# ---- tick_updown_counter ----
==> tick_updown_counter/logic_types.png <==
The bar under the picture is 20 µm long.
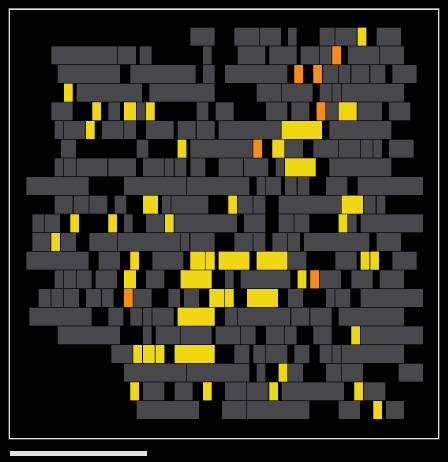

File: src/rtl/tick_updown_counter.sv
// tick_updown_counter
//   Fully synchronous modulo-MODULUS up/down counter with a built-in
//   prescaler. The prescaler produces a one-cycle enable strobe (tick) every
//   DIV enabled clocks. Every flop runs on clk; no derived clocks.
//
// Ports
//   clk       system clock, all state updates on its rising edge
//   rst       asynchronous active-low reset
//   en        run enable; prescaler and counter freeze while low
//   up        direction: 1 = increment, 0 = decrement (sampled on tick)
//   load      synchronous load strobe, priority over tick, ignores en
//   load_val  value to load (clamped to MODULUS-1)
//   count     current count, registered
//   tick      prescaler step strobe, combinational
//   tc        terminal-count pulse, registered
module tick_updown_counter #(
  parameter int unsigned      WIDTH    = 4,
  parameter longint unsigned  MODULUS  = 16,
  parameter int unsigned      DIV      = 62500000,
  parameter int unsigned      SATURATE = 0
) (
  input  logic             clk,
  input  logic             rst,
  input  logic             en,
  input  logic             up,
  input  logic             load,
  input  logic [WIDTH-1:0] load_val,
  output logic [WIDTH-1:0] count,
  output logic             tick,
  output logic             tc
);

  localparam int unsigned     PRE_W   = (DIV <= 1) ? 1 : $clog2(DIV);
  localparam longint unsigned DIV_M1  = DIV - 1;
  localparam longint unsigned MOD_M1  = MODULUS - 1;

  localparam logic [PRE_W-1:0] PRE_LAST = DIV_M1[PRE_W-1:0];
  localparam logic [WIDTH-1:0] MAX_VAL  = MOD_M1[WIDTH-1:0];
  // One extra bit so MODULUS == 2**WIDTH is representable for the clamp test.
  localparam logic [WIDTH:0]   MOD_EXT  = MODULUS[WIDTH:0];

  logic [PRE_W-1:0] pre;
  logic             at_end;
  logic [WIDTH-1:0] next_count;
  logic [WIDTH-1:0] load_clamped;

  // Held in reset, tick must read 0 even though pre already sits at 0
  // (which equals PRE_LAST when DIV == 1).
  assign tick = rst & en & (pre == PRE_LAST);

  always_comb begin
    at_end     = 1'b0;
    next_count = count;
    if (up) begin
      at_end = (count == MAX_VAL);
      if (!at_end)            next_count = count + 1'b1;
      else if (SATURATE == 0) next_count = '0;
    end else begin
      at_end = (count == '0);
      if (!at_end)            next_count = count - 1'b1;
      else if (SATURATE == 0) next_count = MAX_VAL;
    end
  end

  always_comb begin
    load_clamped = load_val;
    if ({1'b0, load_val} >= MOD_EXT) load_clamped = MAX_VAL;
  end

  always_ff @(posedge clk or negedge rst) begin
    if (!rst) begin
      pre   <= '0;
      count <= '0;
      tc    <= 1'b0;
    end else if (load) begin
      pre   <= '0;
      count <= load_clamped;
      tc    <= 1'b0;
    end else begin
      tc <= tick & at_end;
      if (en) begin
        pre <= (pre == PRE_LAST) ? '0 : pre + 1'b1;
      end
      if (tick) begin
        count <= next_count;
      end
    end
  end

endmodule

File: config.mk
export PLATFORM = sky130hd
export DESIGN_NAME = tick_updown_counter
export DESIGN_NICKNAME = d
export VERILOG_FILES = /design/src/rtl/tick_updown_counter.sv
export SDC_FILE = /design/constraint.sdc
export NUM_CORES = 1
export LEC_CHECK = 0
export CAP_MARGIN = 5
export CORE_MARGIN = 2
export CORE_UTILIZATION = 58
export CTS_CLUSTER_SIZE = 30
export DETAILED_ROUTE_END_ITERATION = 8
export GPL_TIMING_DRIVEN = 0
export PLACE_DENSITY = 0.79
export SYNTH_ARGS = -nofsm -noshare
export SYNTH_HDL_FRONTEND = slang
export SYNTH_SLANG_ARGS = --single-unit
File: constraint.sdc
create_clock -name clk -period 2.66 [get_ports clk]
set_clock_uncertainty 0.2 [all_clocks]
set_input_delay 0.532 -clock clk [delete_from_list [all_inputs] [get_ports clk]]
set_output_delay 0.532 -clock clk [all_outputs]
set_load 0.01 [all_outputs]
# ---- blinker_bank ----
$ cat src/rtl/blinker_bank.sv
// Multi-channel programmable blinker with off/on/blink/pulse modes and a per-channel half-period.
// Optional build macro BLINKER_SYNC_EN adds sync_i, which phase-aligns every blink-mode channel.
module blinker_bank #(
    parameter int unsigned CHANNELS = 4,
    parameter int unsigned CNT_W    = 8,
    parameter int unsigned CH_W     = 4
) (
    input  logic                system1000,
    input  logic                system1000_rstn,
    input  logic                i_en,
    input  logic                wr_en_i,
    input  logic [CH_W-1:0]     wr_ch_i,
    input  logic [1:0]          wr_mode_i,
    input  logic [CNT_W-1:0]    wr_period_i,
`ifdef BLINKER_SYNC_EN
    input  logic                sync_i,
`endif
    output logic [CHANNELS-1:0] s_o,
    output logic [CHANNELS-1:0] busy_o,
    output logic                wr_err_o
);

    typedef enum logic [1:0] {
        MODE_OFF   = 2'b00,
        MODE_ON    = 2'b01,
        MODE_BLINK = 2'b10,
        MODE_PULSE = 2'b11
    } mode_t;

    mode_t                mode_q   [CHANNELS];
    mode_t                mode_d   [CHANNELS];
    logic [CNT_W-1:0]     period_q [CHANNELS];
    logic [CNT_W-1:0]     period_d [CHANNELS];
    logic [CNT_W-1:0]     cnt_q    [CHANNELS];
    logic [CNT_W-1:0]     cnt_d    [CHANNELS];
    logic [CHANNELS-1:0]  s_d;
    logic [CHANNELS-1:0]  busy_d;
    logic                 wr_err_d;
    logic                 sync_c;
    mode_t                wr_mode_c;

`ifdef BLINKER_SYNC_EN
    assign sync_c = sync_i;
`else
    assign sync_c = 1'b0;
`endif

    assign wr_mode_c = mode_t'(wr_mode_i);

    // Per-channel next state: write beats sync, sync beats advance.
    always_comb begin
        wr_err_d = wr_en_i && (32'(wr_ch_i) >= CHANNELS);
        s_d      = s_o;
        busy_d   = '0;
        for (int unsigned c = 0; c < CHANNELS; c++) begin
            mode_d[c]   = mode_q[c];
            period_d[c] = period_q[c];
            cnt_d[c]    = cnt_q[c];

            if (wr_en_i && (32'(wr_ch_i) == c)) begin
                mode_d[c]   = wr_mode_c;
                period_d[c] = wr_period_i;
                cnt_d[c]    = '0;
                s_d[c]      = (wr_mode_c == MODE_ON) || (wr_mode_c == MODE_PULSE);
            end else if (sync_c && (mode_q[c] == MODE_BLINK)) begin
                cnt_d[c] = '0;
                s_d[c]   = 1'b0;
            end else if (i_en) begin
                unique case (mode_q[c])
                    MODE_BLINK: begin
                        if (cnt_q[c] == period_q[c]) begin
                            cnt_d[c] = '0;
                            s_d[c]   = ~s_o[c];
                        end else begin
                            cnt_d[c] = cnt_q[c] + CNT_W'(1);
                        end
                    end
                    MODE_PULSE: begin
                        if (cnt_q[c] == period_q[c]) begin
                            cnt_d[c]  = '0;
                            s_d[c]    = 1'b0;
                            mode_d[c] = MODE_OFF;
                        end else begin
                            cnt_d[c] = cnt_q[c] + CNT_W'(1);
                        end
                    end
                    default: cnt_d[c] = '0;
                endcase
            end

            busy_d[c] = (mode_d[c] == MODE_PULSE);
        end
    end

    // State and output registers.
    always_ff @(posedge system1000 or negedge system1000_rstn) begin
        if (!system1000_rstn) begin
            for (int unsigned c = 0; c < CHANNELS; c++) begin
                mode_q[c]   <= MODE_OFF;
                period_q[c] <= '0;
                cnt_q[c]    <= '0;
            end
            s_o      <= '0;
            busy_o   <= '0;
            wr_err_o <= 1'b0;
        end else begin
            for (int unsigned c = 0; c < CHANNELS; c++) begin
                mode_q[c]   <= mode_d[c];
                period_q[c] <= period_d[c];
                cnt_q[c]    <= cnt_d[c];
            end
            s_o      <= s_d;
            busy_o   <= busy_d;
            wr_err_o <= wr_err_d;
        end
    end

endmodule
$ cat config.mk
export PLATFORM = sky130hd
export DESIGN_NAME = blinker_bank
export DESIGN_NICKNAME = d
export VERILOG_FILES = /design/src/rtl/blinker_bank.sv
export SDC_FILE = /design/constraint.sdc
export NUM_CORES = 1
export LEC_CHECK = 0
export ABC_AREA = 0
export CORE_MARGIN = 2
export CORE_UTILIZATION = 40
export CTS_CLUSTER_DIAMETER = 40
export CTS_CLUSTER_SIZE = 16
export DETAILED_ROUTE_END_ITERATION = 10
export GPL_ROUTABILITY_DRIVEN = 0
export PLACE_DENSITY_LB_ADDON = 0.05
export SLEW_MARGIN = 30
export SYNTH_ARGS = -nofsm -noshare
export SYNTH_HDL_FRONTEND = slang
export SYNTH_SLANG_ARGS = --single-unit
$ cat constraint.sdc
create_clock -name system1000 -period 1.9 [get_ports system1000]
set_input_delay 0.57 -clock system1000 [delete_from_list [all_inputs] [get_ports system1000]]
set_output_delay 0.57 -clock system1000 [all_outputs]
set_load 0.05 [all_outputs]
# ---- mem_reinit_ctrl_flat ----
**config.mk**
```make
export PLATFORM = sky130hd
export DESIGN_NAME = mem_reinit_ctrl_flat
export DESIGN_NICKNAME = d
export VERILOG_FILES = /design/src/rtl/mem_reinit_ctrl_if.sv /design/src/rtl/mem_reinit_ctrl.sv /design/src/flat_wrapper.sv
export SDC_FILE = /design/constraint.sdc
export NUM_CORES = 1
export LEC_CHECK = 0
export CAP_MARGIN = 20
export CORE_AREA = 2 2 141 143
export DETAILED_ROUTE_END_ITERATION = 7
export DIE_AREA = 0 0 143 145
export PLACE_DENSITY_LB_ADDON = 0.15
export SLEW_MARGIN = 20
export SYNTH_ARGS = -nofsm -noshare
export SYNTH_HDL_FRONTEND = slang
export SYNTH_SLANG_ARGS = --single-unit
```
**constraint.sdc**
```tcl
create_clock -name clk -period 3.2 [get_ports clk]
set_clock_uncertainty 0.2 [all_clocks]
set_input_delay 0.8 -clock clk [delete_from_list [all_inputs] [get_ports clk]]
set_output_delay 0.8 -clock clk [all_outputs]
set_load 0.1 [all_outputs]
```
**src/rtl/mem_reinit_ctrl_if.sv**
```systemverilog
// Memory-side bus between the re-init controller and a simple dual-port BRAM wrapper.
// Latency: read data is valid one cycle after mem_raddr (registered BRAM read).
// Backpressure: none; the memory accepts a write and a read every cycle.
//
// Signals:
//   mem_raddr  read address (32 bits)
//   mem_waddr  write address (32 bits)
//   mem_din    write data
//   mem_we     write enable
//   mem_dout   registered read data
// Modports: master = controller side, slave = memory side.
interface mem_reinit_ctrl_if #(
  parameter int WID_MEM = 36
);
  logic [31:0]        mem_raddr;
  logic [31:0]        mem_waddr;
  logic [WID_MEM-1:0] mem_din;
  logic               mem_we;
  logic [WID_MEM-1:0] mem_dout;

  modport master (
    output mem_raddr,
    output mem_waddr,
    output mem_din,
    output mem_we,
    input  mem_dout
  );

  modport slave (
    input  mem_raddr,
    input  mem_waddr,
    input  mem_din,
    input  mem_we,
    output mem_dout
  );
endinterface

```
**src/rtl/mem_reinit_ctrl.sv**
```systemverilog
// Fills a BRAM with a pattern, reads every word back and counts mismatches; passes a user port through when idle.
// Latency: a sequence takes 2*DEPTH_MEM+2 cycles from the accepted start to the done pulse.
// Backpressure: usr_ready=0 while busy or done; user writes and start requests are dropped then, not queued.
//
// Ports:
//   clk, reset                  clock, synchronous active-high reset
//   start, fill_value, pat_mode sequence request and pattern selection (latched on accept)
//   busy, done, error           status: sequence running, one-cycle completion pulse, mismatches seen
//   err_count, first_err_addr   saturating mismatch count, address of the first mismatch
//   usr_ready                   user port owns the memory
//   usr_we/usr_waddr/usr_din    user write port
//   usr_raddr, usr_dout         user read port (usr_dout mirrors mem_dout)
//   mem                         memory bus (master side)
module mem_reinit_ctrl #(
  parameter int WID_MEM   = 36,
  parameter int DEPTH_MEM = 512,
  parameter int CNT_W     = 16
) (
  input  logic               clk,
  input  logic               reset,
  input  logic               start,
  input  logic [WID_MEM-1:0] fill_value,
  input  logic               pat_mode,
  output logic               busy,
  output logic               done,
  output logic               error,
  output logic [CNT_W-1:0]   err_count,
  output logic [31:0]        first_err_addr,
  output logic               usr_ready,
  input  logic               usr_we,
  input  logic [31:0]        usr_waddr,
  input  logic [WID_MEM-1:0] usr_din,
  input  logic [31:0]        usr_raddr,
  output logic [WID_MEM-1:0] usr_dout,
  mem_reinit_ctrl_if.master  mem
);

  localparam int AW = $clog2(DEPTH_MEM);

  typedef logic [AW-1:0]      addr_t;
  typedef logic [WID_MEM-1:0] word_t;

  localparam addr_t LAST_ADDR = addr_t'(DEPTH_MEM - 1);

  typedef enum logic [2:0] {
    IDLE,
    FILL,
    VERIFY,
    DRAIN,
    DONE
  } state_t;

  state_t state;
  addr_t  addr;
  word_t  fill_q;
  logic   mode_q;

  // Read-side pipeline: address issued last cycle, and whether it was a verify read.
  logic   cmp_vld;
  addr_t  cmp_addr;

  // The address is zero-extended or truncated to the word width by the cast.
  function automatic word_t pattern(input word_t seed, input logic mode, input addr_t a);
    return mode ? (seed ^ word_t'(a)) : seed;
  endfunction

  word_t          fill_word;
  word_t          exp_word;
  logic           mismatch;
  logic [CNT_W-1:0] err_count_inc;

  always_comb begin
    fill_word     = pattern(fill_q, mode_q, addr);
    exp_word      = pattern(fill_q, mode_q, cmp_addr);
    mismatch      = cmp_vld && (mem.mem_dout != exp_word);
    err_count_inc = (&err_count) ? err_count : err_count + 1'b1;
  end

  // Memory port mux: the user port drives the memory only in IDLE.
  always_comb begin
    mem.mem_raddr = usr_raddr;
    mem.mem_waddr = usr_waddr;
    mem.mem_din   = usr_din;
    mem.mem_we    = 1'b0;
    unique case (state)
      IDLE: begin
        mem.mem_we = usr_we;
      end
      FILL: begin
        mem.mem_waddr = 32'(addr);
        mem.mem_din   = fill_word;
        // Suppress the sequence write in a reset cycle so nothing more lands after reset is seen.
        mem.mem_we    = ~reset;
      end
      VERIFY: begin
        mem.mem_raddr = 32'(addr);
      end
      default: ;
    endcase
  end

  assign usr_dout = mem.mem_dout;

  always_ff @(posedge clk) begin
    if (reset) begin
      state          <= IDLE;
      addr           <= '0;
      fill_q         <= '0;
      mode_q         <= 1'b0;
      cmp_vld        <= 1'b0;
      cmp_addr       <= '0;
      busy           <= 1'b0;
      done           <= 1'b0;
      error          <= 1'b0;
      err_count      <= '0;
      first_err_addr <= '0;
      usr_ready      <= 1'b1;
    end else begin
      cmp_vld  <= (state == VERIFY);
      cmp_addr <= addr;

      if (mismatch) begin
        err_count <= err_count_inc;
        error     <= 1'b1;
        if (err_count == '0) begin
          first_err_addr <= 32'(cmp_addr);
        end
      end

      unique case (state)
        IDLE: begin
          if (start) begin
            fill_q         <= fill_value;
            mode_q         <= pat_mode;
            err_count      <= '0;
            error          <= 1'b0;
            first_err_addr <= '0;
            addr           <= '0;
            busy           <= 1'b1;
            usr_ready      <= 1'b0;
            state          <= FILL;
          end
        end
        FILL: begin
          if (addr == LAST_ADDR) begin
            addr  <= '0;
            state <= VERIFY;
          end else begin
            addr <= addr + 1'b1;
          end
        end
        VERIFY: begin
          if (addr == LAST_ADDR) begin
            state <= DRAIN;
          end else begin
            addr <= addr + 1'b1;
          end
        end
        DRAIN: begin
          // The last read's compare happens this cycle via cmp_vld.
          busy  <= 1'b0;
          done  <= 1'b1;
          state <= DONE;
        end
        DONE: begin
          done      <= 1'b0;
          usr_ready <= 1'b1;
          state     <= IDLE;
        end
        default: begin
          state <= IDLE;
        end
      endcase
    end
  end

endmodule

```
**src/flat_wrapper.sv**
```systemverilog
// flat-port wrapper written by rule: the top's interface ports become plain ports
module mem_reinit_ctrl_flat 
#(
  parameter int WID_MEM   = 36,
  parameter int DEPTH_MEM = 512,
  parameter int CNT_W     = 16
)
  (clk, reset, start, fill_value, pat_mode, busy, done, error, err_count, first_err_addr, usr_ready, usr_we, usr_waddr, usr_din, usr_raddr, usr_dout, mem_mem_raddr, mem_mem_waddr, mem_mem_din, mem_mem_we, mem_mem_dout);
  mem_reinit_ctrl_if #(.WID_MEM(WID_MEM)) mem_i ();
  input  logic clk;
  input  logic reset;
  input  logic start;
  input  logic [WID_MEM-1:0] fill_value;
  input  logic pat_mode;
  output logic busy;
  output logic done;
  output logic error;
  output logic [CNT_W-1:0] err_count;
  output logic [31:0] first_err_addr;
  output logic usr_ready;
  input  logic usr_we;
  input  logic [31:0] usr_waddr;
  input  logic [WID_MEM-1:0] usr_din;
  input  logic [31:0] usr_raddr;
  output logic [WID_MEM-1:0] usr_dout;
  output wire logic [$bits(mem_i.mem_raddr)-1:0] mem_mem_raddr;
  output wire logic [$bits(mem_i.mem_waddr)-1:0] mem_mem_waddr;
  output wire logic [$bits(mem_i.mem_din)-1:0] mem_mem_din;
  output wire logic [$bits(mem_i.mem_we)-1:0] mem_mem_we;
  input wire logic [$bits(mem_i.mem_dout)-1:0] mem_mem_dout;
  assign mem_mem_raddr = mem_i.mem_raddr;
  assign mem_mem_waddr = mem_i.mem_waddr;
  assign mem_mem_din = mem_i.mem_din;
  assign mem_mem_we = mem_i.mem_we;
  assign mem_i.mem_dout = mem_mem_dout;
  mem_reinit_ctrl #(.WID_MEM(WID_MEM), .DEPTH_MEM(DEPTH_MEM), .CNT_W(CNT_W)) u_core (.clk(clk), .reset(reset), .start(start), .fill_value(fill_value), .pat_mode(pat_mode), .busy(busy), .done(done), .error(error), .err_count(err_count), .first_err_addr(first_err_addr), .usr_ready(usr_ready), .usr_we(usr_we), .usr_waddr(usr_waddr), .usr_din(usr_din), .usr_raddr(usr_raddr), .usr_dout(usr_dout), .mem(mem_i));
endmodule
```
# ---- ope_undo ----
--- config.mk ---
export PLATFORM = sky130hd
export DESIGN_NAME = ope_undo
export DESIGN_NICKNAME = d
export VERILOG_FILES = /design/src/rtl/ope_undo.sv
export SDC_FILE = /design/constraint.sdc
export NUM_CORES = 1
export LEC_CHECK = 0
export CORE_MARGIN = 2
export CORE_UTILIZATION = 42
export CTS_BUF_LIST = sky130_fd_sc_hd__clkbuf_8
export CTS_CLUSTER_DIAMETER = 30
export DETAILED_ROUTE_END_ITERATION = 8
export GPL_TIMING_DRIVEN = 0
export HOLD_SLACK_MARGIN = 0.15
export PLACE_DENSITY_LB_ADDON = 0.2
export SLEW_MARGIN = 20
export SYNTH_ARGS = -nofsm -noshare
export SYNTH_HDL_FRONTEND = slang
export SYNTH_SLANG_ARGS = --single-unit
--- constraint.sdc ---
create_clock -name clk -period 8 [get_ports clk]
set_input_delay 1.2 -clock clk [delete_from_list [all_inputs] [get_ports clk]]
set_output_delay 1.2 -clock clk [all_outputs]
set_load 0.01 [all_outputs]
--- src/rtl/ope_undo.sv ---
`default_nettype none
// ============================================================================
//  Module   : ope_undo
//  Purpose  : Dual-lane inverse of the ope add-offset stage. Recovers
//             x = y - OFFSET on both lanes, buffers the pairs in a small
//             valid/ready FIFO and compares the lanes on every output
//             transfer, keeping a sticky mismatch flag and a saturating
//             mismatch counter.
//  Revision : 1.0 - initial release
// ============================================================================
module ope_undo #(
   parameter int WIDTH         = 32,
   parameter int OFFSET        = 5,
   parameter int DEPTH         = 4,
   // Enables the lane-equality property; it is expected to fire whenever the
   // encoder lanes are fed different operands, so it is off by default.
   parameter bit LANE_EQ_CHECK = 1'b0
) (
   input  logic                     clk,
   input  logic                     rst_n,
   input  logic                     in_valid,
   output logic                     in_ready,
   input  logic [WIDTH-1:0]         in_y1,
   input  logic [WIDTH-1:0]         in_y2,
   output logic                     out_valid,
   input  logic                     out_ready,
   output logic [WIDTH-1:0]         out_x1,
   output logic [WIDTH-1:0]         out_x2,
   output logic                     mismatch,
   output logic [15:0]              mism_count,
   output logic [$clog2(DEPTH):0]   level
);

   localparam int                c_AW   = $clog2(DEPTH);
   localparam int                c_LW   = c_AW + 1;
   localparam logic [c_LW-1:0]   c_FULL = c_LW'(DEPTH);
   localparam logic [c_LW-1:0]   c_ONE  = c_LW'(1);
   localparam logic [WIDTH-1:0]  c_OFF  = WIDTH'(OFFSET);
   localparam logic [15:0]       c_SAT  = 16'hFFFF;

   logic [WIDTH-1:0]  r_mem1 [DEPTH];
   logic [WIDTH-1:0]  r_mem2 [DEPTH];
   logic [c_AW-1:0]   r_wr;
   logic [c_AW-1:0]   r_rd;
   logic [c_LW-1:0]   r_level;
   logic              r_mismatch;
   logic [15:0]       r_mism_count;

   logic              w_push;
   logic              w_pop;
   logic              w_lane_diff;

   // Handshake qualifiers and head-of-queue lane comparison
   always_comb begin
      in_ready    = rst_n && (r_level != c_FULL);
      out_valid   = (r_level != '0);
      w_push      = in_valid && in_ready;
      w_pop       = out_valid && out_ready;
      out_x1      = r_mem1[r_rd];
      out_x2      = r_mem2[r_rd];
      w_lane_diff = (out_x1 != out_x2);
      level       = r_level;
      mismatch    = r_mismatch;
      mism_count  = r_mism_count;
   end

   // FIFO storage, pointers, occupancy and compare statistics
   always_ff @(posedge clk) begin
      if (!rst_n) begin
         for (int i = 0; i < DEPTH; i++) begin
            r_mem1[i] <= '0;
            r_mem2[i] <= '0;
         end
         r_wr         <= '0;
         r_rd         <= '0;
         r_level      <= '0;
         r_mismatch   <= 1'b0;
         r_mism_count <= '0;
      end else begin
         if (w_push) begin
            // Modulo-2^WIDTH subtraction: small y values wrap to the top.
            r_mem1[r_wr] <= in_y1 - c_OFF;
            r_mem2[r_wr] <= in_y2 - c_OFF;
            r_wr         <= r_wr + 1'b1;
         end
         if (w_pop) begin
            r_rd <= r_rd + 1'b1;
         end
         case ({w_push, w_pop})
            2'b10:   r_level <= r_level + c_ONE;
            2'b01:   r_level <= r_level - c_ONE;
            default: r_level <= r_level;
         endcase
         // Only transferred pairs are compared; pushes never touch this.
         if (w_pop && w_lane_diff) begin
            r_mismatch <= 1'b1;
            if (r_mism_count != c_SAT) begin
               r_mism_count <= r_mism_count + 16'd1;
            end
         end
      end
   end

`ifndef SYNTHESIS
   // Occupancy never exceeds the FIFO depth
   a_level_bound: assert property (@(posedge clk) disable iff (!rst_n)
      r_level <= c_FULL);

   // No write is accepted while the FIFO is full
   a_no_push_full: assert property (@(posedge clk) disable iff (!rst_n)
      !(in_valid && in_ready && r_level == c_FULL));

   generate
      if (LANE_EQ_CHECK) begin : g_lane_eq
         // Both recovered lanes agree whenever a pair is presented
         a_lane_eq: assert property (@(posedge clk) disable iff (!rst_n)
            out_valid |-> (out_x1 == out_x2));
      end
   endgenerate
`endif

endmodule
`default_nettype wire

# ---- serial_borrow_subtractor ----
**config.mk**
```make
export PLATFORM = sky130hd
export DESIGN_NAME = serial_borrow_subtractor
export DESIGN_NICKNAME = d
export VERILOG_FILES = /design/src/rtl/serial_borrow_subtractor.sv
export SDC_FILE = /design/constraint.sdc
export NUM_CORES = 1
export LEC_CHECK = 0
export ABC_AREA = 1
export CAP_MARGIN = 10
export CORE_MARGIN = 3
export CORE_UTILIZATION = 46
export DETAILED_ROUTE_END_ITERATION = 8
export GPL_ROUTABILITY_DRIVEN = 0
export PLACE_DENSITY = 0.74
export SLEW_MARGIN = 20
export SYNTH_ARGS = -nofsm -noshare
export SYNTH_HDL_FRONTEND = slang
export SYNTH_SLANG_ARGS = --single-unit
```
**constraint.sdc**
```tcl
create_clock -name clk -period 1.1 [get_ports clk]
set_input_delay 0.33 -clock clk [delete_from_list [all_inputs] [get_ports clk]]
set_output_delay 0.33 -clock clk [all_outputs]
set_load 0.05 [all_outputs]
```
**src/rtl/serial_borrow_subtractor.sv**
```systemverilog
// Bit-serial ripple-borrow subtractor: diff = a - b - bin, one bit per clock, LSB first.
// A single full-subtractor cell is reused across WIDTH cycles; valid/ready on both sides.
module serial_borrow_subtractor #(
  parameter int WIDTH = 8
) (
  input  logic             clk,
  input  logic             rst,
  input  logic             in_valid,
  output logic             in_ready,
  input  logic [WIDTH-1:0] a,
  input  logic [WIDTH-1:0] b,
  input  logic             bin,
  output logic             out_valid,
  input  logic             out_ready,
  output logic [WIDTH-1:0] diff,
  output logic             bout
);

  localparam int CW = $clog2(WIDTH + 1);

  typedef enum logic [1:0] {
    S_IDLE,
    S_RUN,
    S_DONE
  } state_t;

  state_t           state_q, state_d;
  logic [WIDTH-1:0] a_q, a_d;
  logic [WIDTH-1:0] b_q, b_d;
  logic [WIDTH-1:0] res_q, res_d;
  logic [WIDTH-1:0] diff_q, diff_d;
  logic             br_q, br_d;
  logic             bout_q, bout_d;
  logic [CW-1:0]    cnt_q, cnt_d;

  logic             d_bit;
  logic             br_next;
  logic             last_bit;
  logic [WIDTH:0]   res_shift;

  always_comb begin
    d_bit     = a_q[0] ^ b_q[0] ^ br_q;
    br_next   = (~a_q[0] & b_q[0]) | (~(a_q[0] ^ b_q[0]) & br_q);
    last_bit  = (cnt_q == CW'(WIDTH - 1));
    res_shift = {d_bit, res_q};

    state_d = state_q;
    a_d     = a_q;
    b_d     = b_q;
    res_d   = res_q;
    diff_d  = diff_q;
    br_d    = br_q;
    bout_d  = bout_q;
    cnt_d   = cnt_q;

    case (state_q)
      S_IDLE: begin
        if (in_valid) begin
          a_d     = a;
          b_d     = b;
          br_d    = bin;
          cnt_d   = '0;
          state_d = S_RUN;
        end
      end
      S_RUN: begin
        a_d   = a_q >> 1;
        b_d   = b_q >> 1;
        br_d  = br_next;
        res_d = res_shift[WIDTH:1];
        cnt_d = cnt_q + CW'(1);
        // Visible result is committed only once all bits are in, never partially.
        if (last_bit) begin
          diff_d  = res_shift[WIDTH:1];
          bout_d  = br_next;
          state_d = S_DONE;
        end
      end
      S_DONE: begin
        if (out_ready) state_d = S_IDLE;
      end
      default: state_d = S_IDLE;
    endcase
  end

  always_ff @(posedge clk) begin
    if (rst) begin
      state_q <= S_IDLE;
      a_q     <= '0;
      b_q     <= '0;
      res_q   <= '0;
      diff_q  <= '0;
      br_q    <= 1'b0;
      bout_q  <= 1'b0;
      cnt_q   <= '0;
    end else begin
      state_q <= state_d;
      a_q     <= a_d;
      b_q     <= b_d;
      res_q   <= res_d;
      diff_q  <= diff_d;
      br_q    <= br_d;
      bout_q  <= bout_d;
      cnt_q   <= cnt_d;
    end
  end

  // Held low during reset so nothing is offered as accepted while rst is asserted.
  assign in_ready  = (state_q == S_IDLE) && !rst;
  assign out_valid = (state_q == S_DONE);
  assign diff      = diff_q;
  assign bout      = bout_q;

endmodule

```
==> tick_updown_counter/placement.png <==
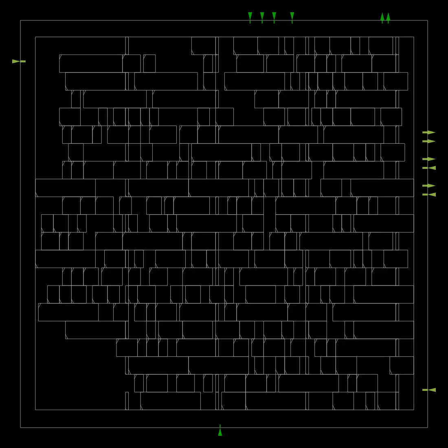
total of fill cells in the finished design: 270
tap cells: 46
core area: 0.003311 mm²
Post-Route Utilization: 69.61%

## Picture notes: tick_updown_counter/logic_types.png
color	family	cells	most used
orange	inverters	7	inv_1
yellow	NOR gates	44	nor2_1

==> impl_summary.log, tick_updown_counter <==
[report] extracting results
INFO  metric outcome = finished clean
INFO  metric first_global_vias = 1718
INFO  metric worst_slew_pin_slew = 0.6074 ns
INFO  metric timing.hold.worst.class = reg2reg
INFO  metric min-delay-start = pre[25]
INFO  metric numSynthFlops = 31
INFO  metric max_slew_violations = 0
INFO  metric nClkBuffers = 5
INFO  metric syn_to_final_growth = 16.58%
INFO  metric synthTopCellsByCount = 31 x sky130_fd_sc_hd__dfrtp_1, 27 x sky130_fd_sc_hd__nor2_1, 15 x sky130_fd_sc_hd__nand2_1, 11 x sky130_fd_sc_hd__nand3_1, 9 x sky130_fd_sc_hd__xor2_1
INFO  metric final_layout_net_count = 251
INFO  metric clk_latency = 0.35 ns
INFO  metric cts_made_buffers = 5
INFO  metric critPathMaxStageDelay = between 0.5 and 0.6 ns
INFO  metric flop_share_of_the_area = 34.04%
INFO  metric n_all_inverters = 7
INFO  metric top_regs = pre: 26 flops, count: 4 flops, tc: 1 flops
INFO  metric synth-cells-yosys = between 200 and 250
INFO  metric postSynthNetCount = 226
INFO  metric layout.cells.largest_class = multi-input combinational cells
INFO  metric flop_cell = sky130_fd_sc_hd__dfrtp_1
INFO  metric ios = 15
INFO  metric r2r_end = count[3]
INFO  metric clk_root_buffer_cell = sky130_fd_sc_hd__clkbuf_4
INFO  metric finalCritPeriodShare = 95.93%
INFO  metric dominant_combinational_cell_family_by_area_after_synthesis = simple AND/OR/NAND/NOR gates
INFO  metric cp-start-kind = input pin
INFO  metric via_per_inst = 6.168
==> tick_updown_counter: routing by layer <==
layer | part of all wire (%) | vias up | wire length, µm
li1 | - | 841 | -
met1 | 43 | 868 | 2070
met2 | 50 | 50 | 2392
met3 | 5.5 | 5 | 262
met4 | 0.90 | 0 | 43
met5 | 0 | - | 0
==> tick_updown_counter: worst reg2reg max path, delay by kind of cell, from the launching register on <==
| kind | cells | cell delay, ns |
|---|---|---|
| mux | 2 | 0.61 |
| flops | 1 | 0.47 |
| buf+inv | 1 | 0.22 |
| simple gates | 3 | 0.76 |
==> tick_updown_counter: power breakdown <==
| group | leakage (nW) | switching [W] | internal, W | total, W |
|---|---|---|---|---|
| logic | 0.474 | 0.0000645 | 0.0000529 | 0.000117 |
| clock network | 0.0347 | 0.000174 | 0.0000981 | 0.000273 |
| registers | 0.412 | 0.0000159 | 0.000480 | 0.000496 |
| total | 0.921 | 0.000255 | 0.000631 | 0.000886 |
==> tick_updown_counter: repair_timing <==
| action | in CTS | in global routing |
|---|---|---|
| gates resized | 15 | 0 |
| setup buffers | 3 | 0 |
| endpoints found under the setup margin | 1 | 0 |
| endpoints found under the hold margin | 31 | 0 |
| hold buffers | 2 | 0 |
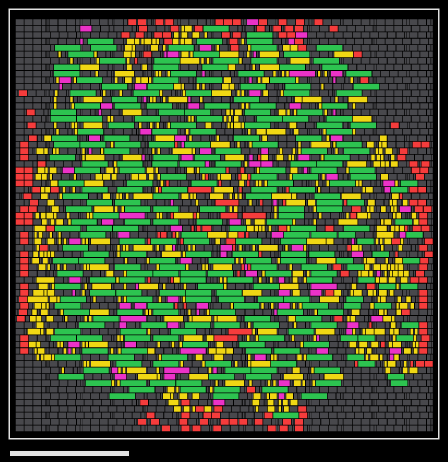
(ope_undo/placement_by_type.png)
The bar under the picture is 50 µm long. Fill, decap, tap and diode cells in gray.
color	class	cells
red	other buffers and delay cells	207
magenta	clock drivers and dummy loads	103
yellow	combinational and other logic	657
green	flops	282

==> impl_summary.log, ope_undo <==
[report] extracting results
INFO  metric io_buffer_count = 152
INFO  metric max_slew_violations = 0
INFO  metric timing.hold.worst.class = reg2reg
INFO  metric synth.cell_area = 0.01309 mm²
INFO  metric switchingPower = 0.001430 W
INFO  metric cp.buffers_inverters = 7
INFO  metric number_of_cells_traversed_by_the_worst_hold_path = 2
INFO  metric final_layout_net_count = between 1000 and 1500
INFO  metric grt_antenna_before_repair = 0
INFO  metric cts_setup_buffers = 0
INFO  metric clk_latency = 0.59 ns
INFO  metric flop_share_of_the_area = 49.88%
INFO  metric cts.sinks = approximately 280
INFO  metric cp-start-kind = input pin
INFO  metric outcome = finished clean
INFO  metric whs = 0.4841 ns
==> ope_undo: tightest hold or removal path: stages, from the launching register on <==
cell and delay (ns):
sky130_fd_sc_hd__dfxtp_1 0.33, sky130_fd_sc_hd__a21oi_1 0.04, sky130_fd_sc_hd__nor2_1 0.08
==> ope_undo: cell usage in the layout (no fill, tap or decap), types with 26 or more instances in the layout <==
master                              n
sky130_fd_sc_hd__edfxtp_1         256
sky130_fd_sc_hd__inv_1             31
sky130_fd_sc_hd__clkbuf_8          56
sky130_fd_sc_hd__clkdlybuf4s50_1  152
sky130_fd_sc_hd__mux4_2            64
sky130_fd_sc_hd__nor2_1           279
sky130_fd_sc_hd__xor2_1            29
sky130_fd_sc_hd__xnor2_1           69
sky130_fd_sc_hd__dfxtp_1           26
sky130_fd_sc_hd__nand2_1           52
sky130_fd_sc_hd__clkbuf_1          34
==> ope_undo: per-layer routing <==
layer  vias up  share of wire (%)  GRT usage [%]
met2       412                 48          36.63
li1       4013                  -              -
met5         -                  0              0
met4         0                2.2          6.387
met3        58                8.6          4.244
met1      4465                 41          32.55
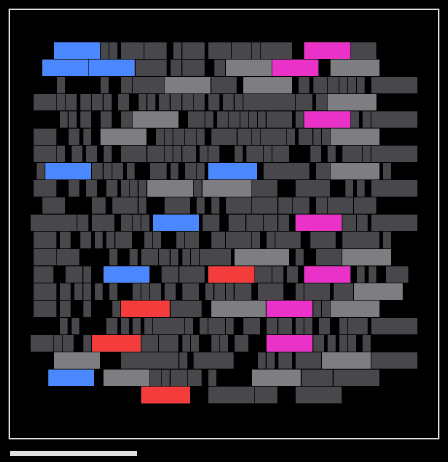
(serial_borrow_subtractor/flops_by_reg.png)
The bar under the picture is 20 µm long.
color	signal	flops
blue	b_q	8
magenta	res_q	7
red	cnt_q	4
not colored	20

==> impl_summary.log, serial_borrow_subtractor <==
[report] extracting results
INFO  metric outcome = complete, but fails checks
INFO  metric failed_checks = negative setup slack
INFO  metric cts.sinks = 39
INFO  metric ys_sh_adder = 1.862%
INFO  metric setup_violations = 44
INFO  metric grt_start_max_net_pins = 25
INFO  metric slowest_stage = sky130_fd_sc_hd__dfxtp_4
INFO  metric synth_area_leader_cell = sky130_fd_sc_hd__dfxtp_1
INFO  metric nClkBuffers = 8
INFO  metric dominant_power_group = sequential cells
INFO  metric cp-start-kind = register
INFO  metric and_or_or_and_share_of_the_synthesized_area = between 7 and 8%
INFO  metric use_met3 = 5.158%
INFO  metric setup_slack = -0.3240 ns
INFO  metric critical_path_class = reg2out
INFO  metric synth.cellmix.xorXnorShare = 0%
INFO  metric clk_latency = 0.29 ns
INFO  metric synth.yosys.seq_area_share = 44.70%
INFO  metric critPathTopFamily = flip-flops
INFO  metric min-delay-start = a_q[7]
INFO  metric total_number_of_sequential_cells = 39
INFO  metric top_area_cell_types = sky130_fd_sc_hd__dfxtp_1 45%, sky130_fd_sc_hd__nand2_1 14%, sky130_fd_sc_hd__nand3_1 11%
INFO  metric final_layout_net_count = 335
INFO  metric openroad.warnings = 29
INFO  metric synth-cells-yosys = between 200 and 300
-- serial_borrow_subtractor: synth_stat cells --
master and number:
sky130_fd_sc_hd__nand2_1 64, sky130_fd_sc_hd__dfxtp_1 39, sky130_fd_sc_hd__nor2_1 39, sky130_fd_sc_hd__nand3_1 38, sky130_fd_sc_hd__inv_1 32, sky130_fd_sc_hd__a21oi_1 13
sky130_fd_sc_hd__o21ai_0 9, sky130_fd_sc_hd__buf_2 3, sky130_fd_sc_hd__buf_4 3, sky130_fd_sc_hd__clkbuf_1 3, sky130_fd_sc_hd__buf_6 2, sky130_fd_sc_hd__nor2_2 2
sky130_fd_sc_hd__buf_1 1, sky130_fd_sc_hd__fa_1 1, sky130_fd_sc_hd__ha_1 1, sky130_fd_sc_hd__inv_2 1, sky130_fd_sc_hd__nand2_2 1, sky130_fd_sc_hd__nor2_4 1
sky130_fd_sc_hd__nor3_1 1, sky130_fd_sc_hd__o21a_1 1, sky130_fd_sc_hd__o21ai_1 1
-- serial_borrow_subtractor: flip-flops by register name (all words and copies together), names as in the netlist --
signal   cells
a_q          8
b_q          8
bout         1
br_q         1
cnt_q        4
diff         8
res_q        7
state_q      2
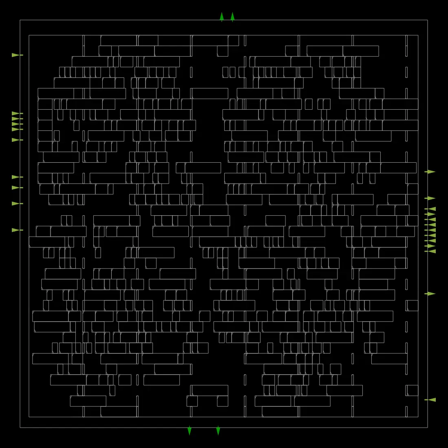
(blinker_bank/placement.png)
flop share of the area: 40.94%
total number of sequential cells: 81
Post-Route Utilization: 50.65%
core area: 0.009774 mm²
filler-free cell count of the finished design: 640

==> impl_summary.log, blinker_bank <==
[report] extracting results
INFO  metric outcome = finished clean
INFO  metric placed_cell_area = approximately 0.0047 mm²
INFO  metric final_layout_top_logic_cell = sky130_fd_sc_hd__nand2_1
INFO  metric synth-async-reset-ratio = 100.0%
INFO  metric cp_cell_sequence = clkdlybuf4s50_1 > nor4b_4 > buf_6 > nand2_2 > buf_4 > buf_4 > nand2_1 > nand2_1
INFO  metric via_per_inst = just over 5
INFO  metric critPathCapture = period_q[24]
INFO  metric n_all_inverters = 2
INFO  metric grt.overflow.total = 0
INFO  metric setup_violations = 0
INFO  metric postSynthNetCount = 460
INFO  metric rsz0062_at_grt = no
INFO  metric final_hpwl_from_detailed_placement = 7005 µm
INFO  metric preCtsSetupSlack = -0.4187 ns
INFO  metric worst_setup_path_end_kind = register
INFO  metric num-nonclk-buffers = 69
INFO  metric layout.cells.largest_class = sequential cells
INFO  metric die_width = 104.5 µm
INFO  metric critical_path_class = in2reg
INFO  metric timing.hold.worst.class = in2async
[blinker_bank: layer usage]
layer / routed length [µm] / GRT usage, %
met3: 321 / 3.057
met5: 0 / 0
met2: 4276 / 28.15
met1: 4905 / 27.81
met4: 247 / 9.653
[blinker_bank: logic make-up after synthesis]
logic type	share of synthesized area (%)
buffers and inverters	1.485
xor gates and xnor gates	10.40
muxes	1.021
and+or+nand+nor	25.15
AOI/OAI and AO/OA	10.58
adders and majority gates	1.238
DFF	50.12
[blinker_bank: worst register-to-register path: cells and delay by family (launching register included)]
| kind | cells | cell delay, ns |
|---|---|---|
| simple gates | 3 | 0.74 |
| mux | 1 | 0.27 |
| xor+xnor | 1 | 0.16 |
| flops | 1 | 0.43 |
[blinker_bank: report_power, final]
part           switching [W]  leakage, nW  internal [W]
clock               0.000590       0.0782      0.000488
combinational       0.000742         1.26      0.000569
sequential          0.000276         1.07       0.00202
total                0.00161         2.40       0.00307
[blinker_bank: repair_timing]
item | CTS | global route
setup buffers | 0 | 1
setup endpoints to repair | 4 | 41
resized | 3 | 9
hold buffers | 0 | 0
pin swaps | 1 | 3
==> mem_reinit_ctrl_flat/layer_met4.png <==
The bar under the picture is 50 µm long.
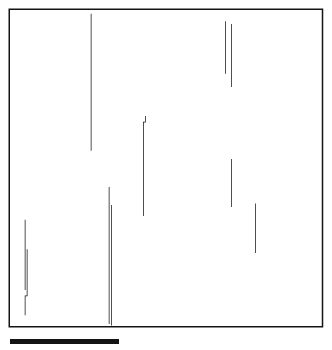
longest straight run	62.6 µm
main direction	vertical
share of all routed wire	1.6%
wire length on this layer	386 µm
nets with wire on the layer	9

==> mem_reinit_ctrl_flat/wires.png <==
The bar under the picture is 50 µm long.
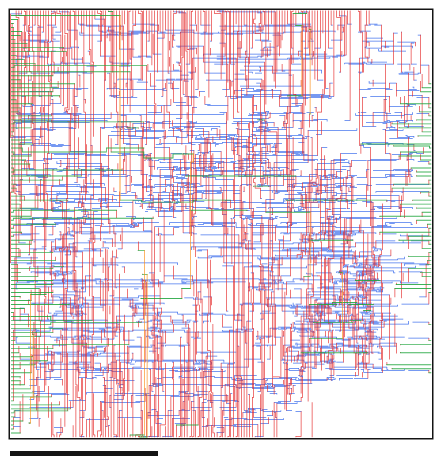
color	layer	wire length
orange	metal 4	386 µm
green	metal 3	1870 µm
red	metal 2	12400 µm
blue	metal 1	9040 µm

==> impl_summary.log, mem_reinit_ctrl_flat <==
[report] extracting results
INFO  metric layoutNonFillerInstCount = 1360
INFO  metric p_int = 0.002814 W
INFO  metric dominant_combinational_cell_family_by_area_after_synthesis = simple AND/OR/NAND/NOR gates
INFO  metric min_delay_worst_endpoint = u_core.first_err_addr[16]
INFO  metric whs = roughly 0.26 ns
INFO  metric comb.multi_input.count = 527
INFO  metric placed_cell_area = 0.01161 mm²
INFO  metric tapcell.inserted = approximately 270
INFO  metric detail_route.drc_violations = 0
INFO  metric combinationalPowerShare = 44.7%
INFO  metric critical_path.startpoint = mem_mem_dout[26]
INFO  metric grt_start_max_net_pins = 61
INFO  metric cts_setup_buffers = 0
INFO  metric critical_path_peak_fanout = 23
INFO  metric clk_root_buffer_cell = sky130_fd_sc_hd__clkbuf_16
INFO  metric insertedDiodeCount = 0
INFO  metric rsz0062_at_grt = no
INFO  metric cts.sinks = between 100 and 150
INFO  metric drt-pass1-iter-count = 4
INFO  metric outcome = finished clean
INFO  metric power-per-cell-area = 393.7 mW/mm²
INFO  metric ios = approximately 370
INFO  metric timing.hold.worst.class = reg2reg
==> mem_reinit_ctrl_flat: cells in the final DEF (no fill, tap or decap), types with 9 or more instances in the layout <==
cell                              netlist  final
sky130_fd_sc_hd__a21oi_1               68     59
sky130_fd_sc_hd__and2_1                26     25
sky130_fd_sc_hd__buf_12                 0    143
sky130_fd_sc_hd__buf_4                 36    117
sky130_fd_sc_hd__clkbuf_16              0      9
sky130_fd_sc_hd__clkdlybuf4s50_1        0    175
sky130_fd_sc_hd__dfxtp_1              111    111
sky130_fd_sc_hd__mux2_2                46     46
sky130_fd_sc_hd__nand2_1              114    114
sky130_fd_sc_hd__nand3_1               20     20
sky130_fd_sc_hd__nand4_1               14     14
sky130_fd_sc_hd__nor2_1                30     29
sky130_fd_sc_hd__nor2b_1               55     11
sky130_fd_sc_hd__nor2b_2                0     44
sky130_fd_sc_hd__o21ai_0               13     13
sky130_fd_sc_hd__or3_1                 10     10
sky130_fd_sc_hd__xnor2_1               19     19
sky130_fd_sc_hd__xor2_1                40     40

# ---- dmem_store_buffer ----
--- src/rtl/dmem_pkg.sv ---
// Shared types and helpers for the data-memory store buffer.
//   sz_e        : dataSize encodings (2'b10 is treated as a word)
//   sb_entry_t  : one buffered store {word addr, lane data, byte enables}
//   lane_t      : lane-positioned data plus byte enables
//   laneAlign() : (size, addr[1:0], right-aligned data) -> lane_t, big-endian
package dmem_pkg;

  typedef enum logic [1:0] {
    SZ_BYTE = 2'b00,
    SZ_HALF = 2'b01,
    SZ_WORD = 2'b11
  } sz_e;

  typedef struct packed {
    logic [29:0] addr;
    logic [31:0] data;
    logic [3:0]  be;
  } sb_entry_t;

  typedef struct packed {
    logic [31:0] data;
    logic [3:0]  be;
  } lane_t;

  // Big-endian: byte offset 0 is bits [31:24], be[3] covers [31:24].
  function automatic lane_t laneAlign(input logic [1:0] size, input logic [1:0] off,
                                      input logic [31:0] d);
    lane_t r;
    r.data = '0;
    r.be   = '0;
    case (size)
      SZ_BYTE: begin
        case (off)
          2'd0: begin r.data = {d[7:0], 24'h0};        r.be = 4'b1000; end
          2'd1: begin r.data = {8'h0, d[7:0], 16'h0};  r.be = 4'b0100; end
          2'd2: begin r.data = {16'h0, d[7:0], 8'h0};  r.be = 4'b0010; end
          default: begin r.data = {24'h0, d[7:0]};     r.be = 4'b0001; end
        endcase
      end
      SZ_HALF: begin
        // off[0] is deliberately ignored for halves.
        if (off[1]) begin r.data = {16'h0, d[15:0]}; r.be = 4'b0011; end
        else        begin r.data = {d[15:0], 16'h0}; r.be = 4'b1100; end
      end
      default: begin r.data = d; r.be = 4'b1111; end
    endcase
    return r;
  endfunction

endpackage

--- src/rtl/sb_lane_align.sv ---
// Combinational size/offset-to-lane shifter and byte-enable generator.
//   dataSize : access size encoding
//   offset   : byte address bits [1:0]
//   dataIn   : right-aligned store data
//   laneData : data moved into its big-endian lanes, unused lanes zero
//   laneBe   : byte enables, bit 3 = bits [31:24]
module sb_lane_align
  import dmem_pkg::*;
(
  input  logic [1:0]  dataSize,
  input  logic [1:0]  offset,
  input  logic [31:0] dataIn,
  output logic [31:0] laneData,
  output logic [3:0]  laneBe
);

  lane_t lane;

  assign lane     = laneAlign(dataSize, offset, dataIn);
  assign laneData = lane.data;
  assign laneBe   = lane.be;

endmodule

--- src/rtl/dmem_store_buffer.sv ---
// Store buffer between MEM-stage stores and the slow external memory bus.
// Stores are queued in a circular FIFO and drained via ext_wr_req/ext_wr_ack;
// loads read ext_rdata and merge pending buffered bytes combinationally.
//   clk, reset                : clock, synchronous active-high reset
//   aluResultMem, busBMem2    : byte address and right-aligned store data
//   memWr, dataSize           : store strobe and access size
//   unshiftedMemDataUnsigned  : merged word-aligned load data
//   ext_raddr, ext_rdata      : external combinational read port
//   ext_wr_req/waddr/wdata/wbe, ext_wr_ack : head-entry write handshake
//   buf_full, buf_empty, overflow : occupancy status, sticky drop flag
module dmem_store_buffer
  import dmem_pkg::*;
#(
  parameter int DEPTH = 4,
  parameter int PTR_W = 2
) (
  input  logic        clk,
  input  logic        reset,
  input  logic [31:0] aluResultMem,
  input  logic [31:0] busBMem2,
  input  logic        memWr,
  input  logic [1:0]  dataSize,
  output logic [31:0] unshiftedMemDataUnsigned,
  output logic [29:0] ext_raddr,
  input  logic [31:0] ext_rdata,
  output logic        ext_wr_req,
  output logic [29:0] ext_waddr,
  output logic [31:0] ext_wdata,
  output logic [3:0]  ext_wbe,
  input  logic        ext_wr_ack,
  output logic        buf_full,
  output logic        buf_empty,
  output logic        overflow
);

  sb_entry_t        entries [DEPTH];
  logic [PTR_W-1:0] head, tail;
  logic [PTR_W:0]   count;
  logic             enq, deq;
  logic [31:0]      laneData;
  logic [3:0]       laneBe;
  sb_entry_t        newEntry;

  sb_lane_align uAlign (
    .dataSize (dataSize),
    .offset   (aluResultMem[1:0]),
    .dataIn   (busBMem2),
    .laneData (laneData),
    .laneBe   (laneBe)
  );

  assign newEntry  = '{addr: aluResultMem[31:2], data: laneData, be: laneBe};
  assign buf_full  = (count == (PTR_W+1)'(DEPTH));
  assign buf_empty = (count == '0);

  // At full, an ack in the same cycle frees the head slot, so the store fits.
  assign enq = memWr && (!buf_full || ext_wr_ack);
  assign deq = ext_wr_req && ext_wr_ack;

  always_ff @(posedge clk) begin
    if (reset) begin
      head     <= '0;
      tail     <= '0;
      count    <= '0;
      overflow <= 1'b0;
    end else begin
      if (enq) tail <= tail + 1'b1;
      if (deq) head <= head + 1'b1;
      case ({enq, deq})
        2'b10:   count <= count + 1'b1;
        2'b01:   count <= count - 1'b1;
        default: ;
      endcase
      if (memWr && buf_full && !ext_wr_ack) overflow <= 1'b1;
    end
  end

  // Storage is not cleared on reset; validity lives in count.
  always_ff @(posedge clk) begin
    if (enq && !reset) entries[tail] <= newEntry;
  end

  // Head fields are gated so they read 0 (never stale/X) when nothing is pending.
  assign ext_wr_req = !buf_empty;
  assign ext_waddr  = ext_wr_req ? entries[head].addr : '0;
  assign ext_wdata  = ext_wr_req ? entries[head].data : '0;
  assign ext_wbe    = ext_wr_req ? entries[head].be   : '0;
  assign ext_raddr  = aluResultMem[31:2];

  // Oldest-to-youngest overlay, so later stores overwrite earlier bytes.
  logic [PTR_W-1:0] idx;
  always_comb begin
    unshiftedMemDataUnsigned = ext_rdata;
    idx = '0;
    for (int i = 0; i < DEPTH; i++) begin
      idx = head + PTR_W'(i);
      if (((PTR_W+1)'(i) < count) && (entries[idx].addr == aluResultMem[31:2])) begin
        for (int b = 0; b < 4; b++) begin
          if (entries[idx].be[b])
            unshiftedMemDataUnsigned[b*8 +: 8] = entries[idx].data[b*8 +: 8];
        end
      end
    end
  end

endmodule

--- config.mk ---
export PLATFORM = sky130hd
export DESIGN_NAME = dmem_store_buffer
export DESIGN_NICKNAME = d
export VERILOG_FILES = /design/src/rtl/dmem_pkg.sv /design/src/rtl/sb_lane_align.sv /design/src/rtl/dmem_store_buffer.sv
export SDC_FILE = /design/constraint.sdc
export NUM_CORES = 1
export LEC_CHECK = 0
export CAP_MARGIN = 30
export CORE_MARGIN = 4
export CORE_UTILIZATION = 50
export DETAILED_ROUTE_END_ITERATION = 8
export PLACE_DENSITY = 0.76
export SETUP_SLACK_MARGIN = 0.5
export SLEW_MARGIN = 20
export SYNTH_ARGS = -nofsm -noshare
export SYNTH_HDL_FRONTEND = slang
export SYNTH_SLANG_ARGS = --single-unit
--- constraint.sdc ---
create_clock -name clk -period 3.6 [get_ports clk]
set_input_delay 0.72 -clock clk [delete_from_list [all_inputs] [get_ports clk]]
set_output_delay 0.72 -clock clk [all_outputs]
set_load 0.05 [all_outputs]
# ---- tt_sweep_capture ----
--- src/rtl/tt_sweep_capture.sv ---
// tt_sweep_capture: exhaustive 7-input truth-table sweep around one cell.
// Drives x = 0..127, captures the cell output into a 128-bit table,
// compares it against EXP_TT and then streams the table as four 32-bit words.
module tt_sweep_capture #(
   parameter logic [127:0] EXP_TT  = 128'heaeaeae8eae8e8a8eae8e8a8e8a8a8a8,
   parameter int           DUT_LAT = 0
) (
   input  logic         clk,
   input  logic         rst,
   input  logic         start,
   output logic [6:0]   x,
   input  logic         f_in,
   output logic         busy,
   output logic         done,
   output logic [127:0] tt,
   output logic         match,
   output logic [7:0]   mismatch_cnt,
   output logic         first_err_vld,
   output logic [6:0]   first_err_idx,
   output logic         tt_word_valid,
   input  logic         tt_word_ready,
   output logic [31:0]  tt_word
);

   typedef enum logic [2:0] {
      S_IDLE  = 3'd0,
      S_SWEEP = 3'd1,
      S_DRAIN = 3'd2,
      S_EMIT  = 3'd3,
      S_DONE  = 3'd4
   } state_t;

   state_t         r_state;
   state_t         w_state_nxt;
   logic [6:0]     r_x;
   logic [127:0]   r_tt;
   logic           r_match;
   logic [7:0]     r_mismatch_cnt;
   logic           r_first_err_vld;
   logic [6:0]     r_first_err_idx;
   logic [1:0]     r_k;

   logic           w_cap_vld;
   logic [6:0]     w_cap_idx;
   logic           w_last_cap;
   logic           w_miss;
   logic [7:0]     w_cnt_nxt;
   logic           w_start_ok;
   logic           w_xfer;

   // Index delay line: pairs each f_in sample with the vector that produced it.
   generate
      if (DUT_LAT == 0) begin : g_lat0
         assign w_cap_vld = (r_state == S_SWEEP);
         assign w_cap_idx = r_x;
      end else begin : g_latn
         logic [DUT_LAT:1]      r_vld_pipe;
         logic [DUT_LAT:1][6:0] r_idx_pipe;

         // Shift the vector index and its valid bit alongside the cell latency.
         always_ff @(posedge clk or posedge rst) begin
            if (rst) begin
               r_vld_pipe <= '0;
               r_idx_pipe <= '0;
            end else begin
               r_vld_pipe[1] <= (r_state == S_SWEEP);
               r_idx_pipe[1] <= r_x;
               for (int i = 2; i <= DUT_LAT; i++) begin
                  r_vld_pipe[i] <= r_vld_pipe[i-1];
                  r_idx_pipe[i] <= r_idx_pipe[i-1];
               end
            end
         end

         assign w_cap_vld = r_vld_pipe[DUT_LAT];
         assign w_cap_idx = r_idx_pipe[DUT_LAT];
      end
   endgenerate

   assign w_last_cap = w_cap_vld && (w_cap_idx == 7'd127);
   assign w_miss     = w_cap_vld && (f_in != EXP_TT[w_cap_idx]);
   assign w_cnt_nxt  = r_mismatch_cnt + {7'd0, w_miss};
   assign w_start_ok = (r_state == S_IDLE) && start;
   assign w_xfer     = (r_state == S_EMIT) && tt_word_ready;

   // State register.
   always_ff @(posedge clk or posedge rst) begin
      if (rst) r_state <= S_IDLE;
      else     r_state <= w_state_nxt;
   end

   // Next-state logic; the sweep skips DRAIN when the last sample is already in.
   always_comb begin
      w_state_nxt = r_state;
      case (r_state)
         S_IDLE:  if (start) w_state_nxt = S_SWEEP;
         S_SWEEP: if (r_x == 7'd127) w_state_nxt = w_last_cap ? S_EMIT : S_DRAIN;
         S_DRAIN: if (w_last_cap) w_state_nxt = S_EMIT;
         S_EMIT:  if (tt_word_ready && (r_k == 2'd3)) w_state_nxt = S_DONE;
         S_DONE:  w_state_nxt = S_IDLE;
         default: w_state_nxt = S_IDLE;
      endcase
   end

   // Sweep counter, capture/compare datapath and output word counter.
   always_ff @(posedge clk or posedge rst) begin
      if (rst) begin
         r_x             <= '0;
         r_tt            <= '0;
         r_match         <= 1'b0;
         r_mismatch_cnt  <= '0;
         r_first_err_vld <= 1'b0;
         r_first_err_idx <= '0;
         r_k             <= '0;
      end else begin
         if (w_start_ok) begin
            r_x             <= '0;
            r_tt            <= '0;
            r_match         <= 1'b0;
            r_mismatch_cnt  <= '0;
            r_first_err_vld <= 1'b0;
            r_first_err_idx <= '0;
            r_k             <= '0;
         end
         // 7-bit counter wraps 127 -> 0 exactly as the sweep ends.
         if (r_state == S_SWEEP) r_x <= r_x + 7'd1;
         if (w_cap_vld) begin
            r_tt[w_cap_idx] <= f_in;
            r_mismatch_cnt  <= w_cnt_nxt;
            // Indices arrive in ascending order, so the first miss is the lowest.
            if (w_miss && !r_first_err_vld) begin
               r_first_err_vld <= 1'b1;
               r_first_err_idx <= w_cap_idx;
            end
            if (w_last_cap) r_match <= (w_cnt_nxt == 8'd0);
         end
         if (w_xfer) r_k <= r_k + 2'd1;
      end
   end

   assign x             = r_x;
   assign busy          = (r_state != S_IDLE);
   assign done          = (r_state == S_DONE);
   assign tt            = r_tt;
   assign match         = r_match;
   assign mismatch_cnt  = r_mismatch_cnt;
   assign first_err_vld = r_first_err_vld;
   assign first_err_idx = r_first_err_idx;
   assign tt_word_valid = (r_state == S_EMIT);
   assign tt_word       = r_tt[{r_k, 5'd0} +: 32];

endmodule

--- config.mk ---
export PLATFORM = sky130hd
export DESIGN_NAME = tt_sweep_capture
export DESIGN_NICKNAME = d
export VERILOG_FILES = /design/src/rtl/tt_sweep_capture.sv
export SDC_FILE = /design/constraint.sdc
export NUM_CORES = 1
export LEC_CHECK = 0
export CAP_MARGIN = 10
export CORE_MARGIN = 3
export CORE_UTILIZATION = 51
export DETAILED_ROUTE_END_ITERATION = 10
export PLACE_DENSITY = 0.81
export SKIP_LAST_GASP = 1
export SYNTH_ARGS = -nofsm -noshare
export SYNTH_HDL_FRONTEND = slang
export SYNTH_SLANG_ARGS = --single-unit
--- constraint.sdc ---
create_clock -name clk -period 6.2 [get_ports clk]
set_input_delay 0.62 -clock clk [delete_from_list [all_inputs] [get_ports clk]]
set_output_delay 0.62 -clock clk [all_outputs]
set_load 0.01 [all_outputs]
# ---- mio_bus_ctrl ----
--- src/rtl/mio_pkg.sv ---
// Shared definitions for the memory/IO bus controller: FSM state encoding,
// default peripheral region and a small elaboration-time helper.
package mio_pkg;

  typedef enum logic [1:0] {
    ST_IDLE    = 2'd0,
    ST_RAM_ACC = 2'd1,
    ST_IO_ACC  = 2'd2,
    ST_DONE    = 2'd3
  } mio_state_e;

  localparam logic [3:0] IO_REGION_DFLT = 4'hE;

  function automatic int max_int(input int a, input int b);
    return (a > b) ? a : b;
  endfunction

endpackage

--- src/rtl/mio_bus_ctrl.sv ---
// Memory/IO bus controller: decodes CPU requests to a synchronous word RAM or a
// peripheral bus and returns a one-cycle MIO_ready completion pulse.
module mio_bus_ctrl
  import mio_pkg::*;
#(
  parameter int         ADDR_W     = 10,
  parameter int         RAM_WAIT   = 1,
  parameter int         IO_TIMEOUT = 15,
  parameter logic [3:0] IO_REGION  = IO_REGION_DFLT
) (
  input  logic              clk,
  input  logic              reset,
  input  logic              cpu_req,
  input  logic              cpu_we,
  input  logic [31:0]       cpu_addr,
  input  logic [31:0]       cpu_wdata,
  output logic [31:0]       cpu_rdata,
  output logic              mio_ready,
  output logic              bus_err,
  output logic [ADDR_W-1:0] ram_addr,
  output logic              ram_we,
  output logic [31:0]       ram_wdata,
  input  logic [31:0]       ram_rdata,
  output logic [31:0]       io_addr,
  output logic              io_rd,
  output logic              io_we,
  output logic [31:0]       io_wdata,
  input  logic [31:0]       io_rdata,
  input  logic              io_ack,
  output logic [1:0]        mio_state
);

  // One counter serves both the RAM wait and the peripheral timeout.
  localparam int CNT_W = max_int(1, $clog2(max_int(RAM_WAIT, IO_TIMEOUT) + 1));
  localparam logic [CNT_W-1:0] RAM_LAST = CNT_W'(RAM_WAIT);
  localparam logic [CNT_W-1:0] IO_LAST  = CNT_W'(IO_TIMEOUT);

  mio_state_e       state_q;
  logic [CNT_W-1:0] cnt_q;
  logic [31:0]      addr_q;
  logic [31:0]      wdata_q;
  logic [31:0]      rdata_q;
  logic             ready_q;
  logic             err_q;
  logic             ram_we_q;
  logic             io_rd_q;
  logic             io_we_q;

  logic             is_io;

  assign is_io = (cpu_addr[31:28] == IO_REGION);

  // Strobes and the completion pulse are registered so they are glitch-free
  // and fall immediately with the asynchronous reset.
  always_ff @(posedge clk or posedge reset) begin
    if (reset) begin
      state_q  <= ST_IDLE;
      cnt_q    <= '0;
      addr_q   <= '0;
      wdata_q  <= '0;
      rdata_q  <= '0;
      ready_q  <= 1'b0;
      err_q    <= 1'b0;
      ram_we_q <= 1'b0;
      io_rd_q  <= 1'b0;
      io_we_q  <= 1'b0;
    end else begin
      case (state_q)
        ST_IDLE: begin
          if (cpu_req) begin
            addr_q   <= cpu_addr;
            wdata_q  <= cpu_wdata;
            cnt_q    <= '0;
            ram_we_q <= cpu_we & ~is_io;
            io_rd_q  <= ~cpu_we & is_io;
            io_we_q  <= cpu_we & is_io;
            state_q  <= is_io ? ST_IO_ACC : ST_RAM_ACC;
          end
        end
        ST_RAM_ACC: begin
          ram_we_q <= 1'b0;
          cnt_q    <= cnt_q + CNT_W'(1);
          if (cnt_q == RAM_LAST) begin
            rdata_q <= ram_rdata;
            ready_q <= 1'b1;
            state_q <= ST_DONE;
          end
        end
        ST_IO_ACC: begin
          // A late ack on the final timeout cycle still counts as success.
          if (io_ack) begin
            rdata_q <= io_rdata;
            ready_q <= 1'b1;
            io_rd_q <= 1'b0;
            io_we_q <= 1'b0;
            state_q <= ST_DONE;
          end else if (cnt_q == IO_LAST) begin
            rdata_q <= '0;
            err_q   <= 1'b1;
            ready_q <= 1'b1;
            io_rd_q <= 1'b0;
            io_we_q <= 1'b0;
            state_q <= ST_DONE;
          end else begin
            cnt_q <= cnt_q + CNT_W'(1);
          end
        end
        ST_DONE: begin
          ready_q <= 1'b0;
          err_q   <= 1'b0;
          state_q <= ST_IDLE;
        end
        default: state_q <= ST_IDLE;
      endcase
    end
  end

  assign cpu_rdata = rdata_q;
  assign mio_ready = ready_q;
  assign bus_err   = err_q;
  assign ram_addr  = addr_q[ADDR_W+1:2];
  assign ram_we    = ram_we_q;
  assign ram_wdata = wdata_q;
  assign io_addr   = addr_q;
  assign io_rd     = io_rd_q;
  assign io_we     = io_we_q;
  assign io_wdata  = wdata_q;
  assign mio_state = state_q;

endmodule
--- config.mk ---
export PLATFORM = sky130hd
export DESIGN_NAME = mio_bus_ctrl
export DESIGN_NICKNAME = d
export VERILOG_FILES = /design/src/rtl/mio_pkg.sv /design/src/rtl/mio_bus_ctrl.sv
export SDC_FILE = /design/constraint.sdc
export NUM_CORES = 1
export LEC_CHECK = 0
export ABC_AREA = 1
export CAP_MARGIN = 20
export CORE_MARGIN = 5
export CORE_UTILIZATION = 25
export CTS_BUF_LIST = sky130_fd_sc_hd__clkbuf_4 sky130_fd_sc_hd__clkbuf_8
export CTS_CLUSTER_DIAMETER = 50
export DETAILED_ROUTE_END_ITERATION = 12
export PLACE_DENSITY_LB_ADDON = 0.3
export SLEW_MARGIN = 20
export SYNTH_ARGS = -nofsm -noshare
export SYNTH_HDL_FRONTEND = slang
export SYNTH_SLANG_ARGS = --single-unit
--- constraint.sdc ---
create_clock -name clk -period 3.5 [get_ports clk]
set_input_delay 0.525 -clock clk [delete_from_list [all_inputs] [get_ports clk]]
set_output_delay 0.525 -clock clk [all_outputs]
set_load 0.01 [all_outputs]
# ---- ps2_key_decoder ----
`src/rtl/ps2_pkg.sv`:
```
// Shared scan-code constants, decoder state encoding and the key event payload
// used by the PS/2 key decoder.
package ps2_pkg;

  localparam logic [7:0] SC_EXT       = 8'hE0;
  localparam logic [7:0] SC_BRK       = 8'hF0;
  localparam logic [7:0] SC_PAUSE     = 8'hE1;
  localparam logic [7:0] SC_LSHIFT    = 8'h12;
  localparam logic [7:0] SC_RSHIFT    = 8'h59;
  localparam logic [7:0] SC_CAPS      = 8'h58;
  localparam logic [7:0] SC_ENTER     = 8'h5A;
  localparam logic [7:0] SC_BKSP      = 8'h66;
  localparam logic [7:0] SC_SPACE     = 8'h29;
  localparam logic [7:0] SC_PAUSE_KEY = 8'h77;
  localparam logic [2:0] PAUSE_LEN    = 3'd7;

  typedef enum logic [2:0] {
    ST_IDLE,
    ST_EXT,
    ST_BRK,
    ST_EXT_BRK,
    ST_PAUSE
  } state_t;

  typedef struct packed {
    logic [7:0] code;
    logic       ext;
    logic       rel;
    logic [7:0] ascii;
  } key_evt_t;

  // Keyboard status/ack bytes that carry no key information when seen idle
  function automatic logic is_ignored(input logic [7:0] b);
    case (b)
      8'hAA, 8'hFA, 8'hEE, 8'hFC, 8'hFE, 8'h00, 8'hFF: return 1'b1;
      default:                                          return 1'b0;
    endcase
  endfunction

endpackage

```
`src/rtl/ps2_ascii_lut.sv`:
```
// Combinational scan code set 2 to ASCII translation with Shift/Caps handling.
module ps2_ascii_lut
  import ps2_pkg::*;
(
  input  logic [7:0] i_code,
  input  logic       i_ext,
  input  logic       i_shift,
  input  logic       i_caps,
  output logic [7:0] o_ascii_c
);

  logic [7:0] w_letter;
  logic [7:0] w_digit;
  logic [7:0] w_digit_sh;

  // Lower-case letters; zero means "not a letter"
  always_comb begin
    w_letter = 8'h00;
    case (i_code)
      8'h1C: w_letter = 8'h61;  8'h32: w_letter = 8'h62;  8'h21: w_letter = 8'h63;
      8'h23: w_letter = 8'h64;  8'h24: w_letter = 8'h65;  8'h2B: w_letter = 8'h66;
      8'h34: w_letter = 8'h67;  8'h33: w_letter = 8'h68;  8'h43: w_letter = 8'h69;
      8'h3B: w_letter = 8'h6A;  8'h42: w_letter = 8'h6B;  8'h4B: w_letter = 8'h6C;
      8'h3A: w_letter = 8'h6D;  8'h31: w_letter = 8'h6E;  8'h44: w_letter = 8'h6F;
      8'h4D: w_letter = 8'h70;  8'h15: w_letter = 8'h71;  8'h2D: w_letter = 8'h72;
      8'h1B: w_letter = 8'h73;  8'h2C: w_letter = 8'h74;  8'h3C: w_letter = 8'h75;
      8'h2A: w_letter = 8'h76;  8'h1D: w_letter = 8'h77;  8'h22: w_letter = 8'h78;
      8'h35: w_letter = 8'h79;  8'h1A: w_letter = 8'h7A;
      default: w_letter = 8'h00;
    endcase
  end

  // Digit row: plain and shifted symbols
  always_comb begin
    w_digit    = 8'h00;
    w_digit_sh = 8'h00;
    case (i_code)
      8'h45: begin w_digit = 8'h30; w_digit_sh = 8'h29; end
      8'h16: begin w_digit = 8'h31; w_digit_sh = 8'h21; end
      8'h1E: begin w_digit = 8'h32; w_digit_sh = 8'h40; end
      8'h26: begin w_digit = 8'h33; w_digit_sh = 8'h23; end
      8'h25: begin w_digit = 8'h34; w_digit_sh = 8'h24; end
      8'h2E: begin w_digit = 8'h35; w_digit_sh = 8'h25; end
      8'h36: begin w_digit = 8'h36; w_digit_sh = 8'h5E; end
      8'h3D: begin w_digit = 8'h37; w_digit_sh = 8'h26; end
      8'h3E: begin w_digit = 8'h38; w_digit_sh = 8'h2A; end
      8'h46: begin w_digit = 8'h39; w_digit_sh = 8'h28; end
      default: begin w_digit = 8'h00; w_digit_sh = 8'h00; end
    endcase
  end

  always_comb begin
    o_ascii_c = 8'h00;
    if (!i_ext) begin
      if (w_letter != 8'h00) begin
        o_ascii_c = (i_shift ^ i_caps) ? (w_letter - 8'h20) : w_letter;
      end else if (w_digit != 8'h00) begin
        o_ascii_c = i_shift ? w_digit_sh : w_digit;
      end else begin
        case (i_code)
          SC_SPACE: o_ascii_c = 8'h20;
          SC_ENTER: o_ascii_c = 8'h0D;
          SC_BKSP:  o_ascii_c = 8'h08;
          default:  o_ascii_c = 8'h00;
        endcase
      end
    end
  end

endmodule

```
`src/rtl/ps2_key_decoder.sv`:
```
// PS/2 scan code set 2 decoder: prefix FSM, Shift/Caps tracking and an event FIFO
// with ready/valid output.
module ps2_key_decoder
  import ps2_pkg::*;
#(
  parameter int unsigned DP_size    = 8,
  parameter int unsigned FIFO_DEPTH = 8
) (
  input  logic               CLOCK,
  input  logic               RESET,
  input  logic [DP_size-1:0] RX_DATA,
  input  logic               DATA_VALID,
  input  logic               EVT_READY,
  output logic               EVT_VALID,
  output logic [DP_size-1:0] KEY_CODE,
  output logic               KEY_EXT,
  output logic               KEY_REL,
  output logic [7:0]         KEY_ASCII,
  output logic               SHIFT_ON,
  output logic               CAPS_ON,
  output logic               OVERFLOW
);

  localparam int unsigned AW = (FIFO_DEPTH > 1) ? $clog2(FIFO_DEPTH) : 1;
  localparam int unsigned PW = AW + 1;

  state_t     r_state, w_state_n;
  logic [2:0] r_cnt, w_cnt_n;
  logic       r_lshift, r_rshift, r_caps, r_ovf;
  logic       w_lshift_n, w_rshift_n, w_caps_n;
  logic [7:0] w_byte, w_code, w_ascii;
  logic       w_emit, w_ext, w_rel;
  key_evt_t   w_evt, w_head;
  key_evt_t   r_mem [FIFO_DEPTH];
  logic [PW-1:0] r_wr_ptr, r_rd_ptr, w_count;
  logic       w_valid, w_full, w_pop, w_push, w_drop;

  assign w_byte = 8'(RX_DATA);

  always_ff @(posedge CLOCK) begin
    if (RESET) begin
      r_state <= ST_IDLE;
      r_cnt   <= 3'd0;
    end else begin
      r_state <= w_state_n;
      r_cnt   <= w_cnt_n;
    end
  end

  // Prefix decoding; an emitting byte returns the FSM to IDLE
  always_comb begin
    w_state_n = r_state;
    w_cnt_n   = r_cnt;
    w_emit    = 1'b0;
    w_ext     = 1'b0;
    w_rel     = 1'b0;
    w_code    = w_byte;
    if (DATA_VALID) begin
      if (r_state == ST_PAUSE) begin
        w_cnt_n = r_cnt - 3'd1;
        if (r_cnt <= 3'd1) begin
          w_emit    = 1'b1;
          w_code    = SC_PAUSE_KEY;
          w_ext     = 1'b1;
          w_cnt_n   = 3'd0;
          w_state_n = ST_IDLE;
        end
      end else if (w_byte == SC_PAUSE) begin
        w_state_n = ST_PAUSE;
        w_cnt_n   = PAUSE_LEN;
      end else if (w_byte == SC_EXT) begin
        w_state_n = ST_EXT;
      end else if (w_byte == SC_BRK && r_state == ST_IDLE) begin
        w_state_n = ST_BRK;
      end else if (w_byte == SC_BRK && r_state == ST_EXT) begin
        w_state_n = ST_EXT_BRK;
      end else if (!(r_state == ST_IDLE && is_ignored(w_byte))) begin
        w_emit    = 1'b1;
        w_ext     = (r_state == ST_EXT) || (r_state == ST_EXT_BRK);
        w_rel     = (r_state == ST_BRK) || (r_state == ST_EXT_BRK);
        w_state_n = ST_IDLE;
      end
    end
  end

  // Modifier state as seen by the ASCII lookup of the same event
  always_comb begin
    w_lshift_n = r_lshift;
    w_rshift_n = r_rshift;
    w_caps_n   = r_caps;
    if (w_emit && !w_ext) begin
      if (w_code == SC_LSHIFT) w_lshift_n = !w_rel;
      if (w_code == SC_RSHIFT) w_rshift_n = !w_rel;
      if (w_code == SC_CAPS && !w_rel) w_caps_n = !r_caps;
    end
  end

  ps2_ascii_lut u_lut (
    .i_code    (w_code),
    .i_ext     (w_ext),
    .i_shift   (w_lshift_n | w_rshift_n),
    .i_caps    (w_caps_n),
    .o_ascii_c (w_ascii)
  );

  assign w_evt   = {w_code, w_ext, w_rel, w_ascii};
  assign w_count = r_wr_ptr - r_rd_ptr;
  assign w_valid = (r_wr_ptr != r_rd_ptr);
  assign w_full  = (w_count == PW'(FIFO_DEPTH));
  assign w_pop   = w_valid && EVT_READY;
  assign w_push  = w_emit && (!w_full || w_pop);
  assign w_drop  = w_emit && w_full && !w_pop;

  always_ff @(posedge CLOCK) begin
    if (RESET) begin
      r_lshift <= 1'b0;
      r_rshift <= 1'b0;
      r_caps   <= 1'b0;
      r_ovf    <= 1'b0;
      r_wr_ptr <= '0;
      r_rd_ptr <= '0;
    end else begin
      r_lshift <= w_lshift_n;
      r_rshift <= w_rshift_n;
      r_caps   <= w_caps_n;
      if (w_drop) r_ovf    <= 1'b1;
      if (w_push) r_wr_ptr <= r_wr_ptr + PW'(1);
      if (w_pop)  r_rd_ptr <= r_rd_ptr + PW'(1);
    end
  end

  always_ff @(posedge CLOCK) begin
    if (w_push) r_mem[r_wr_ptr[AW-1:0]] <= w_evt;
  end

  // Head fields forced to zero while empty so reset leaves every output at 0
  assign w_head    = w_valid ? r_mem[r_rd_ptr[AW-1:0]] : '0;
  assign EVT_VALID = w_valid;
  assign KEY_CODE  = DP_size'(w_head.code);
  assign KEY_EXT   = w_head.ext;
  assign KEY_REL   = w_head.rel;
  assign KEY_ASCII = w_head.ascii;
  assign SHIFT_ON  = r_lshift | r_rshift;
  assign CAPS_ON   = r_caps;
  assign OVERFLOW  = r_ovf;

endmodule

```
`config.mk`:
```
export PLATFORM = sky130hd
export DESIGN_NAME = ps2_key_decoder
export DESIGN_NICKNAME = d
export VERILOG_FILES = /design/src/rtl/ps2_pkg.sv /design/src/rtl/ps2_ascii_lut.sv /design/src/rtl/ps2_key_decoder.sv
export SDC_FILE = /design/constraint.sdc
export NUM_CORES = 1
export LEC_CHECK = 0
export CAP_MARGIN = 5
export CORE_MARGIN = 2
export CORE_UTILIZATION = 50
export CTS_BUF_LIST = sky130_fd_sc_hd__clkbuf_2
export DETAILED_ROUTE_END_ITERATION = 7
export PLACE_DENSITY_LB_ADDON = 0.3
export SLEW_MARGIN = 30
export SYNTH_ARGS = -nofsm -noshare
export SYNTH_HDL_FRONTEND = slang
export SYNTH_HIERARCHICAL = 1
export SYNTH_SLANG_ARGS = --single-unit
```
`constraint.sdc`:
```
create_clock -name CLOCK -period 5.23 [get_ports CLOCK]
set_input_delay 1.046 -clock CLOCK [delete_from_list [all_inputs] [get_ports CLOCK]]
set_output_delay 1.046 -clock CLOCK [all_outputs]
set_load 0.05 [all_outputs]
```

==> notes/layouts.md <==
Pictures saved along the way, in no particular order.

Gate-type map.
The bar under the picture is 50 µm long.
panel A
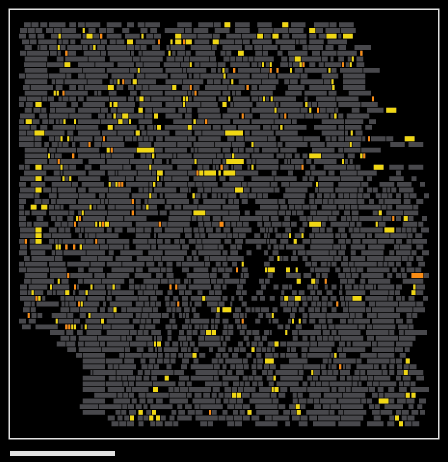
panel B
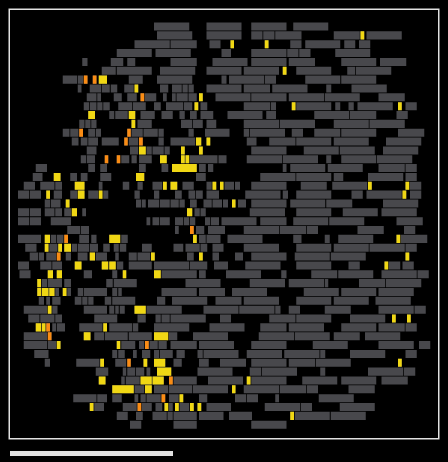
panel C
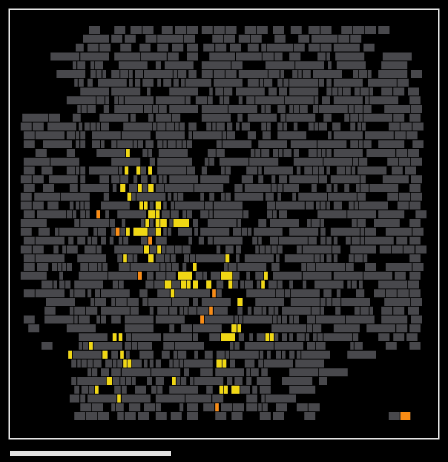
panel D
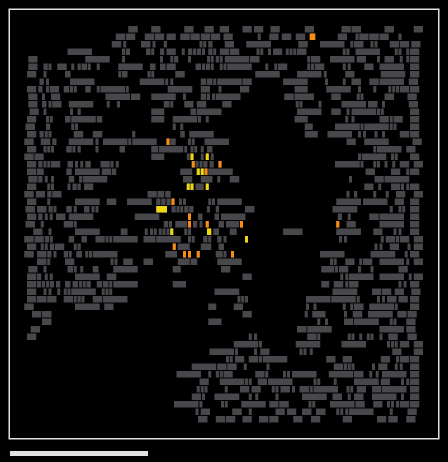
tt_sweep_capture: panel C
ps2_key_decoder: panel B
mio_bus_ctrl: panel D
dmem_store_buffer: panel A
- fewest cells: panel B

==> tt_sweep_capture/placement.png <==
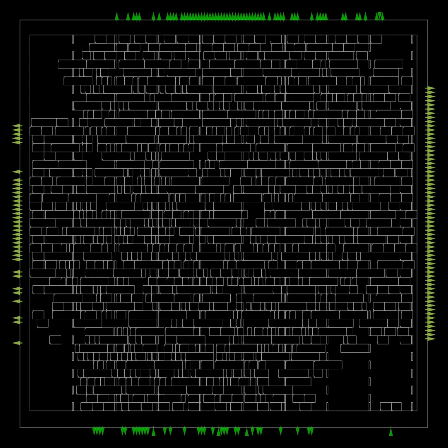
Post-Route Utilization: 70.10%
flop share of the area: 36.35%
core area: 0.01543 mm²
filler-free cell count of the finished design: 1245
tap cells: 211

==> tt_sweep_capture/wires.png <==
The bar under the picture is 50 µm long.
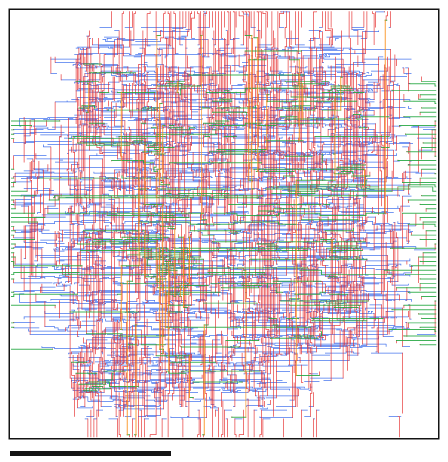
color	layer	wire length
orange	metal 4	983 µm
green	metal 3	3260 µm
blue	metal 1	11000 µm
red	metal 2	12700 µm

==> impl_summary.log, tt_sweep_capture <==
[report] extracting results
INFO  metric met2_length = 12750 µm
INFO  metric topRoutingLayerUsed = met4
INFO  metric switchingPower = 0.002217 W
INFO  metric r2r_start = x[1]
INFO  metric synth-async-reset-ratio = 100.0%
INFO  metric syn_to_final_growth = 32.07%
INFO  metric ff2ff_path_depth = 13
INFO  metric final_hpwl_from_detailed_placement = approximately 18000 µm
INFO  metric totalNegativeSetupSlack = 0 ns
INFO  metric combinationalPowerShare = 46.7%
INFO  metric fill_cells = 1141
INFO  metric synth_cells = 871
INFO  metric yosysUniqueCellTypes = 46
INFO  metric postSynthNetCount = slightly below 900
INFO  metric setup_slack = 2.424 ns
INFO  metric min_delay_worst_endpoint = match
INFO  metric use_met3 = 7.490%
INFO  metric timing_hold_violations_final = 0
INFO  metric vdd_drop_max = 0.2613 mV
INFO  metric cp_cell_sequence = clkinv_1 > ha_1 > nor2b_1 > a211o_1 > a21oi_1 > or4_4 > a21oi_1 > ha_1 > and3_1 > and3_1 > nand3_1 > xor2_1 > o21ai_0
INFO  metric worst_slew_pin_slew = 1.282 ns
INFO  metric critPathTopFamily = simple AND/OR/NAND/NOR gates
INFO  metric rows = 45
INFO  metric outcome = finished clean
INFO  metric finalCritPeriodShare = 60.90%
INFO  metric worst_setup_path_end_kind = register
INFO  metric final_layout_net_count = approximately 1000
INFO  metric cts_setup_buffers = 0
tt_sweep_capture: tightest hold or removal path, stage by stage, from the launching register on:
cell and delay [ns]:
sky130_fd_sc_hd__dfrtp_1 0.36, sky130_fd_sc_hd__nand3_1 0.06, sky130_fd_sc_hd__o21ai_0 0.07
tt_sweep_capture: area by class of cell:
class                           count  area (µm²)  area share (%)
Multi-Input combinational cell    635        3985           36.85
Sequential cell                   157        3931           36.35
Timing Repair Buffer              201        1984           18.35
Clock buffer                       21       470.5           4.350
Tap cell                          211       264.0           2.441
Clock inverter                     11       140.1           1.296
Inverter                            9       38.79          0.3587
tt_sweep_capture: logic make-up after synthesis:
family                     Yosys count  share of synthesized area (%)
adders and majority gates            5                         0.7641
buffers and inverters               79                          3.713
DFF                                157                          47.98
xor gates and xnor gates             2                         0.2140
AOI/OAI and AO/OA                  159                          14.04
and+or+nand+nor                    430                          23.62
muxes                               39                          9.658
tt_sweep_capture: cells in the final DEF, fill, tap and decap left out, drive strengths merged, types with 11 or more instances in the layout:
cell / n
nand2: 193
clkdlybuf4s50: 190
dfrtp: 157
nand3: 155
o211ai: 117
nor2: 38
mux4: 32
clkbuf: 21
o21ai: 20
nor3: 15
buf: 11
==> ps2_key_decoder/wires.png <==
The bar under the picture is 50 µm long.
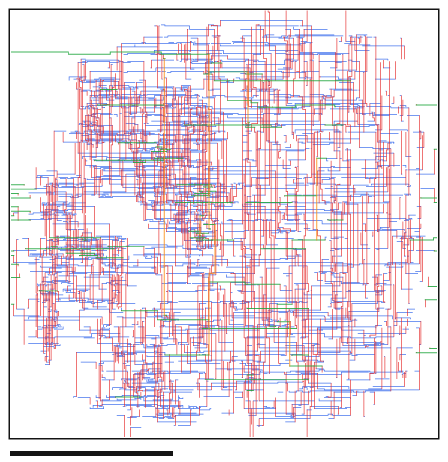
color	layer	wire length
blue	metal 1	7610 µm
orange	metal 4	235 µm
green	metal 3	754 µm
red	metal 2	8640 µm

==> impl_summary.log, ps2_key_decoder <==
[report] extracting results
INFO  metric outcome = finished clean
INFO  metric vias = 5091
INFO  metric synth-cells-yosys = just under 600
INFO  metric detailedRoute.firstIterationViolations = slightly below 600
INFO  metric area_share_nonclk_buffers = 5.720%
INFO  metric required = 4.18 ns
INFO  metric max_slew_violations = 0
INFO  metric power = 0.003982 W
INFO  metric final_layout_top_logic_cell = sky130_fd_sc_hd__edfxtp_1
INFO  metric post_route_cells_drive_above_1_share = between 20% and 30%
INFO  metric drt-pass1-iter-count = 6
INFO  metric drtAntennaViolNets = 0
INFO  metric cts-root-to-sink-buffers = 2
INFO  metric timing.slew.headroom = 35.66%
INFO  metric synth-async-reset-ratio = 0%
INFO  metric switchingPower = roughly 0.0016 W
INFO  metric numSynthFlops = 165
INFO  metric rows = 46
INFO  metric timing.reg2reg.setup_slack = 1.00 ns
[ps2_key_decoder: power by group through the flow]
stage / Sequential [W] / Combinational, W / Clock (W)
final: 0.00172 / 0.00165 / 0.000613
after global routing: 0.00174 / 0.00176 / 0.000676
after CTS: 0.00172 / 0.00167 / 0.000635
after detailed placement: 0.00175 / 0.00167 / 0
after global placement: 0.00174 / 0.00165 / 0
after floorplan: 0.00174 / 0.00116 / 0
[ps2_key_decoder: metal layers]
layer	share of wire [%]	vias up	wire [µm]	track usage [%]
li1	-	2364	-	-
met1	44	2557	7605	28.39
met2	50	152	8635	33.80
met3	4.4	18	754	3.549
met4	1.4	0	235	5.918
met5	0	-	0	0
[ps2_key_decoder: cell families (layout without fill, tap and decap cells)]
group,after synthesis,in the layout,share of synthesized area (%)
DFF,165,165,58.32
other,0,1,0
and+or+nand+nor,180,180,12.44
adders and majority gates,17,17,2.599
buffers and inverters,52,107,2.830
xor gates and xnor gates,11,11,1.184
AOI/OAI and AO/OA,95,95,8.582
muxes,67,67,14.04
==> dmem_store_buffer/layer_met4.png <==
The bar under the picture is 50 µm long.
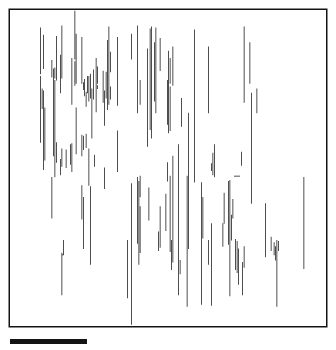
wire length on this layer	3650 µm
share of all routed wire	4.9%
nets with wire on the layer	101
main direction	vertical
longest straight run	98.6 µm

==> dmem_store_buffer/wires.png <==
The bar under the picture is 50 µm long.
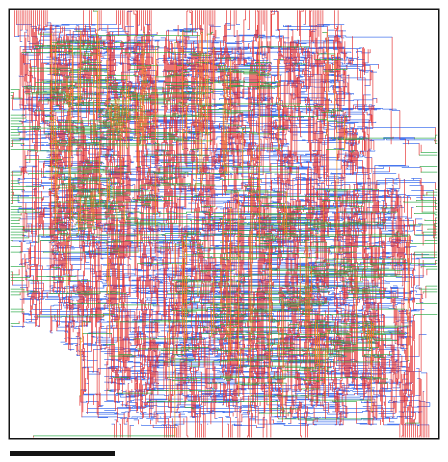
color	layer	wire length
orange	metal 4	3650 µm
green	metal 3	9200 µm
red	metal 2	34.9 mm
blue	metal 1	27.3 mm

==> impl_summary.log, dmem_store_buffer <==
[report] extracting results
INFO  metric failed_checks = negative setup slack
INFO  metric openroad.warnings = 34
INFO  metric setup_violations = 32
INFO  metric ys_sh_adder = less than 1%
INFO  metric grt.overflow.total = 0
INFO  metric max_freq = 204.3 MHz
INFO  metric global_route.usage.total = 33.18%
INFO  metric timing_hold_violations_final = 0
INFO  metric setup_slack = -1.295 ns
INFO  metric outcome = complete, but fails checks
INFO  metric syn_to_final_growth = 48.48%
INFO  metric critPathMaxStageDelay = 0.62 ns
INFO  metric finalCritPeriodShare = 136.0%
INFO  metric cap_violations = 0
INFO  metric post_synth_edffs = 264
INFO  metric required = 2.88 ns
[dmem_store_buffer: report_power, final]
group          internal, W  switching (W)  total, W
clock              0.00181        0.00135   0.00315
combinational      0.00518        0.00630    0.0115
sequential         0.00367       0.000119   0.00379
[dmem_store_buffer: sequential cells by signal (all words and copies together) (netlist names), named ones only]
signal / flops
tail: 2
count: 3
head: 2
overflow: 1
entries: 264
[dmem_store_buffer: worst paths after layout]
check | slack, ns | cells after the start | startpoint | end
max | -1.30 | 14 | register | unshiftedMemDataUnsigned[29]
min | 0.48 | 2 | overflow | overflow
max reg2reg | 1.02 | 10 | count[1] | count[2]
min reg2reg | 0.48 | 2 | overflow | overflow
[dmem_store_buffer: repair_timing]
action,4_1_cts,5_1_grt
gates cloned,5,4
setup buffers,25,36
resized,101,118
pin swaps,31,33
endpoints found under the setup margin,99,95
endpoints found under the hold margin,0,0
[dmem_store_buffer: layer usage]
metal / wire (µm) / track usage (%)
met1: 27290 / 45.30
met2: 34930 / 52.98
met3: 9197 / 7.807
met4: 3650 / 10.58
met5: 0 / 0
==> mio_bus_ctrl/placement.png <==
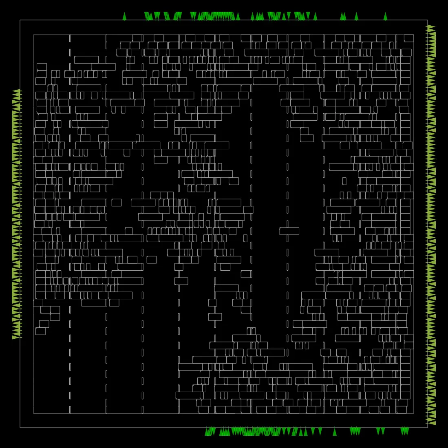
number of placement rows: 53
total of fill cells in the finished design: 2205

==> mio_bus_ctrl/wires.png <==
The bar under the picture is 50 µm long.
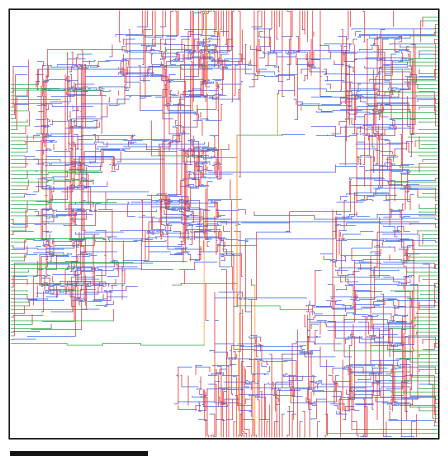
color	layer	wire length
red	metal 2	7630 µm
blue	metal 1	7710 µm
orange	metal 4	251 µm
green	metal 3	1880 µm

==> impl_summary.log, mio_bus_ctrl <==
[report] extracting results
INFO  metric powerComb = 0.00395 W
INFO  metric flop_cell = sky130_fd_sc_hd__dfrtp_1
INFO  metric via_per_inst = 4.262
INFO  metric post_route_cells_drive_above_1_share = 3.604%
INFO  metric postSynthNetCount = approximately 800
INFO  metric syn_avg_cell_area = 7.893 µm²
INFO  metric cp-start-kind = register
INFO  metric cts.sinks = 107
INFO  metric combinational_share_of_cell_area = 24.60%
INFO  metric vias = 4957
INFO  metric combinationalPowerShare = 56.9%
INFO  metric synth_area_leader_cell = sky130_fd_sc_hd__dfrtp_1
INFO  metric first_global_vias = 4719
INFO  metric outcome = finished clean
INFO  metric grt_start_max_net_pins = around 67
INFO  metric final_layout_net_count = just over 1000
INFO  metric seq_area = about 0.0027 mm²
INFO  metric swShare = between 40 and 50%
INFO  metric seq_cell_power = 0.00222 W
INFO  metric pg_clk = between 0.0007 and 0.0008 W
INFO  metric layout_min_cycle_time = 2.347 ns
[mio_bus_ctrl: sequential cells by signal, summed over array words and instances, names as in the netlist]
name	count
io_wdata	32
mio_state	2
mio_ready	1
io_we	1
bus_err	1
io_addr	32
ram_we	1
io_rd	1
cpu_rdata	32
cnt_q	4
[mio_bus_ctrl: metrics by stage]
step                setup WS [ns]  cell area, µm²  instances  utilization [%]  hold slack (ns)
floorplan                  0.1578            5273        668                -           0.5048
finish                      1.153            8128       1163            38.91           0.4825
global placement            1.015            7934       1147            37.98           0.4559
global route               0.8391            8128       1163            38.91           0.5015
CTS                         1.079            8128       1163            38.91           0.4878
detailed placement          1.018            7934       1147            37.98           0.4600
[mio_bus_ctrl: worst max-delay path, stage by stage, from the launching register on]
cell and delay, ns:
sky130_fd_sc_hd__dfrtp_1 0.46, sky130_fd_sc_hd__inv_1 0.10, sky130_fd_sc_hd__ha_1 0.23, sky130_fd_sc_hd__inv_2 0.47, sky130_fd_sc_hd__nor2_4 0.06, sky130_fd_sc_hd__nand2_2 0.10
sky130_fd_sc_hd__nand3_2 0.52, sky130_fd_sc_hd__nand2_1 0.24, sky130_fd_sc_hd__nand2_1 0.06


==> notes/layouts.md <==
Pictures saved along the way, in no particular order.

Placed cells, one color a class.
(a)
The bar under the picture is 50 µm long. Fill, decap, tap and diode cells in gray.
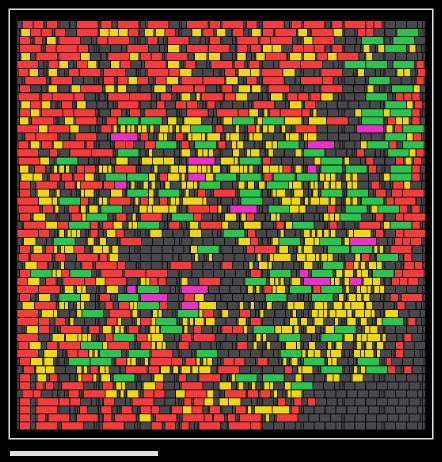
(b)
The bar under the picture is 20 µm long. Fill, decap, tap and diode cells in gray.
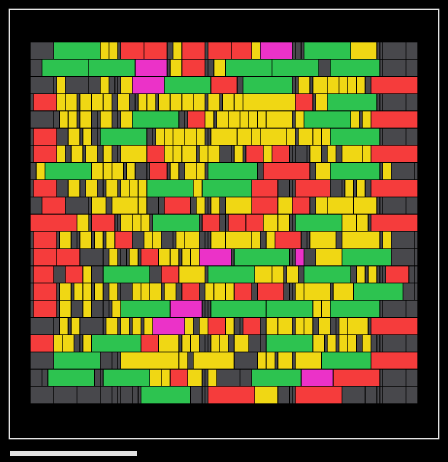
(c)
The bar under the picture is 50 µm long. Fill, decap, tap and diode cells in gray.
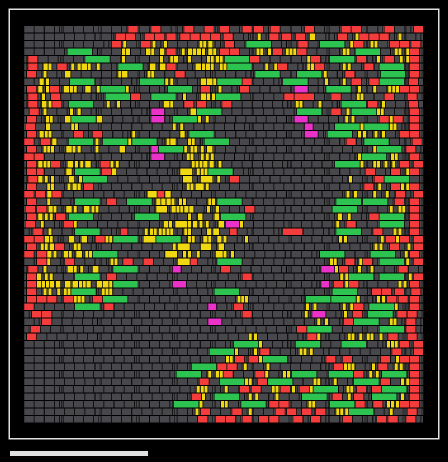
(d)
The bar under the picture is 50 µm long. Fill, decap, tap and diode cells in gray.
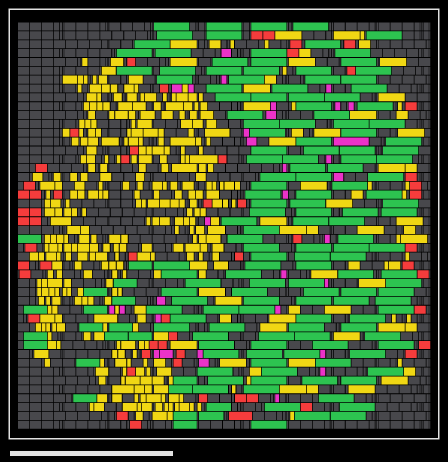
(e)
The bar under the picture is 50 µm long. Fill, decap, tap and diode cells in gray.
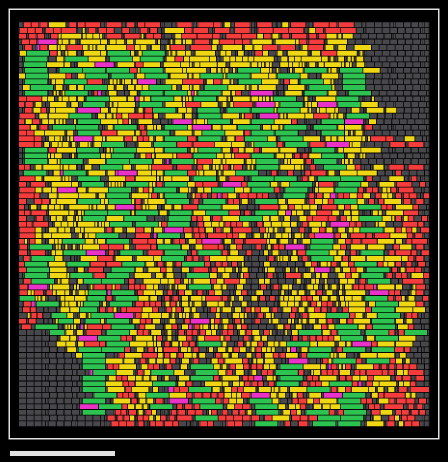
(f)
The bar under the picture is 20 µm long. Fill, decap, tap and diode cells in gray.
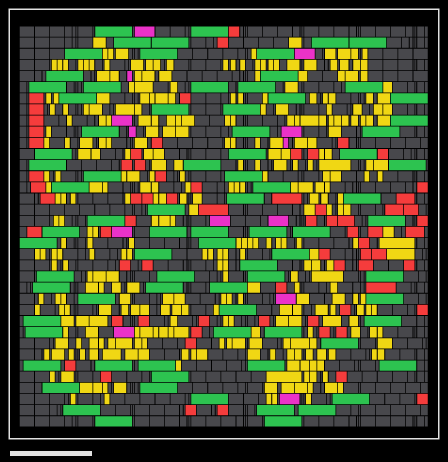
- mem_reinit_ctrl_flat = (a)
- dmem_store_buffer = (e)
- blinker_bank = (f)
- mio_bus_ctrl = (c)
- serial_borrow_subtractor = (b)
- ps2_key_decoder = (d)
The one with the most sequential cells is (e).

Key to (e):
color	class	cells
magenta	clock drivers and dummy loads	57
yellow	combinational and other logic	1150
red	other buffers and delay cells	700
green	flops	274


==> layout pictures side by side <==
Wiring by layer.
picture 1
The bar under the picture is 20 µm long.
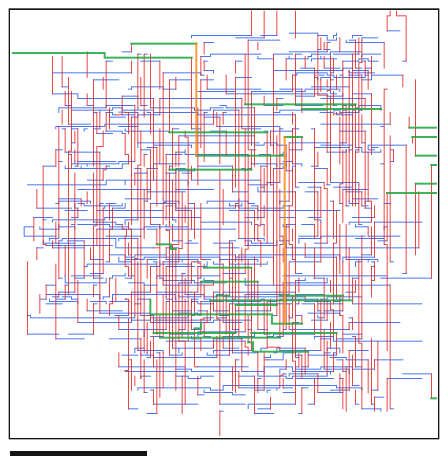
picture 2
The bar under the picture is 50 µm long.
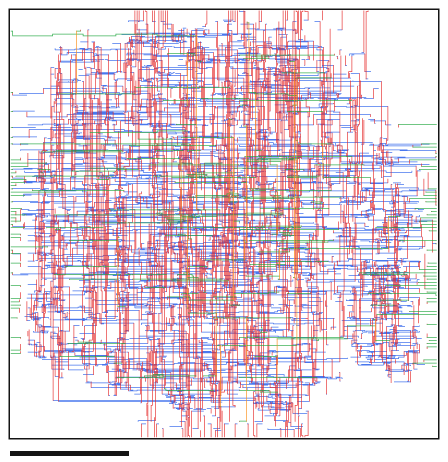
picture 3
The bar under the picture is 20 µm long.
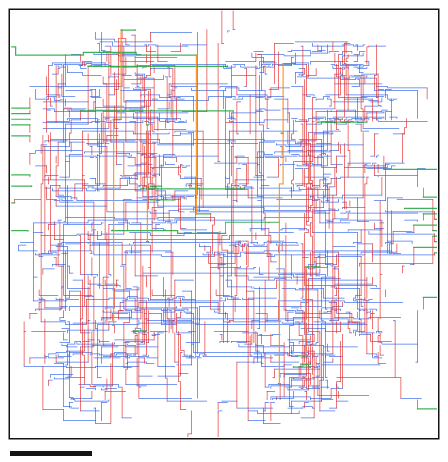
picture 4
The bar under the picture is 20 µm long.
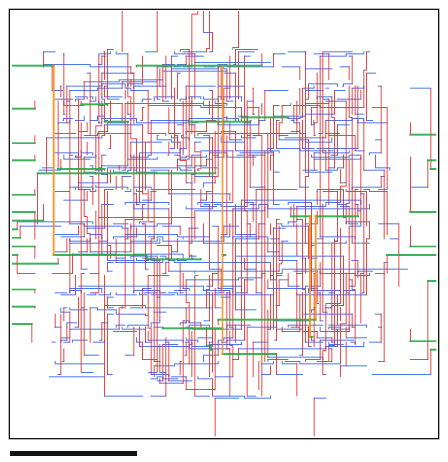
picture 2 -> ope_undo
picture 1 -> tick_updown_counter
picture 4 -> serial_borrow_subtractor
picture 3 -> blinker_bank
Of these, largest die: picture 2
Of these, most wire: picture 2

Key to picture 4:
color	layer	wire length
blue	metal 1	1890 µm
orange	metal 4	111 µm
green	metal 3	228 µm
red	metal 2	2410 µm

Power is estimated from default activity; no workload was simulated.
